=== hazard_stall_unit ===
**hazard_stall_unit: logic cells by family**

(4 px per um)
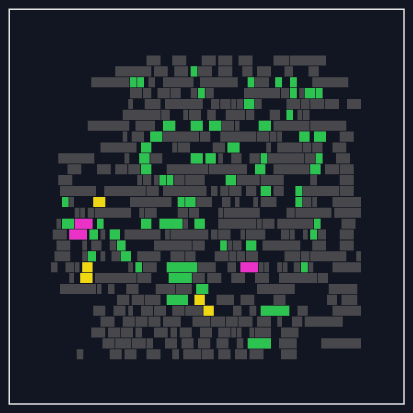

==> src/rtl/hazard_stall_unit.sv <==
// -----------------------------------------------------------------------------
// hazard_stall_unit
//
// Resolves the pipeline hazards that EX-stage bypassing cannot cover. It stalls
// F/D and bubbles E on load-use hazards, on branch/jr operands consumed in
// decode, and on HI/LO accesses while the multi-cycle mul/div unit is busy. It
// also drives the decode-stage compare forwarding selects, tracks mul/div
// occupancy, and counts stall cycles.
//
// Ports
//   clk, rst                   clock (rising edge), async active-high reset
//   Rs_D, Rt_D                 decode source register addresses
//   UseRs_D, UseRt_D           decode instruction reads Rs / Rt
//   Branch_D, Jr_D             decode beq/bne, decode jr/jalr
//   HiLoUse_D                  decode mfhi/mflo/mult/div
//   PCSrc_D                    control transfer resolved taken in D
//   RegWrDst_E/RegWr_E/MemToReg_E   EX destination, write enable, load flag
//   RegWrDst_M/RegWr_M/MemToReg_M   MEM destination, write enable, load flag
//   MulDivStart_E, IsDiv_E     mul/div enters EX, divide (1) or multiply (0)
//   CntClr                     synchronous clear of StallCnt
//   Stall_F, Stall_D, Flush_E  hold PC and IF/ID, bubble into ID/EX
//   Flush_D                    squash IF/ID on a taken control transfer
//   Forward_AD, Forward_BD     select MEM ALU result for the D-stage compare
//   MulDivBusy, MulDivDone     unit occupied, pulse on final busy cycle
//   StallCnt                   number of cycles with Stall_D=1 (wraps)
// -----------------------------------------------------------------------------
module hazard_stall_unit #(
    parameter int unsigned MUL_CYCLES = 4,
    parameter int unsigned DIV_CYCLES = 32,
    parameter int unsigned CNT_W      = 32
) (
    input  logic             clk,
    input  logic             rst,
    input  logic [4:0]       Rs_D,
    input  logic [4:0]       Rt_D,
    input  logic             UseRs_D,
    input  logic             UseRt_D,
    input  logic             Branch_D,
    input  logic             Jr_D,
    input  logic             HiLoUse_D,
    input  logic             PCSrc_D,
    input  logic [4:0]       RegWrDst_E,
    input  logic             RegWr_E,
    input  logic             MemToReg_E,
    input  logic [4:0]       RegWrDst_M,
    input  logic             RegWr_M,
    input  logic             MemToReg_M,
    input  logic             MulDivStart_E,
    input  logic             IsDiv_E,
    input  logic             CntClr,
    output logic             Stall_F,
    output logic             Stall_D,
    output logic             Flush_E,
    output logic             Flush_D,
    output logic             Forward_AD,
    output logic             Forward_BD,
    output logic             MulDivBusy,
    output logic             MulDivDone,
    output logic [CNT_W-1:0] StallCnt
);

    localparam int unsigned MAXC = (DIV_CYCLES > MUL_CYCLES) ? DIV_CYCLES : MUL_CYCLES;
    localparam int unsigned MDW  = (MAXC > 2) ? $clog2(MAXC) : 1;

    typedef enum logic {
        IDLE = 1'b0,
        BUSY = 1'b1
    } md_state_e;

    md_state_e        state_q, state_d;
    logic [MDW-1:0]   mdcnt_q, mdcnt_d;
    logic [CNT_W-1:0] stallcnt_q, stallcnt_d;

    logic match_e_rs, match_e_rt, match_m_rs, match_m_rt;
    logic lw_stall, br_stall, jr_stall, md_stall, stall;

    // -------------------------------------------------------------------------
    // Hazard detection
    // -------------------------------------------------------------------------
    always_comb begin
        match_e_rs = RegWr_E && (RegWrDst_E != '0) && (RegWrDst_E == Rs_D);
        match_e_rt = RegWr_E && (RegWrDst_E != '0) && (RegWrDst_E == Rt_D);
        match_m_rs = RegWr_M && (RegWrDst_M != '0) && (RegWrDst_M == Rs_D);
        match_m_rt = RegWr_M && (RegWrDst_M != '0) && (RegWrDst_M == Rt_D);

        lw_stall = MemToReg_E && ((UseRs_D && match_e_rs) || (UseRt_D && match_e_rt));

        // A D-stage compare cannot take EX results at all, nor a load still in MEM.
        br_stall = Branch_D &&
                   ((UseRs_D && (match_e_rs || (match_m_rs && MemToReg_M))) ||
                    (UseRt_D && (match_e_rt || (match_m_rt && MemToReg_M))));

        jr_stall = Jr_D && (match_e_rs || (match_m_rs && MemToReg_M));

        md_stall = HiLoUse_D && ((state_q == BUSY) || MulDivStart_E);

        // Outputs are held low for the whole reset interval, not just after it.
        stall = !rst && (lw_stall || br_stall || jr_stall || md_stall);
    end

    assign Stall_F    = stall;
    assign Stall_D    = stall;
    assign Flush_E    = stall;
    assign Flush_D    = !rst && PCSrc_D && !stall;
    assign Forward_AD = !rst && match_m_rs && !MemToReg_M;
    assign Forward_BD = !rst && match_m_rt && !MemToReg_M;

    // -------------------------------------------------------------------------
    // Mul/div occupancy FSM
    // -------------------------------------------------------------------------
    always_ff @(posedge clk or posedge rst) begin
        if (rst) begin
            state_q <= IDLE;
            mdcnt_q <= '0;
        end else begin
            state_q <= state_d;
            mdcnt_q <= mdcnt_d;
        end
    end

    // Counter is loaded with N-2 so BUSY lasts exactly N-1 cycles after start.
    always_comb begin
        state_d = state_q;
        mdcnt_d = mdcnt_q;
        unique case (state_q)
            IDLE: begin
                if (MulDivStart_E) begin
                    state_d = BUSY;
                    mdcnt_d = IsDiv_E ? MDW'(DIV_CYCLES - 2) : MDW'(MUL_CYCLES - 2);
                end
            end
            BUSY: begin
                if (mdcnt_q == '0) begin
                    state_d = IDLE;
                end else begin
                    mdcnt_d = mdcnt_q - 1'b1;
                end
            end
            default: begin
                state_d = IDLE;
                mdcnt_d = '0;
            end
        endcase
    end

    always_comb begin
        MulDivBusy = (state_q == BUSY);
        MulDivDone = (state_q == BUSY) && (mdcnt_q == '0);
    end

    // -------------------------------------------------------------------------
    // Stall performance counter
    // -------------------------------------------------------------------------
    always_comb begin
        stallcnt_d = stallcnt_q;
        if (CntClr) begin
            stallcnt_d = '0;
        end else if (stall) begin
            stallcnt_d = stallcnt_q + 1'b1;
        end
    end

    always_ff @(posedge clk or posedge rst) begin
        if (rst) begin
            stallcnt_q <= '0;
        end else begin
            stallcnt_q <= stallcnt_d;
        end
    end

    assign StallCnt = stallcnt_q;

endmodule

==> config.mk <==
export PLATFORM = sky130hd
export DESIGN_NAME = hazard_stall_unit
export DESIGN_NICKNAME = d
export VERILOG_FILES = /design/src/rtl/hazard_stall_unit.sv
export SDC_FILE = /design/constraint.sdc
export NUM_CORES = 1
export LEC_CHECK = 0
export CORE_MARGIN = 10
export CORE_UTILIZATION = 39
export CTS_CLUSTER_SIZE = 8
export DETAILED_ROUTE_END_ITERATION = 8
export GPL_TIMING_DRIVEN = 0
export PLACE_DENSITY = 0.69
export SLEW_MARGIN = 20
export SYNTH_ARGS = -nofsm -noshare
export SYNTH_HDL_FRONTEND = slang
export SYNTH_SLANG_ARGS = --single-unit
==> constraint.sdc <==
create_clock -name clk -period 2.4 [get_ports clk]
set_input_delay 0.24 -clock clk [delete_from_list [all_inputs] [get_ports clk]]
set_output_delay 0.24 -clock clk [all_outputs]
set_load 0.1 [all_outputs]
=== data_cache ===
`src/rtl/data_cache.sv`:
```
// Direct-mapped, write-back, write-allocate byte cache in front of a block-wide data memory.
// Hits complete combinationally in the request cycle; misses stall via BUSYWAIT while the FSM moves blocks.
module data_cache #(
    parameter int NBLOCKS  = 8,
    parameter int BLKBYTES = 4
) (
    input  logic        CLK,
    input  logic        RESET,
    input  logic        READ,
    input  logic        WRITE,
    input  logic [7:0]  ADDRESS,
    input  logic [7:0]  WRITEDATA,
    output logic [7:0]  READDATA,
    output logic        BUSYWAIT,
    output logic        mem_read,
    output logic        mem_write,
    output logic [5:0]  mem_address,
    output logic [31:0] mem_writedata,
    input  logic [31:0] mem_readdata,
    input  logic        mem_busywait
);
    localparam int IDXW = $clog2(NBLOCKS);
    localparam int OFFW = $clog2(BLKBYTES);
    localparam int TAGW = 8 - IDXW - OFFW;

    typedef enum logic [1:0] {IDLE, WRITEBACK, FETCH, UPDATE} state_t;

    state_t state_q, state_d;
    logic   first_q;
    logic [31:0] fill_q;

    logic [NBLOCKS-1:0] valid_q;
    logic [NBLOCKS-1:0] dirty_q;
    logic [TAGW-1:0]    tag_q  [NBLOCKS];
    logic [31:0]        data_q [NBLOCKS];

    logic [TAGW-1:0] addr_tag;
    logic [IDXW-1:0] idx;
    logic [OFFW-1:0] offset;
    logic [31:0]     cur_block;
    logic [31:0]     merged_block;
    logic            hit;
    logic            write_hit;

    assign addr_tag  = ADDRESS[7 -: TAGW];
    assign idx       = ADDRESS[OFFW +: IDXW];
    assign offset    = ADDRESS[OFFW-1:0];
    assign cur_block = data_q[idx];
    assign hit       = valid_q[idx] && (tag_q[idx] == addr_tag);

    // A simultaneous READ and WRITE is a read, so the store side is suppressed.
    assign write_hit = (state_q == IDLE) && hit && WRITE && !READ;
    assign BUSYWAIT  = (READ || WRITE) && !((state_q == IDLE) && hit);
    assign READDATA  = valid_q[idx] ? cur_block[{offset, 3'b000} +: 8] : 8'h00;

    genvar gi;
    generate
        for (gi = 0; gi < BLKBYTES; gi++) begin : g_lane
            assign merged_block[gi*8 +: 8] = (offset == OFFW'(gi)) ? WRITEDATA : cur_block[gi*8 +: 8];
        end
    endgenerate

    always_ff @(posedge CLK) begin
        if (RESET) begin
            valid_q <= '0;
            dirty_q <= '0;
        end else if (state_q == UPDATE) begin
            data_q[idx]  <= fill_q;
            tag_q[idx]   <= addr_tag;
            valid_q[idx] <= 1'b1;
            dirty_q[idx] <= 1'b0;
        end else if (write_hit) begin
            data_q[idx]  <= merged_block;
            dirty_q[idx] <= 1'b1;
        end
    end

    always_ff @(posedge CLK) begin
        if (RESET) begin
            state_q <= IDLE;
            first_q <= 1'b1;
            fill_q  <= '0;
        end else begin
            state_q <= state_d;
            // first_q marks the entry cycle of a state; memory states may not exit on it.
            first_q <= (state_d != state_q);
            if (state_q == FETCH && state_d == UPDATE)
                fill_q <= mem_readdata;
        end
    end

    always_comb begin
        state_d       = state_q;
        mem_read      = 1'b0;
        mem_write     = 1'b0;
        mem_address   = '0;
        mem_writedata = '0;
        case (state_q)
            IDLE: begin
                if ((READ || WRITE) && !hit)
                    state_d = (valid_q[idx] && dirty_q[idx]) ? WRITEBACK : FETCH;
            end
            WRITEBACK: begin
                mem_write     = 1'b1;
                mem_address   = {tag_q[idx], idx};
                mem_writedata = cur_block;
                if (!first_q && !mem_busywait)
                    state_d = FETCH;
            end
            FETCH: begin
                mem_read    = 1'b1;
                mem_address = ADDRESS[7:OFFW];
                if (!first_q && !mem_busywait)
                    state_d = UPDATE;
            end
            UPDATE: state_d = IDLE;
            default: state_d = IDLE;
        endcase
    end
endmodule

```
`config.mk`:
```
export PLATFORM = sky130hd
export DESIGN_NAME = data_cache
export DESIGN_NICKNAME = d
export VERILOG_FILES = /design/src/rtl/data_cache.sv
export SDC_FILE = /design/constraint.sdc
export NUM_CORES = 1
export LEC_CHECK = 0
export ABC_AREA = 1
export CORE_MARGIN = 3
export CORE_UTILIZATION = 59
export CTS_CLUSTER_SIZE = 14
export DETAILED_ROUTE_END_ITERATION = 10
export PLACE_DENSITY = 0.8
export SETUP_SLACK_MARGIN = 0.2
export SLEW_MARGIN = 10
export SYNTH_ARGS = -nofsm -noshare
export SYNTH_HDL_FRONTEND = slang
export SYNTH_SLANG_ARGS = --single-unit
```
`constraint.sdc`:
```
create_clock -name CLK -period 5.3 [get_ports CLK]
set_input_delay 1.59 -clock CLK [delete_from_list [all_inputs] [get_ports CLK]]
set_output_delay 1.59 -clock CLK [all_outputs]
set_load 0.01 [all_outputs]
```

==> layout pictures side by side <==
The clock network.
(a)
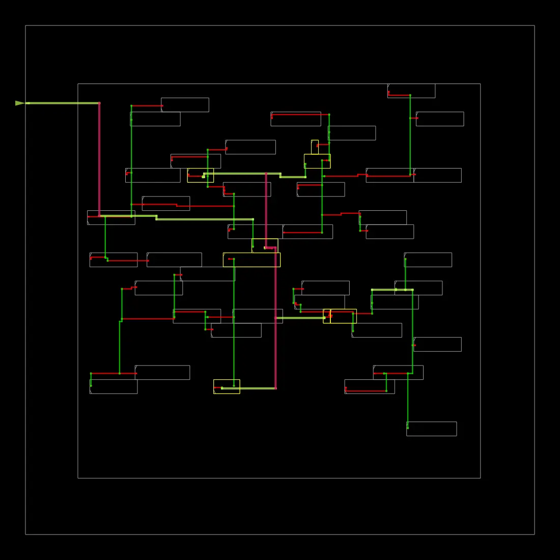
(b)
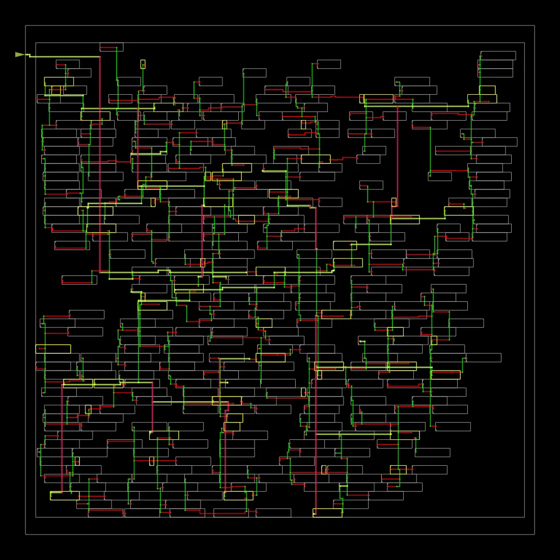
The one with the most clock buffers is (b).
| picture | from |
|---|---|
| (a) | hazard_stall_unit |
| (b) | data_cache |

**hazard_stall_unit: wiring by layer**

(4 px per um)
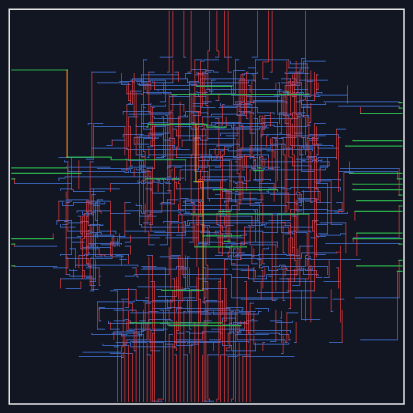
- orange: M4 (wire length 65.1 um)
- blue: M1 (wire length 3310 um)
- green: M3 (wire length 423 um)
- red: M2 (wire length 3880 um)

Notes on 'logic cells by family' of hazard_stall_unit above:
- yellow: non-inverting ao/oa cells (cells 5)
- green: aoi and oai cells (cells 60; most used a21oi_1)
- magenta: fa/ha/maj cells (cells 3; most used ha_1)

==> deck_impl_summary.md, hazard_stall_unit <==
Flow Results at a Glance

STA
  • Slew @ Worst Pin: 1000 ps
  • Final hold vios: 0
  • Worst hold margin: 180 ps
  • Period utilization: 0.956
  • Final setup TNS: 0 ps

Worst setup path
  • RR Startpoint: StallCnt[8]
  • Worst path slowest cell: or4_4
  • Crit end category: primary output

Yosys
  • Yosys top cell by area: dfrtp_1
  • Post-synth seq share: 0.398
  • Ys flops: 38

Cells and area
  • Logic area: 1510 um^2
  • Registers: 38
  • Comb gates: 202
  • Clk tree area frac: 0.0291
  • Largest class: combinational gates

Floorplan
  • Core Area: 5920 um^2
  • Row count: 28
  • Fp util: 0.404
  • # Taps: 75
  • Die X: 98.3 um

Drt
  • Max layer used: met4

Outcome
  • Status: completed

Place
  • IO buf count: 72

Power and ir drop
  • Switching pwr: 606 uW
  • Pint: 1.23 mW
  • P_clk: 547 uW
  • Pwr Total: 1.83 mW

GRT
  • Initial antenna violation count: 0
-- hazard_stall_unit: logic make-up (layout without fill, tap and decap cells) --
kind of cell	count (synthesis)	in the layout	share of synthesized area
AND/OR/NAND/NOR	96	96	0.221
AND-OR/OR-AND	65	65	0.188
flip-flops	38	38	0.398
XOR/XNOR	36	36	0.132
buffers and inverters	21	114	0.0366
adder cells (fa/ha/maj)	3	3	0.0157
multiplexers	2	2	0.00890
-- hazard_stall_unit: sequential cells by signal (all words and copies together) (netlist names) --
register and cells:
StallCnt 32, mdcnt_q 5, MulDivBusy 1
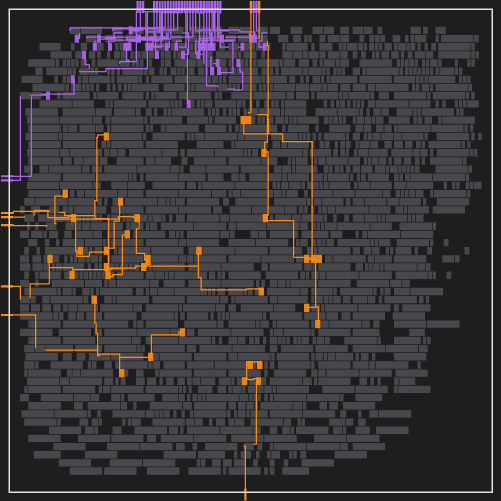
**Above:** data_cache (wires at chosen ports, followed through buffers).
(3 px per um)
- purple: mem_readdata (direction input; edge 30 top, 2 left; end cells 32; buffers 32; wire 824 um)
- orange: WRITEDATA (direction input; edge 5 left, 2 top, 1 bottom; end cells 32; buffers 8; wire 771 um)

==> deck_impl_summary.md, data_cache <==
Flow Results at a Glance

Outcome
  • Status: completed

STA
  • Final setup TNS: 0 ps

Cells and area
  • Layout Utilization: 0.787
  • Final instance area: 18200 um^2
  • Most numerous logic cell after layout: edfxtp_1

Place
  • Placed instance area: 16500 um^2
  • IO buf count: 101

Power and ir drop
  • Clock network fraction of total power: 0.359

Clocking
  • Cell resize tally after clock tree synthesis: 186
  • Longest Clk Path Bufs: 3
  • Clock latency (worst-skew pair): 580 ps
  • Post-CTS Setup Bufs: 33

Yosys
  • Top cells by count, synth: edfxtp_1, nand2_1, nor2_1
  • Post-synth design cell area: 14100 um^2

Worst setup path
  • Worst-path cell chain: buf_2, buf_4, nand3_2, inv_2, buf_12, buf_4, a22o_1, a221oi_4, nand2_2, buf_4, nand2_1, a41oi_2, buf_2

Drt
  • Routed length per instance: 23.3 um
## data_cache: path summary, 6_finish.rpt
check | startpoint | endpoint | slack, ps | cells after the start
worst min register to register | flop | flop | 460 | 2
worst max-delay path | ADDRESS[3] | READDATA[7] | 230 | 13
worst max register to register | valid_q[6] | data_q[0][5] | 2350 | 13
worst min-delay path | flop | flop | 460 | 2
## data_cache: state kept, by name, summed over array words and instances, names as in the netlist, named ones only
| register | flops |
|---|---|
| data_q | 256 |
| valid_q | 8 |
| fill_q | 32 |
| state_q | 2 |
| tag_q | 24 |
| first_q | 1 |

=== cap_ctrl ===
**cap_ctrl: wires at chosen ports, followed through buffers**

(4 px per um)
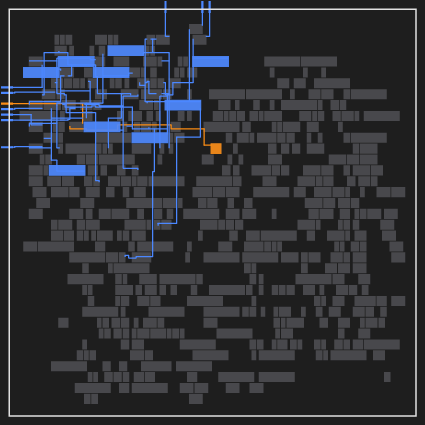

### config.mk
export PLATFORM = sky130hd
export DESIGN_NAME = cap_ctrl
export DESIGN_NICKNAME = d
export VERILOG_FILES = /design/src/rtl/la_pkg.sv /design/src/rtl/cap_addr_ctr.sv /design/src/rtl/cap_ctrl.sv
export SDC_FILE = /design/constraint.sdc
export NUM_CORES = 1
export LEC_CHECK = 0
export CAP_MARGIN = 10
export CORE_MARGIN = 2
export CORE_UTILIZATION = 40
export CTS_CLUSTER_SIZE = 12
export DETAILED_ROUTE_END_ITERATION = 10
export HOLD_SLACK_MARGIN = 0.05
export REMOVE_ABC_BUFFERS = 1
export SETUP_SLACK_MARGIN = 0.5
export SYNTH_ARGS = -nofsm -noshare
export SYNTH_HDL_FRONTEND = slang
export SYNTH_HIERARCHICAL = 1
export SYNTH_SLANG_ARGS = --single-unit
### constraint.sdc
create_clock -name clk -period 4.5 [get_ports clk]
set_clock_uncertainty 0.15 [all_clocks]
set_input_delay 0.675 -clock clk [delete_from_list [all_inputs] [get_ports clk]]
set_output_delay 0.675 -clock clk [all_outputs]
set_load 0.01 [all_outputs]
### src/rtl/la_pkg.sv
// la_pkg: shared types and default sizes for the logic-analyzer capture path.
//   cap_state_t  - capture/dump sequencer states
//   SIM_*/DE0_*  - RAMqueue depth and address width for simulation and DE-0
package la_pkg;

  typedef enum logic [2:0] {
    IDLE    = 3'd0,
    CAPTURE = 3'd1,
    POST    = 3'd2,
    DONE    = 3'd3,
    DUMP    = 3'd4
  } cap_state_t;

  localparam int SIM_ENTRIES = 384;
  localparam int SIM_LOG2    = 9;
  localparam int DE0_ENTRIES = 12288;
  localparam int DE0_LOG2    = 14;

endpackage

### src/rtl/cap_addr_ctr.sv
// cap_addr_ctr: modulo-ENTRIES address counter for a RAMqueue port.
//   clk, rst_n  - core clock, async active-low reset
//   i_clr       - synchronous clear to 0 (highest priority)
//   i_load      - load i_load_val
//   i_inc       - advance by one, wrapping ENTRIES-1 -> 0
//   o_addr      - current address
module cap_addr_ctr
  import la_pkg::*;
#(
  parameter int ENTRIES = SIM_ENTRIES,
  parameter int LOG2    = SIM_LOG2
) (
  input  logic            clk,
  input  logic            rst_n,
  input  logic            i_clr,
  input  logic            i_load,
  input  logic [LOG2-1:0] i_load_val,
  input  logic            i_inc,
  output logic [LOG2-1:0] o_addr
);

  // Depth need not be a power of two, so the wrap is an explicit compare.
  localparam logic [LOG2-1:0] LAST = LOG2'(ENTRIES - 1);

  logic [LOG2-1:0] r_addr;

  always_ff @(posedge clk or negedge rst_n) begin
    if (!rst_n) begin
      r_addr <= '0;
    end else if (i_clr) begin
      r_addr <= '0;
    end else if (i_load) begin
      r_addr <= i_load_val;
    end else if (i_inc) begin
      r_addr <= (r_addr == LAST) ? '0 : r_addr + LOG2'(1);
    end
  end

  assign o_addr = r_addr;

endmodule

### src/rtl/cap_ctrl.sv
// cap_ctrl: capture/dump sequencer for the five-channel RAMqueue buffers.
//
// state   | meaning
// --------+----------------------------------------------------------
// IDLE    | waiting for run; write address and counters held at 0
// CAPTURE | pre-trigger fill; trigger accepted once armed
// POST    | counting out trig_pos post-trigger writes
// DONE    | buffer frozen, waddr points at the oldest entry
// DUMP    | replaying the buffer oldest-first via rd_vld/rd_ack
//
// Ports:
//   clk, rst_n    - core clock, async active-low reset (pre-synchronized)
//   wrt_smpl      - one-cycle strobe, decimated sample valid
//   run           - capture enable level; 0 aborts (ignored in DUMP)
//   triggered     - trigger condition level
//   trig_pos      - number of post-trigger samples, 0..ENTRIES-1
//   start_dump    - begin readout, honoured only in DONE
//   rd_ack        - consumer took the current read sample
//   we, waddr     - RAMqueue write enable / address
//   raddr         - RAMqueue read address
//   armed         - enough pre-trigger samples stored
//   rd_vld        - read data valid for current raddr
//   capture_done  - one-cycle pulse on entry to DONE
//   dump_done     - one-cycle pulse after the last sample is acked
module cap_ctrl
  import la_pkg::*;
#(
  parameter int ENTRIES = SIM_ENTRIES,
  parameter int LOG2    = SIM_LOG2
) (
  input  logic            clk,
  input  logic            rst_n,
  input  logic            wrt_smpl,
  input  logic            run,
  input  logic            triggered,
  input  logic [LOG2-1:0] trig_pos,
  input  logic            start_dump,
  input  logic            rd_ack,
  output logic            we,
  output logic [LOG2-1:0] waddr,
  output logic [LOG2-1:0] raddr,
  output logic            armed,
  output logic            rd_vld,
  output logic            capture_done,
  output logic            dump_done
);

  localparam int            CW    = LOG2 + 1;
  localparam logic [CW-1:0] ENT_W = CW'(ENTRIES);

  cap_state_t r_state;
  cap_state_t w_state_nxt;

  logic [CW-1:0] r_smpl_cnt;
  logic [CW-1:0] r_post_cnt;
  logic [CW-1:0] r_rd_cnt;
  logic          r_armed;
  logic          r_rd_vld;
  logic          r_cap_done;
  logic          r_dump_done;

  logic          w_we;
  logic          w_ack;
  logic          w_post_last;
  logic          w_rd_last;
  logic          w_rload;
  logic [CW-1:0] w_arm_thr;
  logic [CW-1:0] w_trig_pos;
  logic [CW-1:0] w_post_nxt;
  logic [CW-1:0] w_rd_nxt;

  // Write lands in the same cycle as the strobe, so we stays combinational.
  assign w_we = wrt_smpl & ((r_state == CAPTURE) | (r_state == POST));

  assign w_trig_pos = {1'b0, trig_pos};
  assign w_arm_thr  = ENT_W - w_trig_pos;
  assign w_post_nxt = r_post_cnt + CW'(1);
  assign w_rd_nxt   = r_rd_cnt + CW'(1);

  // Only an ack against a valid sample consumes it.
  assign w_ack       = (r_state == DUMP) & r_rd_vld & rd_ack;
  assign w_post_last = w_we & (w_post_nxt == w_trig_pos);
  assign w_rd_last   = w_ack & (w_rd_nxt == ENT_W);
  assign w_rload     = (r_state == DONE) & start_dump;

  always_comb begin
    w_state_nxt = r_state;
    case (r_state)
      IDLE: begin
        if (run) w_state_nxt = CAPTURE;
      end
      CAPTURE: begin
        if (!run)                       w_state_nxt = IDLE;
        else if (triggered && r_armed)  w_state_nxt = (trig_pos == '0) ? DONE : POST;
      end
      POST: begin
        // Abort takes precedence over the final post-trigger write.
        if (!run)             w_state_nxt = IDLE;
        else if (w_post_last) w_state_nxt = DONE;
      end
      DONE: begin
        // A dump request beats a simultaneous abort.
        if (start_dump) w_state_nxt = DUMP;
        else if (!run)  w_state_nxt = IDLE;
      end
      DUMP: begin
        if (w_rd_last) w_state_nxt = IDLE;
      end
      default: w_state_nxt = IDLE;
    endcase
  end

  always_ff @(posedge clk or negedge rst_n) begin
    if (!rst_n) begin
      r_state     <= IDLE;
      r_smpl_cnt  <= '0;
      r_post_cnt  <= '0;
      r_rd_cnt    <= '0;
      r_armed     <= 1'b0;
      r_rd_vld    <= 1'b0;
      r_cap_done  <= 1'b0;
      r_dump_done <= 1'b0;
    end else begin
      r_state     <= w_state_nxt;
      r_armed     <= (r_state == CAPTURE) && (r_smpl_cnt >= w_arm_thr);
      r_cap_done  <= (w_state_nxt == DONE) && (r_state != DONE);
      r_dump_done <= w_rd_last;

      // Saturating at ENTRIES keeps the arm compare valid for long pre-fills.
      if (r_state == IDLE)
        r_smpl_cnt <= '0;
      else if ((r_state == CAPTURE) && w_we && (r_smpl_cnt != ENT_W))
        r_smpl_cnt <= r_smpl_cnt + CW'(1);

      // Held at zero until POST so the trigger transition needs no explicit clear.
      if ((r_state == IDLE) || (r_state == CAPTURE))
        r_post_cnt <= '0;
      else if ((r_state == POST) && w_we)
        r_post_cnt <= w_post_nxt;

      if (r_state == DONE)
        r_rd_cnt <= '0;
      else if (w_ack)
        r_rd_cnt <= w_rd_nxt;

      // One-cycle read latency: valid follows every load or advance by a cycle.
      if (r_state != DUMP)
        r_rd_vld <= 1'b0;
      else if (w_ack)
        r_rd_vld <= 1'b0;
      else
        r_rd_vld <= 1'b1;
    end
  end

  cap_addr_ctr #(
    .ENTRIES (ENTRIES),
    .LOG2    (LOG2)
  ) u_waddr (
    .clk        (clk),
    .rst_n      (rst_n),
    .i_clr      (r_state == IDLE),
    .i_load     (1'b0),
    .i_load_val ('0),
    .i_inc      (w_we),
    .o_addr     (waddr)
  );

  // At DONE, waddr is the next slot to overwrite, i.e. the oldest sample.
  cap_addr_ctr #(
    .ENTRIES (ENTRIES),
    .LOG2    (LOG2)
  ) u_raddr (
    .clk        (clk),
    .rst_n      (rst_n),
    .i_clr      (1'b0),
    .i_load     (w_rload),
    .i_load_val (waddr),
    .i_inc      (w_ack),
    .o_addr     (raddr)
  );

  assign we           = w_we;
  assign armed        = r_armed;
  assign rd_vld       = r_rd_vld;
  assign capture_done = r_cap_done;
  assign dump_done    = r_dump_done;

endmodule

=== mp3_ui_ctrl_flat ===
**src/rtl/mp3_ui_ctrl_if.sv**
```systemverilog
// Front-panel control bus: raw button levels and vsync in, frame-stable
// display values and highlight/status flags out.
interface mp3_ui_ctrl_if;
  logic        i_next;
  logic        i_pre;
  logic        i_vol_plus;
  logic        i_vol_dec;
  logic        i_vs;
  logic [3:0]  o_track;
  logic [3:0]  o_vol;
  logic [14:0] o_progress;
  logic        o_hl_next;
  logic        o_hl_pre;
  logic        o_hl_volp;
  logic        o_hl_vold;
  logic        o_track_chg;
  logic        o_busy;

  // Panel / stimulus side: drives buttons and vsync, observes the display values.
  modport master (
    output i_next, i_pre, i_vol_plus, i_vol_dec, i_vs,
    input  o_track, o_vol, o_progress,
    input  o_hl_next, o_hl_pre, o_hl_volp, o_hl_vold,
    input  o_track_chg, o_busy
  );

  // Controller side.
  modport slave (
    input  i_next, i_pre, i_vol_plus, i_vol_dec, i_vs,
    output o_track, o_vol, o_progress,
    output o_hl_next, o_hl_pre, o_hl_volp, o_hl_vold,
    output o_track_chg, o_busy
  );
endinterface

```
**src/rtl/mp3_ui_ctrl.sv**
```systemverilog
// MP3 front-panel control sequencer: button edge detection with fixed
// priority, track/volume/progress state, timed highlights, and display
// values double-buffered on the vsync rising edge.
module mp3_ui_ctrl #(
  parameter int NUM_TRACKS  = 4,
  parameter int VOL_MAX     = 15,
  parameter int VOL_INIT    = 8,
  parameter int HOLD_CYCLES = 50,
  parameter int TICK_CYCLES = 1000000,
  parameter int PROG_MAX    = 32767
) (
  input  logic            clk,
  input  logic            rst,
  mp3_ui_ctrl_if.slave    bus
);

  localparam int HW = (HOLD_CYCLES > 1) ? $clog2(HOLD_CYCLES) : 1;
  localparam int TW = (TICK_CYCLES > 1) ? $clog2(TICK_CYCLES) : 1;

  localparam logic [HW-1:0] HOLD_LAST  = HW'(HOLD_CYCLES - 1);
  localparam logic [TW-1:0] TICK_LAST  = TW'(TICK_CYCLES - 1);
  localparam logic [14:0]   PROG_LAST  = 15'(PROG_MAX);
  localparam logic [3:0]    TRACK_LAST = 4'(NUM_TRACKS - 1);
  localparam logic [3:0]    VOL_TOP    = 4'(VOL_MAX);
  localparam logic [3:0]    VOL_RST    = 4'(VOL_INIT);

  typedef enum logic [1:0] {IDLE, HOLD, WAIT_REL} state_t;

  // Button vectors are ordered {next, pre, vol_plus, vol_dec}; bit 3 wins.
  state_t        state_q, state_d;
  logic [3:0]    btn_hist_q, btn_hist_d;
  logic          vs_hist_q, vs_hist_d;
  logic [HW-1:0] hold_cnt_q, hold_cnt_d;
  logic [TW-1:0] presc_q, presc_d;
  logic [3:0]    track_q, track_d;
  logic [3:0]    vol_q, vol_d;
  logic [14:0]   prog_q, prog_d;
  logic [3:0]    hl_q, hl_d;
  logic          track_chg_q, track_chg_d;
  logic          busy_q, busy_d;
  logic [3:0]    out_track_q, out_track_d;
  logic [3:0]    out_vol_q, out_vol_d;
  logic [14:0]   out_prog_q, out_prog_d;

  logic [3:0] btn;
  logic [3:0] rise;

  assign btn  = {bus.i_next, bus.i_pre, bus.i_vol_plus, bus.i_vol_dec};
  assign rise = btn & ~btn_hist_q;

  // Next-state logic: FSM, value updates, progress timing and frame buffer.
  always_comb begin
    state_d     = state_q;
    btn_hist_d  = btn;
    vs_hist_d   = bus.i_vs;
    hold_cnt_d  = hold_cnt_q;
    presc_d     = presc_q;
    track_d     = track_q;
    vol_d       = vol_q;
    prog_d      = prog_q;
    hl_d        = hl_q;
    track_chg_d = 1'b0;
    out_track_d = out_track_q;
    out_vol_d   = out_vol_q;
    out_prog_d  = out_prog_q;

    case (state_q)
      IDLE: begin
        if (|rise) begin
          state_d    = HOLD;
          hold_cnt_d = '0;
          if (rise[3]) begin
            track_d     = (track_q == TRACK_LAST) ? 4'd0 : track_q + 4'd1;
            track_chg_d = 1'b1;
            hl_d        = 4'b1000;
          end else if (rise[2]) begin
            track_d     = (track_q == 4'd0) ? TRACK_LAST : track_q - 4'd1;
            track_chg_d = 1'b1;
            hl_d        = 4'b0100;
          end else if (rise[1]) begin
            // Saturated presses still highlight and still enter HOLD.
            vol_d = (vol_q == VOL_TOP) ? VOL_TOP : vol_q + 4'd1;
            hl_d  = 4'b0010;
          end else begin
            vol_d = (vol_q == 4'd0) ? 4'd0 : vol_q - 4'd1;
            hl_d  = 4'b0001;
          end
        end
      end
      HOLD: begin
        if (hold_cnt_q == HOLD_LAST) begin
          hl_d    = 4'b0000;
          state_d = (|btn) ? WAIT_REL : IDLE;
        end else begin
          hold_cnt_d = hold_cnt_q + HW'(1);
        end
      end
      WAIT_REL: begin
        if (~|btn) state_d = IDLE;
      end
      default: state_d = IDLE;
    endcase

    busy_d = (state_d != IDLE);

    // A track change restarts playback timing and overrides a same-cycle tick.
    if (track_chg_d) begin
      presc_d = '0;
      prog_d  = '0;
    end else if (presc_q == TICK_LAST) begin
      presc_d = '0;
      if (prog_q != PROG_LAST) prog_d = prog_q + 15'd1;
    end else begin
      presc_d = presc_q + TW'(1);
    end

    // Display copies take the values as they stood before this edge.
    if (bus.i_vs && !vs_hist_q) begin
      out_track_d = track_q;
      out_vol_d   = vol_q;
      out_prog_d  = prog_q;
    end
  end

  // All state and registered outputs, cleared asynchronously.
  always_ff @(posedge clk or posedge rst) begin
    if (rst) begin
      state_q     <= IDLE;
      btn_hist_q  <= '0;
      vs_hist_q   <= 1'b0;
      hold_cnt_q  <= '0;
      presc_q     <= '0;
      track_q     <= '0;
      vol_q       <= VOL_RST;
      prog_q      <= '0;
      hl_q        <= '0;
      track_chg_q <= 1'b0;
      busy_q      <= 1'b0;
      out_track_q <= '0;
      out_vol_q   <= VOL_RST;
      out_prog_q  <= '0;
    end else begin
      state_q     <= state_d;
      btn_hist_q  <= btn_hist_d;
      vs_hist_q   <= vs_hist_d;
      hold_cnt_q  <= hold_cnt_d;
      presc_q     <= presc_d;
      track_q     <= track_d;
      vol_q       <= vol_d;
      prog_q      <= prog_d;
      hl_q        <= hl_d;
      track_chg_q <= track_chg_d;
      busy_q      <= busy_d;
      out_track_q <= out_track_d;
      out_vol_q   <= out_vol_d;
      out_prog_q  <= out_prog_d;
    end
  end

  assign bus.o_track     = out_track_q;
  assign bus.o_vol       = out_vol_q;
  assign bus.o_progress  = out_prog_q;
  assign bus.o_hl_next   = hl_q[3];
  assign bus.o_hl_pre    = hl_q[2];
  assign bus.o_hl_volp   = hl_q[1];
  assign bus.o_hl_vold   = hl_q[0];
  assign bus.o_track_chg = track_chg_q;
  assign bus.o_busy      = busy_q;

endmodule

```
**src/flat_wrapper.sv**
```systemverilog
// flat-port wrapper written by rule: the top's interface ports become plain ports
module mp3_ui_ctrl_flat 
#(
  parameter int NUM_TRACKS  = 4,
  parameter int VOL_MAX     = 15,
  parameter int VOL_INIT    = 8,
  parameter int HOLD_CYCLES = 50,
  parameter int TICK_CYCLES = 1000000,
  parameter int PROG_MAX    = 32767
)
  (clk, rst, bus_i_next, bus_i_pre, bus_i_vol_plus, bus_i_vol_dec, bus_i_vs, bus_o_track, bus_o_vol, bus_o_progress, bus_o_hl_next, bus_o_hl_pre, bus_o_hl_volp, bus_o_hl_vold, bus_o_track_chg, bus_o_busy);
  mp3_ui_ctrl_if bus_i ();
  input  logic clk;
  input  logic rst;
  input wire logic [$bits(bus_i.i_next)-1:0] bus_i_next;
  input wire logic [$bits(bus_i.i_pre)-1:0] bus_i_pre;
  input wire logic [$bits(bus_i.i_vol_plus)-1:0] bus_i_vol_plus;
  input wire logic [$bits(bus_i.i_vol_dec)-1:0] bus_i_vol_dec;
  input wire logic [$bits(bus_i.i_vs)-1:0] bus_i_vs;
  output wire logic [$bits(bus_i.o_track)-1:0] bus_o_track;
  output wire logic [$bits(bus_i.o_vol)-1:0] bus_o_vol;
  output wire logic [$bits(bus_i.o_progress)-1:0] bus_o_progress;
  output wire logic [$bits(bus_i.o_hl_next)-1:0] bus_o_hl_next;
  output wire logic [$bits(bus_i.o_hl_pre)-1:0] bus_o_hl_pre;
  output wire logic [$bits(bus_i.o_hl_volp)-1:0] bus_o_hl_volp;
  output wire logic [$bits(bus_i.o_hl_vold)-1:0] bus_o_hl_vold;
  output wire logic [$bits(bus_i.o_track_chg)-1:0] bus_o_track_chg;
  output wire logic [$bits(bus_i.o_busy)-1:0] bus_o_busy;
  assign bus_i.i_next = bus_i_next;
  assign bus_i.i_pre = bus_i_pre;
  assign bus_i.i_vol_plus = bus_i_vol_plus;
  assign bus_i.i_vol_dec = bus_i_vol_dec;
  assign bus_i.i_vs = bus_i_vs;
  assign bus_o_track = bus_i.o_track;
  assign bus_o_vol = bus_i.o_vol;
  assign bus_o_progress = bus_i.o_progress;
  assign bus_o_hl_next = bus_i.o_hl_next;
  assign bus_o_hl_pre = bus_i.o_hl_pre;
  assign bus_o_hl_volp = bus_i.o_hl_volp;
  assign bus_o_hl_vold = bus_i.o_hl_vold;
  assign bus_o_track_chg = bus_i.o_track_chg;
  assign bus_o_busy = bus_i.o_busy;
  mp3_ui_ctrl #(.NUM_TRACKS(NUM_TRACKS), .VOL_MAX(VOL_MAX), .VOL_INIT(VOL_INIT), .HOLD_CYCLES(HOLD_CYCLES), .TICK_CYCLES(TICK_CYCLES), .PROG_MAX(PROG_MAX)) u_core (.clk(clk), .rst(rst), .bus(bus_i));
endmodule
```
**config.mk**
```make
export PLATFORM = sky130hd
export DESIGN_NAME = mp3_ui_ctrl_flat
export DESIGN_NICKNAME = d
export VERILOG_FILES = /design/src/rtl/mp3_ui_ctrl_if.sv /design/src/rtl/mp3_ui_ctrl.sv /design/src/flat_wrapper.sv
export SDC_FILE = /design/constraint.sdc
export NUM_CORES = 1
export LEC_CHECK = 0
export CORE_MARGIN = 1.5
export CORE_UTILIZATION = 29
export CTS_BUF_LIST = sky130_fd_sc_hd__clkbuf_8
export DETAILED_ROUTE_END_ITERATION = 7
export GPL_TIMING_DRIVEN = 0
export SYNTH_ARGS = -nofsm -noshare
export SYNTH_HDL_FRONTEND = slang
export SYNTH_SLANG_ARGS = --single-unit
```
**constraint.sdc**
```tcl
create_clock -name clk -period 6.6 [get_ports clk]
set_input_delay 1.65 -clock clk [delete_from_list [all_inputs] [get_ports clk]]
set_output_delay 1.65 -clock clk [all_outputs]
set_load 0.005 [all_outputs]
```
=== fp_mul_pipe ===
==> src/rtl/fp_pkg.sv <==
// Shared definitions for the pipelined floating-point multiplier: status codes,
// exponent bias helper and operand field layouts.
package fp_pkg;

    localparam logic [1:0] ERR_NONE = 2'd0;
    localparam logic [1:0] ERR_OVF  = 2'd1;
    localparam logic [1:0] ERR_UNF  = 2'd2;
    localparam logic [1:0] ERR_NAN  = 2'd3;

    // Field layout of the default (bfloat16) operand.
    typedef struct packed {
        logic       sign;
        logic [7:0] exp;
        logic [6:0] man;
    } bf16_t;

    typedef struct packed {
        logic zero;
        logic inf;
        logic nan;
    } fp_class_t;

    function automatic int unsigned bias(input int unsigned exp_w);
        return (32'd1 << (exp_w - 1)) - 32'd1;
    endfunction

endpackage

==> src/rtl/fp_mul_norm_round.sv <==
// Combinational back end of the multiplier: operand classification, 1-bit
// normalisation, rounding (RNE when FP_MUL_RNE_EN is defined, else truncation).
module fp_mul_norm_round
    import fp_pkg::*;
#(
    parameter int EXP_W = 8,
    parameter int MAN_W = 7
) (
    input  logic [EXP_W+MAN_W:0]   a,
    input  logic [EXP_W+MAN_W:0]   b,
    input  logic [2*MAN_W+1:0]     prod,
    output logic [EXP_W+MAN_W:0]   result,
    output logic [1:0]             error
);

    localparam int W  = 1 + EXP_W + MAN_W;
    localparam int PW = 2 * MAN_W + 2;
    localparam int EW = EXP_W + 2;
    localparam logic [EXP_W-1:0] E_ONES = '1;
    localparam logic [EW-1:0]    BIAS_W = EW'(bias(EXP_W));
    localparam logic [W-1:0]     QNAN   = {1'b0, E_ONES, MAN_W'(1) << (MAN_W - 1)};

`ifdef FP_MUL_RNE_EN
    localparam bit RNE_EN = 1'b1;
`else
    localparam bit RNE_EN = 1'b0;
`endif

    function automatic fp_class_t classify(input logic [W-1:0] x);
        fp_class_t c;
        c.zero = (x[W-2 -: EXP_W] == '0);
        c.inf  = (x[W-2 -: EXP_W] == E_ONES) && (x[MAN_W-1:0] == '0);
        c.nan  = (x[W-2 -: EXP_W] == E_ONES) && (x[MAN_W-1:0] != '0);
        return c;
    endfunction

    fp_class_t              ca, cb;
    logic                   sign, hi, guard, sticky, round_up, ovf, unf;
    logic [PW-2:0]          norm;
    logic [MAN_W-1:0]       mant;
    logic [MAN_W:0]         mant_r;
    logic signed [EW-1:0]   exp_fin;

    assign ca = classify(a);
    assign cb = classify(b);

    always_comb begin
        sign = a[W-1] ^ b[W-1];
        // Significand product lies in [1,4); drop the leading one after an optional 1-bit shift.
        hi   = prod[PW-1];
        norm = hi ? prod[PW-2:0] : {prod[PW-3:0], 1'b0};
        mant   = norm[PW-2 -: MAN_W];
        guard  = norm[PW-2-MAN_W];
        sticky = |norm[PW-3-MAN_W:0];
        round_up = RNE_EN & guard & (sticky | mant[0]);
        mant_r   = {1'b0, mant} + (MAN_W+1)'(round_up);
        // A rounding carry leaves mant_r[MAN_W-1:0] all zero, so only the exponent moves.
        exp_fin  = EW'(a[W-2 -: EXP_W]) + EW'(b[W-2 -: EXP_W]) - BIAS_W
                 + EW'(hi) + EW'(mant_r[MAN_W]);
        ovf = !exp_fin[EW-1] && (exp_fin[EW-2:0] >= {1'b0, E_ONES});
        unf = exp_fin[EW-1] || (exp_fin == '0);

        result = {sign, exp_fin[EXP_W-1:0], mant_r[MAN_W-1:0]};
        error  = ERR_NONE;
        if (ca.nan || cb.nan || (ca.inf && cb.zero) || (cb.inf && ca.zero)) begin
            result = QNAN;
            error  = ERR_NAN;
        end else if (ca.inf || cb.inf) begin
            result = {sign, E_ONES, MAN_W'(0)};
        end else if (ca.zero || cb.zero) begin
            result = {sign, (EXP_W+MAN_W)'(0)};
        end else if (ovf) begin
            result = {sign, E_ONES, MAN_W'(0)};
            error  = ERR_OVF;
        end else if (unf) begin
            result = {sign, (EXP_W+MAN_W)'(0)};
            error  = ERR_UNF;
        end
    end

endmodule

==> src/rtl/fp_mul_pipe.sv <==
// Pipelined floating-point multiplier with valid/ready handshake on both ports.
// Build option: define FP_MUL_RNE_EN for round-to-nearest-even (default truncates).
module fp_mul_pipe
    import fp_pkg::*;
#(
    parameter int EXP_W  = 8,
    parameter int MAN_W  = 7,
    parameter int STAGES = 3
) (
    input  logic                   clk,
    input  logic                   rst_n,
    input  logic                   in_valid,
    output logic                   in_ready,
    input  logic [EXP_W+MAN_W:0]   in1,
    input  logic [EXP_W+MAN_W:0]   in2,
    output logic                   out_valid,
    input  logic                   out_ready,
    output logic [EXP_W+MAN_W:0]   out,
    output logic [1:0]             error
);

    localparam int W  = 1 + EXP_W + MAN_W;
    localparam int SW = MAN_W + 1;
    localparam int PW = 2 * SW;
    localparam int DW = 2 * W + PW;

    logic [PW-1:0]      prod_in;
    logic [STAGES-1:0]  stage_valid;
    logic [STAGES-1:0]  stage_en;
    logic [DW-1:0]      stage_data [STAGES];
    logic               running;
    logic               accept;
    logic [W-1:0]       last_a, last_b, nr_result;
    logic [PW-1:0]      last_prod;
    logic [1:0]         nr_error;

    assign prod_in = PW'({1'b1, in1[MAN_W-1:0]}) * PW'({1'b1, in2[MAN_W-1:0]});

    // A stage may load when it is empty or its contents move on this edge.
    always_comb begin
        logic chain;
        // NOTE: every variable gets a value on every path; a missed default would infer a latch.
        stage_en = '0;
        chain    = ~stage_valid[STAGES-1] | out_ready;
        stage_en[STAGES-1] = chain;
        for (int k = STAGES - 2; k >= 0; k--) begin
            chain       = ~stage_valid[k] | chain;
            stage_en[k] = chain;
        end
    end

    // running holds in_ready low until the first edge after reset is released.
    assign in_ready = running & stage_en[0];
    assign accept   = in_valid & in_ready;

    always_ff @(posedge clk or negedge rst_n) begin
        if (!rst_n) begin
            running     <= 1'b0;
            stage_valid <= '0;
        end else begin
            // NOTE: non-blocking assignments let every stage sample its neighbour's pre-edge value.
            running <= 1'b1;
            if (stage_en[0]) stage_valid[0] <= accept;
            for (int k = 1; k < STAGES; k++) begin
                if (stage_en[k]) stage_valid[k] <= stage_valid[k-1];
            end
        end
    end

    // NOTE: payload registers are left unreset; the valid bits alone qualify them.
    always_ff @(posedge clk) begin
        if (accept) stage_data[0] <= {in1, in2, prod_in};
        for (int k = 1; k < STAGES; k++) begin
            if (stage_en[k] && stage_valid[k-1]) stage_data[k] <= stage_data[k-1];
        end
    end

    assign {last_a, last_b, last_prod} = stage_data[STAGES-1];

    fp_mul_norm_round #(
        .EXP_W (EXP_W),
        .MAN_W (MAN_W)
    ) u_norm_round (
        .a      (last_a),
        .b      (last_b),
        .prod   (last_prod),
        .result (nr_result),
        .error  (nr_error)
    );

    // Masking with out_valid keeps out/error at zero until real data arrives.
    assign out_valid = stage_valid[STAGES-1];
    assign out       = out_valid ? nr_result : '0;
    assign error     = out_valid ? nr_error : ERR_NONE;

endmodule

==> config.mk <==
export PLATFORM = sky130hd
export DESIGN_NAME = fp_mul_pipe
export DESIGN_NICKNAME = d
export VERILOG_FILES = /design/src/rtl/fp_pkg.sv /design/src/rtl/fp_mul_norm_round.sv /design/src/rtl/fp_mul_pipe.sv
export SDC_FILE = /design/constraint.sdc
export NUM_CORES = 1
export LEC_CHECK = 0
export CAP_MARGIN = 20
export CORE_ASPECT_RATIO = 0.75
export CORE_MARGIN = 10
export CORE_UTILIZATION = 64
export DETAILED_ROUTE_END_ITERATION = 10
export GPL_TIMING_DRIVEN = 1
export PLACE_DENSITY = 0.86
export REMOVE_ABC_BUFFERS = 1
export SYNTH_ARGS = -nofsm -noshare
export SYNTH_HDL_FRONTEND = slang
export SYNTH_HIERARCHICAL = 1
export SYNTH_SLANG_ARGS = --single-unit
==> constraint.sdc <==
create_clock -name clk -period 6.67 [get_ports clk]
set_input_delay 2.001 -clock clk [delete_from_list [all_inputs] [get_ports clk]]
set_output_delay 2.001 -clock clk [all_outputs]
set_load 0.1 [all_outputs]
=== uart_rx ===
$ cat src/rtl/uart_pkg.sv
// Shared types and constants for the UART receive path.
// Parity support in uart_rx is enabled by defining UART_RX_PARITY_EN.
package uart_pkg;

  localparam int DATA_BITS = 8;
  localparam int CLKS_PER_BIT_DEF = 4;

  typedef enum logic [2:0] {
    IDLE,
    START,
    DATA,
    PARITY,
    STOP,
    BREAK
  } rx_state_t;

endpackage

$ cat src/rtl/uart_rx_sync.sv
// Two-flop synchroniser for an asynchronous single-bit input.
// Both flops reset to RST_VAL so an idle line never looks active.
module uart_rx_sync #(
  parameter logic RST_VAL = 1'b1
) (
  input  logic clk,
  input  logic clr,
  input  logic d_i,
  output logic q_o
);

  logic s1_q;
  logic s2_q;

  // metastability filter: d_i -> s1 -> s2
  always_ff @(posedge clk) begin
    if (clr) begin
      s1_q <= RST_VAL;
      s2_q <= RST_VAL;
    end else begin
      s1_q <= d_i;
      s2_q <= s1_q;
    end
  end

  assign q_o = s2_q;

endmodule

$ cat src/rtl/uart_rx.sv
// 8-N-1 UART receiver with full/ack host handshake and sticky errors.
// Define UART_RX_PARITY_EN to add a parity bit and parity_err output.
module uart_rx
  import uart_pkg::*;
#(
  parameter int CLKS_PER_BIT = CLKS_PER_BIT_DEF,
  parameter int HALF_BIT = CLKS_PER_BIT / 2
`ifdef UART_RX_PARITY_EN
  ,
  parameter bit PARITY_ODD = 1'b0
`endif
) (
  input  logic       clk,
  input  logic       clr,
  input  logic       rxD,
  input  logic       rd_ack,
  output logic [7:0] rx_data,
  output logic       rdrf,
  output logic       frame_err,
  output logic       oe,
  output logic       busy
`ifdef UART_RX_PARITY_EN
  ,
  output logic       parity_err
`endif
);

  localparam logic [15:0] HALF_M1 = 16'(HALF_BIT - 1);
  localparam logic [15:0] BIT_M1 = 16'(CLKS_PER_BIT - 1);
  localparam logic [3:0] LAST_BIT = 4'(DATA_BITS - 1);

  rx_state_t state_q, state_d;
  logic [15:0] baud_q, baud_d;
  logic [3:0] bit_q, bit_d;
  logic [DATA_BITS-1:0] sh_q, sh_d;
  logic [DATA_BITS-1:0] data_q, data_d;
  logic rdrf_q, rdrf_d;
  logic fe_q, fe_d;
  logic oe_q, oe_d;
`ifdef UART_RX_PARITY_EN
  logic pe_q, pe_d;
`endif
  logic rx_s;
  logic tick_half;
  logic tick_bit;

  uart_rx_sync #(
    .RST_VAL(1'b1)
  ) u_sync (
    .clk(clk),
    .clr(clr),
    .d_i(rxD),
    .q_o(rx_s)
  );

  assign tick_half = (baud_q == HALF_M1);
  assign tick_bit = (baud_q == BIT_M1);

  // state, counters and host-visible registers
  always_ff @(posedge clk) begin
    if (clr) begin
      state_q <= IDLE;
      baud_q <= '0;
      bit_q <= '0;
      sh_q <= '0;
      data_q <= '0;
      rdrf_q <= 1'b0;
      fe_q <= 1'b0;
      oe_q <= 1'b0;
`ifdef UART_RX_PARITY_EN
      pe_q <= 1'b0;
`endif
    end else begin
      state_q <= state_d;
      baud_q <= baud_d;
      bit_q <= bit_d;
      sh_q <= sh_d;
      data_q <= data_d;
      rdrf_q <= rdrf_d;
      fe_q <= fe_d;
      oe_q <= oe_d;
`ifdef UART_RX_PARITY_EN
      pe_q <= pe_d;
`endif
    end
  end

  // frame sequencing; ack clears first so new errors override it
  always_comb begin
    state_d = state_q;
    baud_d = baud_q + 16'd1;
    bit_d = bit_q;
    sh_d = sh_q;
    data_d = data_q;
    rdrf_d = rdrf_q;
    fe_d = fe_q;
    oe_d = oe_q;
`ifdef UART_RX_PARITY_EN
    pe_d = pe_q;
`endif

    if (rd_ack) begin
      rdrf_d = 1'b0;
      fe_d = 1'b0;
      oe_d = 1'b0;
`ifdef UART_RX_PARITY_EN
      pe_d = 1'b0;
`endif
    end

    unique case (state_q)
      IDLE: begin
        baud_d = '0;
        if (!rx_s) state_d = START;
      end
      START: begin
        if (tick_half) begin
          if (!rx_s) begin
            state_d = DATA;
            bit_d = '0;
          end else begin
            state_d = IDLE;
          end
        end
      end
      DATA: begin
        if (tick_bit) begin
          baud_d = '0;
          sh_d = {rx_s, sh_q[DATA_BITS-1:1]};
          bit_d = bit_q + 4'd1;
          if (bit_q == LAST_BIT) begin
`ifdef UART_RX_PARITY_EN
            state_d = PARITY;
`else
            state_d = STOP;
`endif
          end
        end
      end
      PARITY: begin
`ifdef UART_RX_PARITY_EN
        if (tick_bit) begin
          if (rx_s != ((^sh_q) ^ PARITY_ODD)) pe_d = 1'b1;
          state_d = STOP;
        end
`else
        state_d = IDLE;
`endif
      end
      STOP: begin
        if (tick_bit) begin
          if (rx_s) begin
            if (!rdrf_q || rd_ack) begin
              data_d = sh_q;
              rdrf_d = 1'b1;
            end else begin
              oe_d = 1'b1;
            end
            state_d = IDLE;
          end else begin
            fe_d = 1'b1;
            state_d = BREAK;
          end
        end
      end
      BREAK: begin
        baud_d = '0;
        if (rx_s) state_d = IDLE;
      end
      default: state_d = IDLE;
    endcase

    if (state_d != state_q) baud_d = '0;
  end

  assign rx_data = data_q;
  assign rdrf = rdrf_q;
  assign frame_err = fe_q;
  assign oe = oe_q;
  assign busy = (state_q != IDLE);
`ifdef UART_RX_PARITY_EN
  assign parity_err = pe_q;
`endif

endmodule

$ cat config.mk
export PLATFORM = sky130hd
export DESIGN_NAME = uart_rx
export DESIGN_NICKNAME = d
export VERILOG_FILES = /design/src/rtl/uart_pkg.sv /design/src/rtl/uart_rx_sync.sv /design/src/rtl/uart_rx.sv
export SDC_FILE = /design/constraint.sdc
export NUM_CORES = 1
export LEC_CHECK = 0
export CAP_MARGIN = 40
export CORE_ASPECT_RATIO = 1.75
export CORE_MARGIN = 5
export CORE_UTILIZATION = 60
export DETAILED_ROUTE_END_ITERATION = 7
export PLACE_DENSITY = 0.93
export RECOVER_POWER = 50
export SLEW_MARGIN = 25
export SYNTH_ARGS = -nofsm -noshare
export SYNTH_HDL_FRONTEND = slang
export SYNTH_HIERARCHICAL = 1
export SYNTH_SLANG_ARGS = --single-unit
$ cat constraint.sdc
create_clock -name clk -period 5 [get_ports clk]
set_input_delay 1 -clock clk [delete_from_list [all_inputs] [get_ports clk]]
set_output_delay 1 -clock clk [all_outputs]
set_load 0.01 [all_outputs]
**mp3_ui_ctrl_flat: register map, names as in the netlist**

(2 px per um)
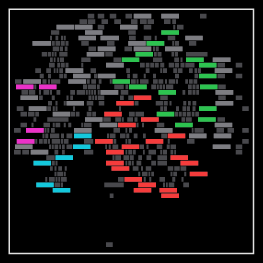
- cyan: u_core.hold_cnt_q (flops 6)
- green: u_core.prog_q (flops 15)
- red: u_core.presc_q (flops 20)
- magenta: u_core.hl_q (flops 4; where middle left)
- not colored: 40

==> deck_impl_summary.md, mp3_ui_ctrl_flat <==
Flow Results at a Glance

Yosys
  • Synth warn: 0
  • Async S/R FF share, synth: 1.00
  • Post-Syn Instances: 393
  • Post-synth design cell area: 4070 um^2
  • Unique cell types: 50
  • Ys flop type: dfrtp_1
  • Yosys stat area: 4070 um^2
  • Post-synth seq share: 0.524

STA
  • Final setup TNS: 0 ps
  • Slew @ Worst Pin: 897 ps
  • Post-route worst setup slack: 3400 ps

Drt
  • 1st-iter DRT viols: 107
  • Detail Route Antenna Nets: 0
  • DRT Pass-1 Iters: 4

Cells and area
  • Largest register FFs: 20
  • Fillers: 1407
  • Storage element area: 2130 um^2
  • Bufs w/o clock: 50
  • Count of non-filler cells in the finished layout: 625
  • Nonclk inv count: 15
  • Share of layout cells above drive strength 1: 0.117
  • Largest class: flip-flops and latches

Worst setup path
  • WP buf/inv: 3
  • Levels on crit path: 7
  • WS Path Type: in -> reg
  • WP data arrival: 3430 ps
  • CP most frequent cell: nand2_1
  • Crit end category: flop

GRT
  • Largest net degree at the start of global routing: 54
  • GRT Residual Overflow: 0
  • First-pass GRT wire length: 14700 um

Clocking
  • Cell resize tally after clock tree synthesis: 0
  • CTS root buf: clkbuf_8
  • Clock latency (worst-skew pair): 370 ps
  • Clock slew at reported path FFs: 90 ps

Min path
  • Hold depth: 1
  • Worst hold endpoint: u_core.presc_q[0]

Power and ir drop
  • P_clk: 417 uW
  • Power Combinational: 494 uW
  • Maximum VDD drop: 0.000141 V

Outcome
  • Status: completed

Flow run
  • Max_cap viols: 0
-- mp3_ui_ctrl_flat: kinds of logic after synthesis --
| logic type | after synthesis |
|---|---|
| buf+inv | 29 |
| compound gates | 64 |
| simple gates | 161 |
| fa+ha+maj | 8 |
| xor+xnor | 21 |
| flops | 85 |
| mux | 25 |
-- mp3_ui_ctrl_flat: layer usage --
metal,up-vias,track usage,wire length [um]
li1,1509,-,-
met3,9,0.0437,381
met5,-,0,0
met4,0,0.0316,74
met2,62,0.202,3890
met1,1490,0.160,3940
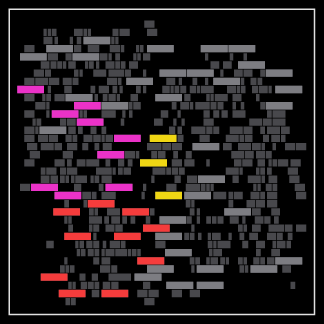
**Above:** cap_ctrl (register map, names as in the netlist).
(3 px per um)
- magenta: u_raddr/o_addr (flops 9; where middle left)
- red: r_rd_cnt (flops 10)
- yellow: r_state (flops 3)
- not colored: 33

Notes on 'wires at chosen ports, followed through buffers' of cap_ctrl above:
- blue: waddr (direction output; edge 6 left, 3 top; end cells 9; buffers 9; wire 641 um)
- orange: we (direction output; edge left; end cells 1; buffers 1; wire 65.5 um)

==> deck_impl_summary.md, cap_ctrl <==
Flow Results at a Glance

Clocking
  • Clock slew at reported path FFs: 100 ps
  • Longest Clk Path Bufs: 2

Yosys
  • Yosys top cell by area: dfrtp_1
  • Count leader, synth: dfrtp_1
  • Mux area share: 0.0132
  • Post-synth seq share: 0.364
  • Post-synth area hogs: dfrtp_1, ha_1, xnor2_1
  • Yosys cell count: 427
  • Unique cell types: 63

GRT
  • GRT Overall Usage: 0.188
  • Met2 Use GR: 0.287
  • Initial antenna violation count: 0
  • Met3 track demand over resource: 0.0400
  • Routing usage on met1: 0.281

Place
  • IO buf count: 38
  • GPL Wtd Cong: 0.830
  • Placed Cells: 581

STA
  • Unrepaired setup endpoints after global routing: no
  • Final hold vios: 0
  • Fmax: 311 MHz
  • Slew @ Worst Pin: 610 ps

Cells and area
  • N_diodes: 0
  • Area grow syn2layout: 16.1%
  • Clk tree area frac: 0.0199
  • Nonclk inv count: 14
  • Nets: 511
  • Multi-input combinational area share: 0.532
  • Fillers: 901
  • Logic area: 2340 um^2

Worst setup path
  • WP buf/inv: 2
  • Reg2reg end: r_state[2]

Drt
  • Max layer used: met4
  • Drt via density: 5.56

Power and ir drop
  • Power Density: 207 nW/um^2
  • Switching portion of total power: 0.260
  • Reg power frac: 0.567
  • Clock network fraction of total power: 0.313

Outcome
  • Status: completed

Floorplan
  • Row count: 35
cap_ctrl: power groups by stage:
stage,sequential (mW),clock [mW],combinational (mW)
after floorplan,0.524,0,0.0518
after global placement,0.525,0,0.108
after detailed placement,0.526,0,0.109
after CTS,0.516,0.299,0.110
after global routing,0.518,0.318,0.124
final,0.516,0.284,0.110
cap_ctrl: sequential cells by signal (all words and copies together) (netlist names):
name	cells
r_post_cnt	10
r_rd_cnt	10
r_smpl_cnt	10
u_raddr/o_addr	9
u_waddr/o_addr	9
r_state	3
armed	1
capture_done	1
dump_done	1
rd_vld	1
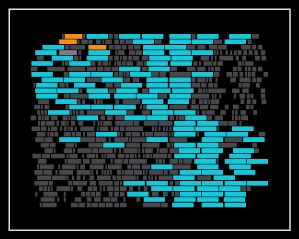
**Above:** fp_mul_pipe (register map, names as in the netlist).
(2 px per um)
- cyan: stage_data (flops 123)
- orange: stage_valid (flops 3)

==> deck_impl_summary.md, fp_mul_pipe <==
Flow Results at a Glance

Drt
  • Vias: 4282
  • Routed length per instance: 18.9 um
  • DRT Pass-1 Iters: 4

Power and ir drop
  • Maximum VDD drop: 0.000289 V
  • Switching portion of total power: 0.353

Worst setup path
  • Flop-to-flop setup slack: 4380 ps
  • Crit end category: primary output
  • WP data arrival: 4370 ps
  • Levels on crit path: 15
  • CP endpoint: out[1]
  • Worst-path cell chain: inv_1, ha_1, inv_1, ha_1, inv_1, fa_1, nand2b_1, a21oi_1, a31oi_1, o21ai_0, xor2_2, nand4b_1, nor2_1, and2_1, buf_4
  • Reg2reg path depth: 3
  • WP data required: 4670 ps

Cells and area
  • Fillers: 573
  • Logic area: 2830 um^2
  • Biggest regs: stage_data x123, stage_valid x3, running x1
  • N_diodes: 0
  • Most common logic cells in the final layout: edfxtp_1, inv_1, ha_1, and2_1
  • Most numerous logic cell after layout: edfxtp_1
  • Clk tree area frac: 0.0678
  • Count of non-filler cells in the finished layout: 753
  • Comb gates: 315

GRT
  • Initial antenna violation count: 0
  • GRT Overall Usage: 0.196

STA
  • Post-route worst setup slack: 299 ps
  • Final setup TNS: 0 ps
  • Fmax: 157 MHz
  • Tmin final: 6370 ps
  • Final setup vio count: 0

Min path
  • Hold depth: 0
  • Worst hold endpoint: stage_data[0][86]

Outcome
  • Status: completed

Clocking
  • Num CTS Buffers: 17
  • CTS root buf: clkbuf_16
  • Clock slew at reported path FFs: 60 ps
  • CTS tree: yes

Floorplan
  • Die X: 140 um

Place
  • IO buf count: 55
fp_mul_pipe: repair_timing:
action,in CTS,in global routing
gates resized,0,1
endpoints found under the setup margin,0,1
hold buffers,0,0
fp_mul_pipe: routing by layer:
| metal | up-vias | share of wire | global-route usage |
|---|---|---|---|
| li1 | 1984 | - | - |
| met1 | 2136 | 0.40 | 0.232 |
| met2 | 142 | 0.53 | 0.350 |
| met3 | 20 | 0.060 | 0.0487 |
| met4 | 0 | 0.012 | 0.0603 |
| met5 | - | 0 | 0 |
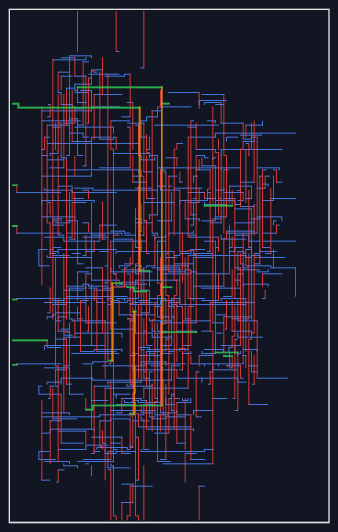
**Above:** uart_rx (wiring by layer).
(6 px per um)
- red: M2 (wire length 2180 um)
- blue: M1 (wire length 1540 um)
- orange: M4 (wire length 110 um)
- green: M3 (wire length 84.2 um)

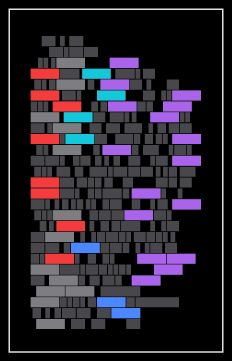
**Above:** uart_rx (register map, names as in the netlist).
(4 px per um)
- blue: state_q (flops 3)
- cyan: bit_q (flops 4)
- red: sh_q (flops 8)
- purple: baud_q (flops 16)
- not colored: 13

==> deck_impl_summary.md, uart_rx <==
Flow Results at a Glance

Yosys
  • Syn nets: 229
  • Xor/xnor share: 0.0811
  • Yosys aoi share: 0.0869
  • And+or+nand+nor area frac: 0.292
  • Yosys cell count: 222

Clocking
  • Clock latency (worst-skew pair): 300 ps
  • H-Tree Depth: 2
  • Clock slew at reported path FFs: 80 ps
  • Num CTS Buffers: 5
  • Hold buffer count at cts: 0

Worst setup path
  • Worst path slowest cell: nor4_1
  • Reg2reg path depth: 6
  • Delay of the slowest critical-path stage: 650 ps

Outcome
  • Status: completed

Cells and area
  • Nonclk inv count: 4
  • Logic area: 1010 um^2

Drt
  • Max layer used: met4
  • Met2 Routed Length: 2180 um

Flow run
  • Log Warnings: 27

Floorplan
  • # Taps: 43

Power and ir drop
  • Switching portion of total power: 0.203
  • Logic pwr share: 0.025
  • Pwr top: registers

STA
  • Final hold vios: 0

GRT
  • GRT Residual Overflow: 0
==> uart_rx: worst paths after layout <==
check / from / to / slack (ps)
worst max-delay path: baud_q[0] / rx_data[6] / 2120
worst min-delay path: u_sync/s1_q / u_sync/q_o / 440
worst max register to register: baud_q[0] / rx_data[6] / 2120
worst min register to register: u_sync/s1_q / u_sync/q_o / 440
==> uart_rx: per-layer routing <==
| metal | global-route usage | up-vias |
|---|---|---|
| met5 | 0 | - |
| met4 | 0.116 | 0 |
| met3 | 0.0475 | 11 |
| met2 | 0.360 | 23 |
| met1 | 0.195 | 725 |
| li1 | - | 784 |


==> screenshots <==
The clock network.
picture 1
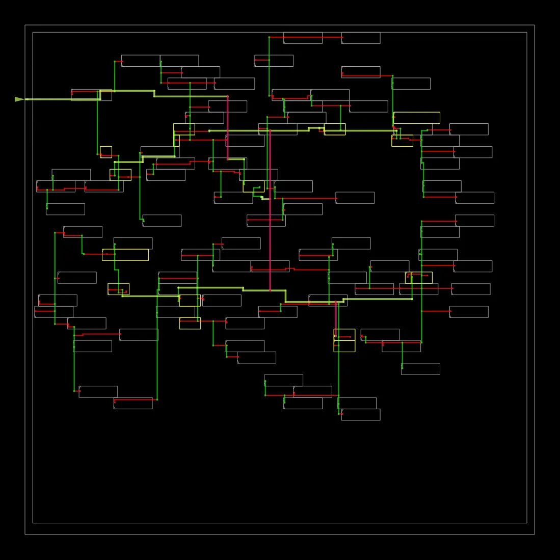
picture 2
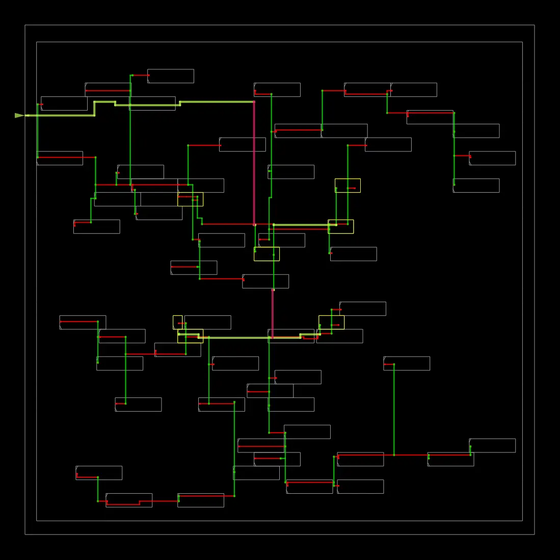
picture 3
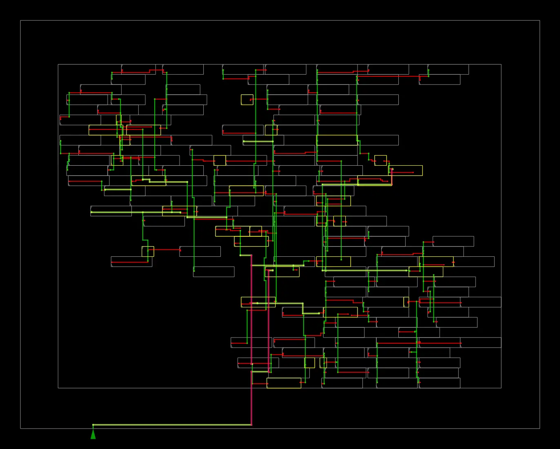
- picture 2 = cap_ctrl
- picture 3 = fp_mul_pipe
- picture 1 = mp3_ui_ctrl_flat
Of these, most sequential cells: picture 3
Of these, fewest clock buffers: picture 2


==> gallery <==
Wires at chosen ports, followed through buffers.
image #1
(4 px per um)
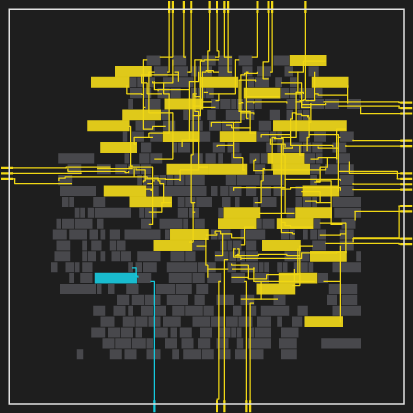
image #2
(3 px per um)
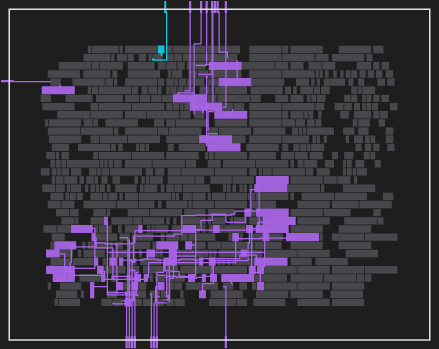
image #3
(4 px per um)
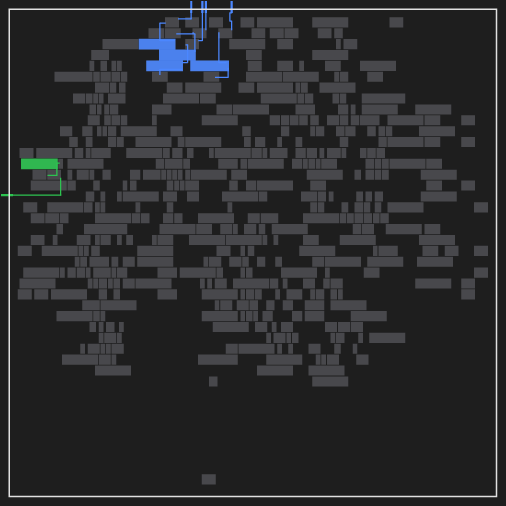
image #4
(8 px per um)
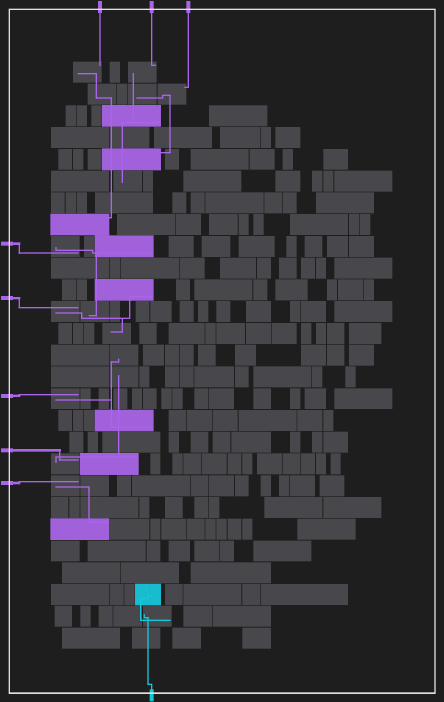
image #4 -> uart_rx
image #2 -> fp_mul_pipe
image #3 -> mp3_ui_ctrl_flat
image #1 -> hazard_stall_unit
- fewest cells: image #4

Key to image #3:
- blue: bus_o_vol (direction output; edge top; end cells 4; buffers 4; wire 70.8 um)
- green: bus_o_hl_vold (direction output; edge left; end cells 1; buffers 1; wire 22.4 um)

Power figures rest on the tool's default switching activity, not on a simulated workload.
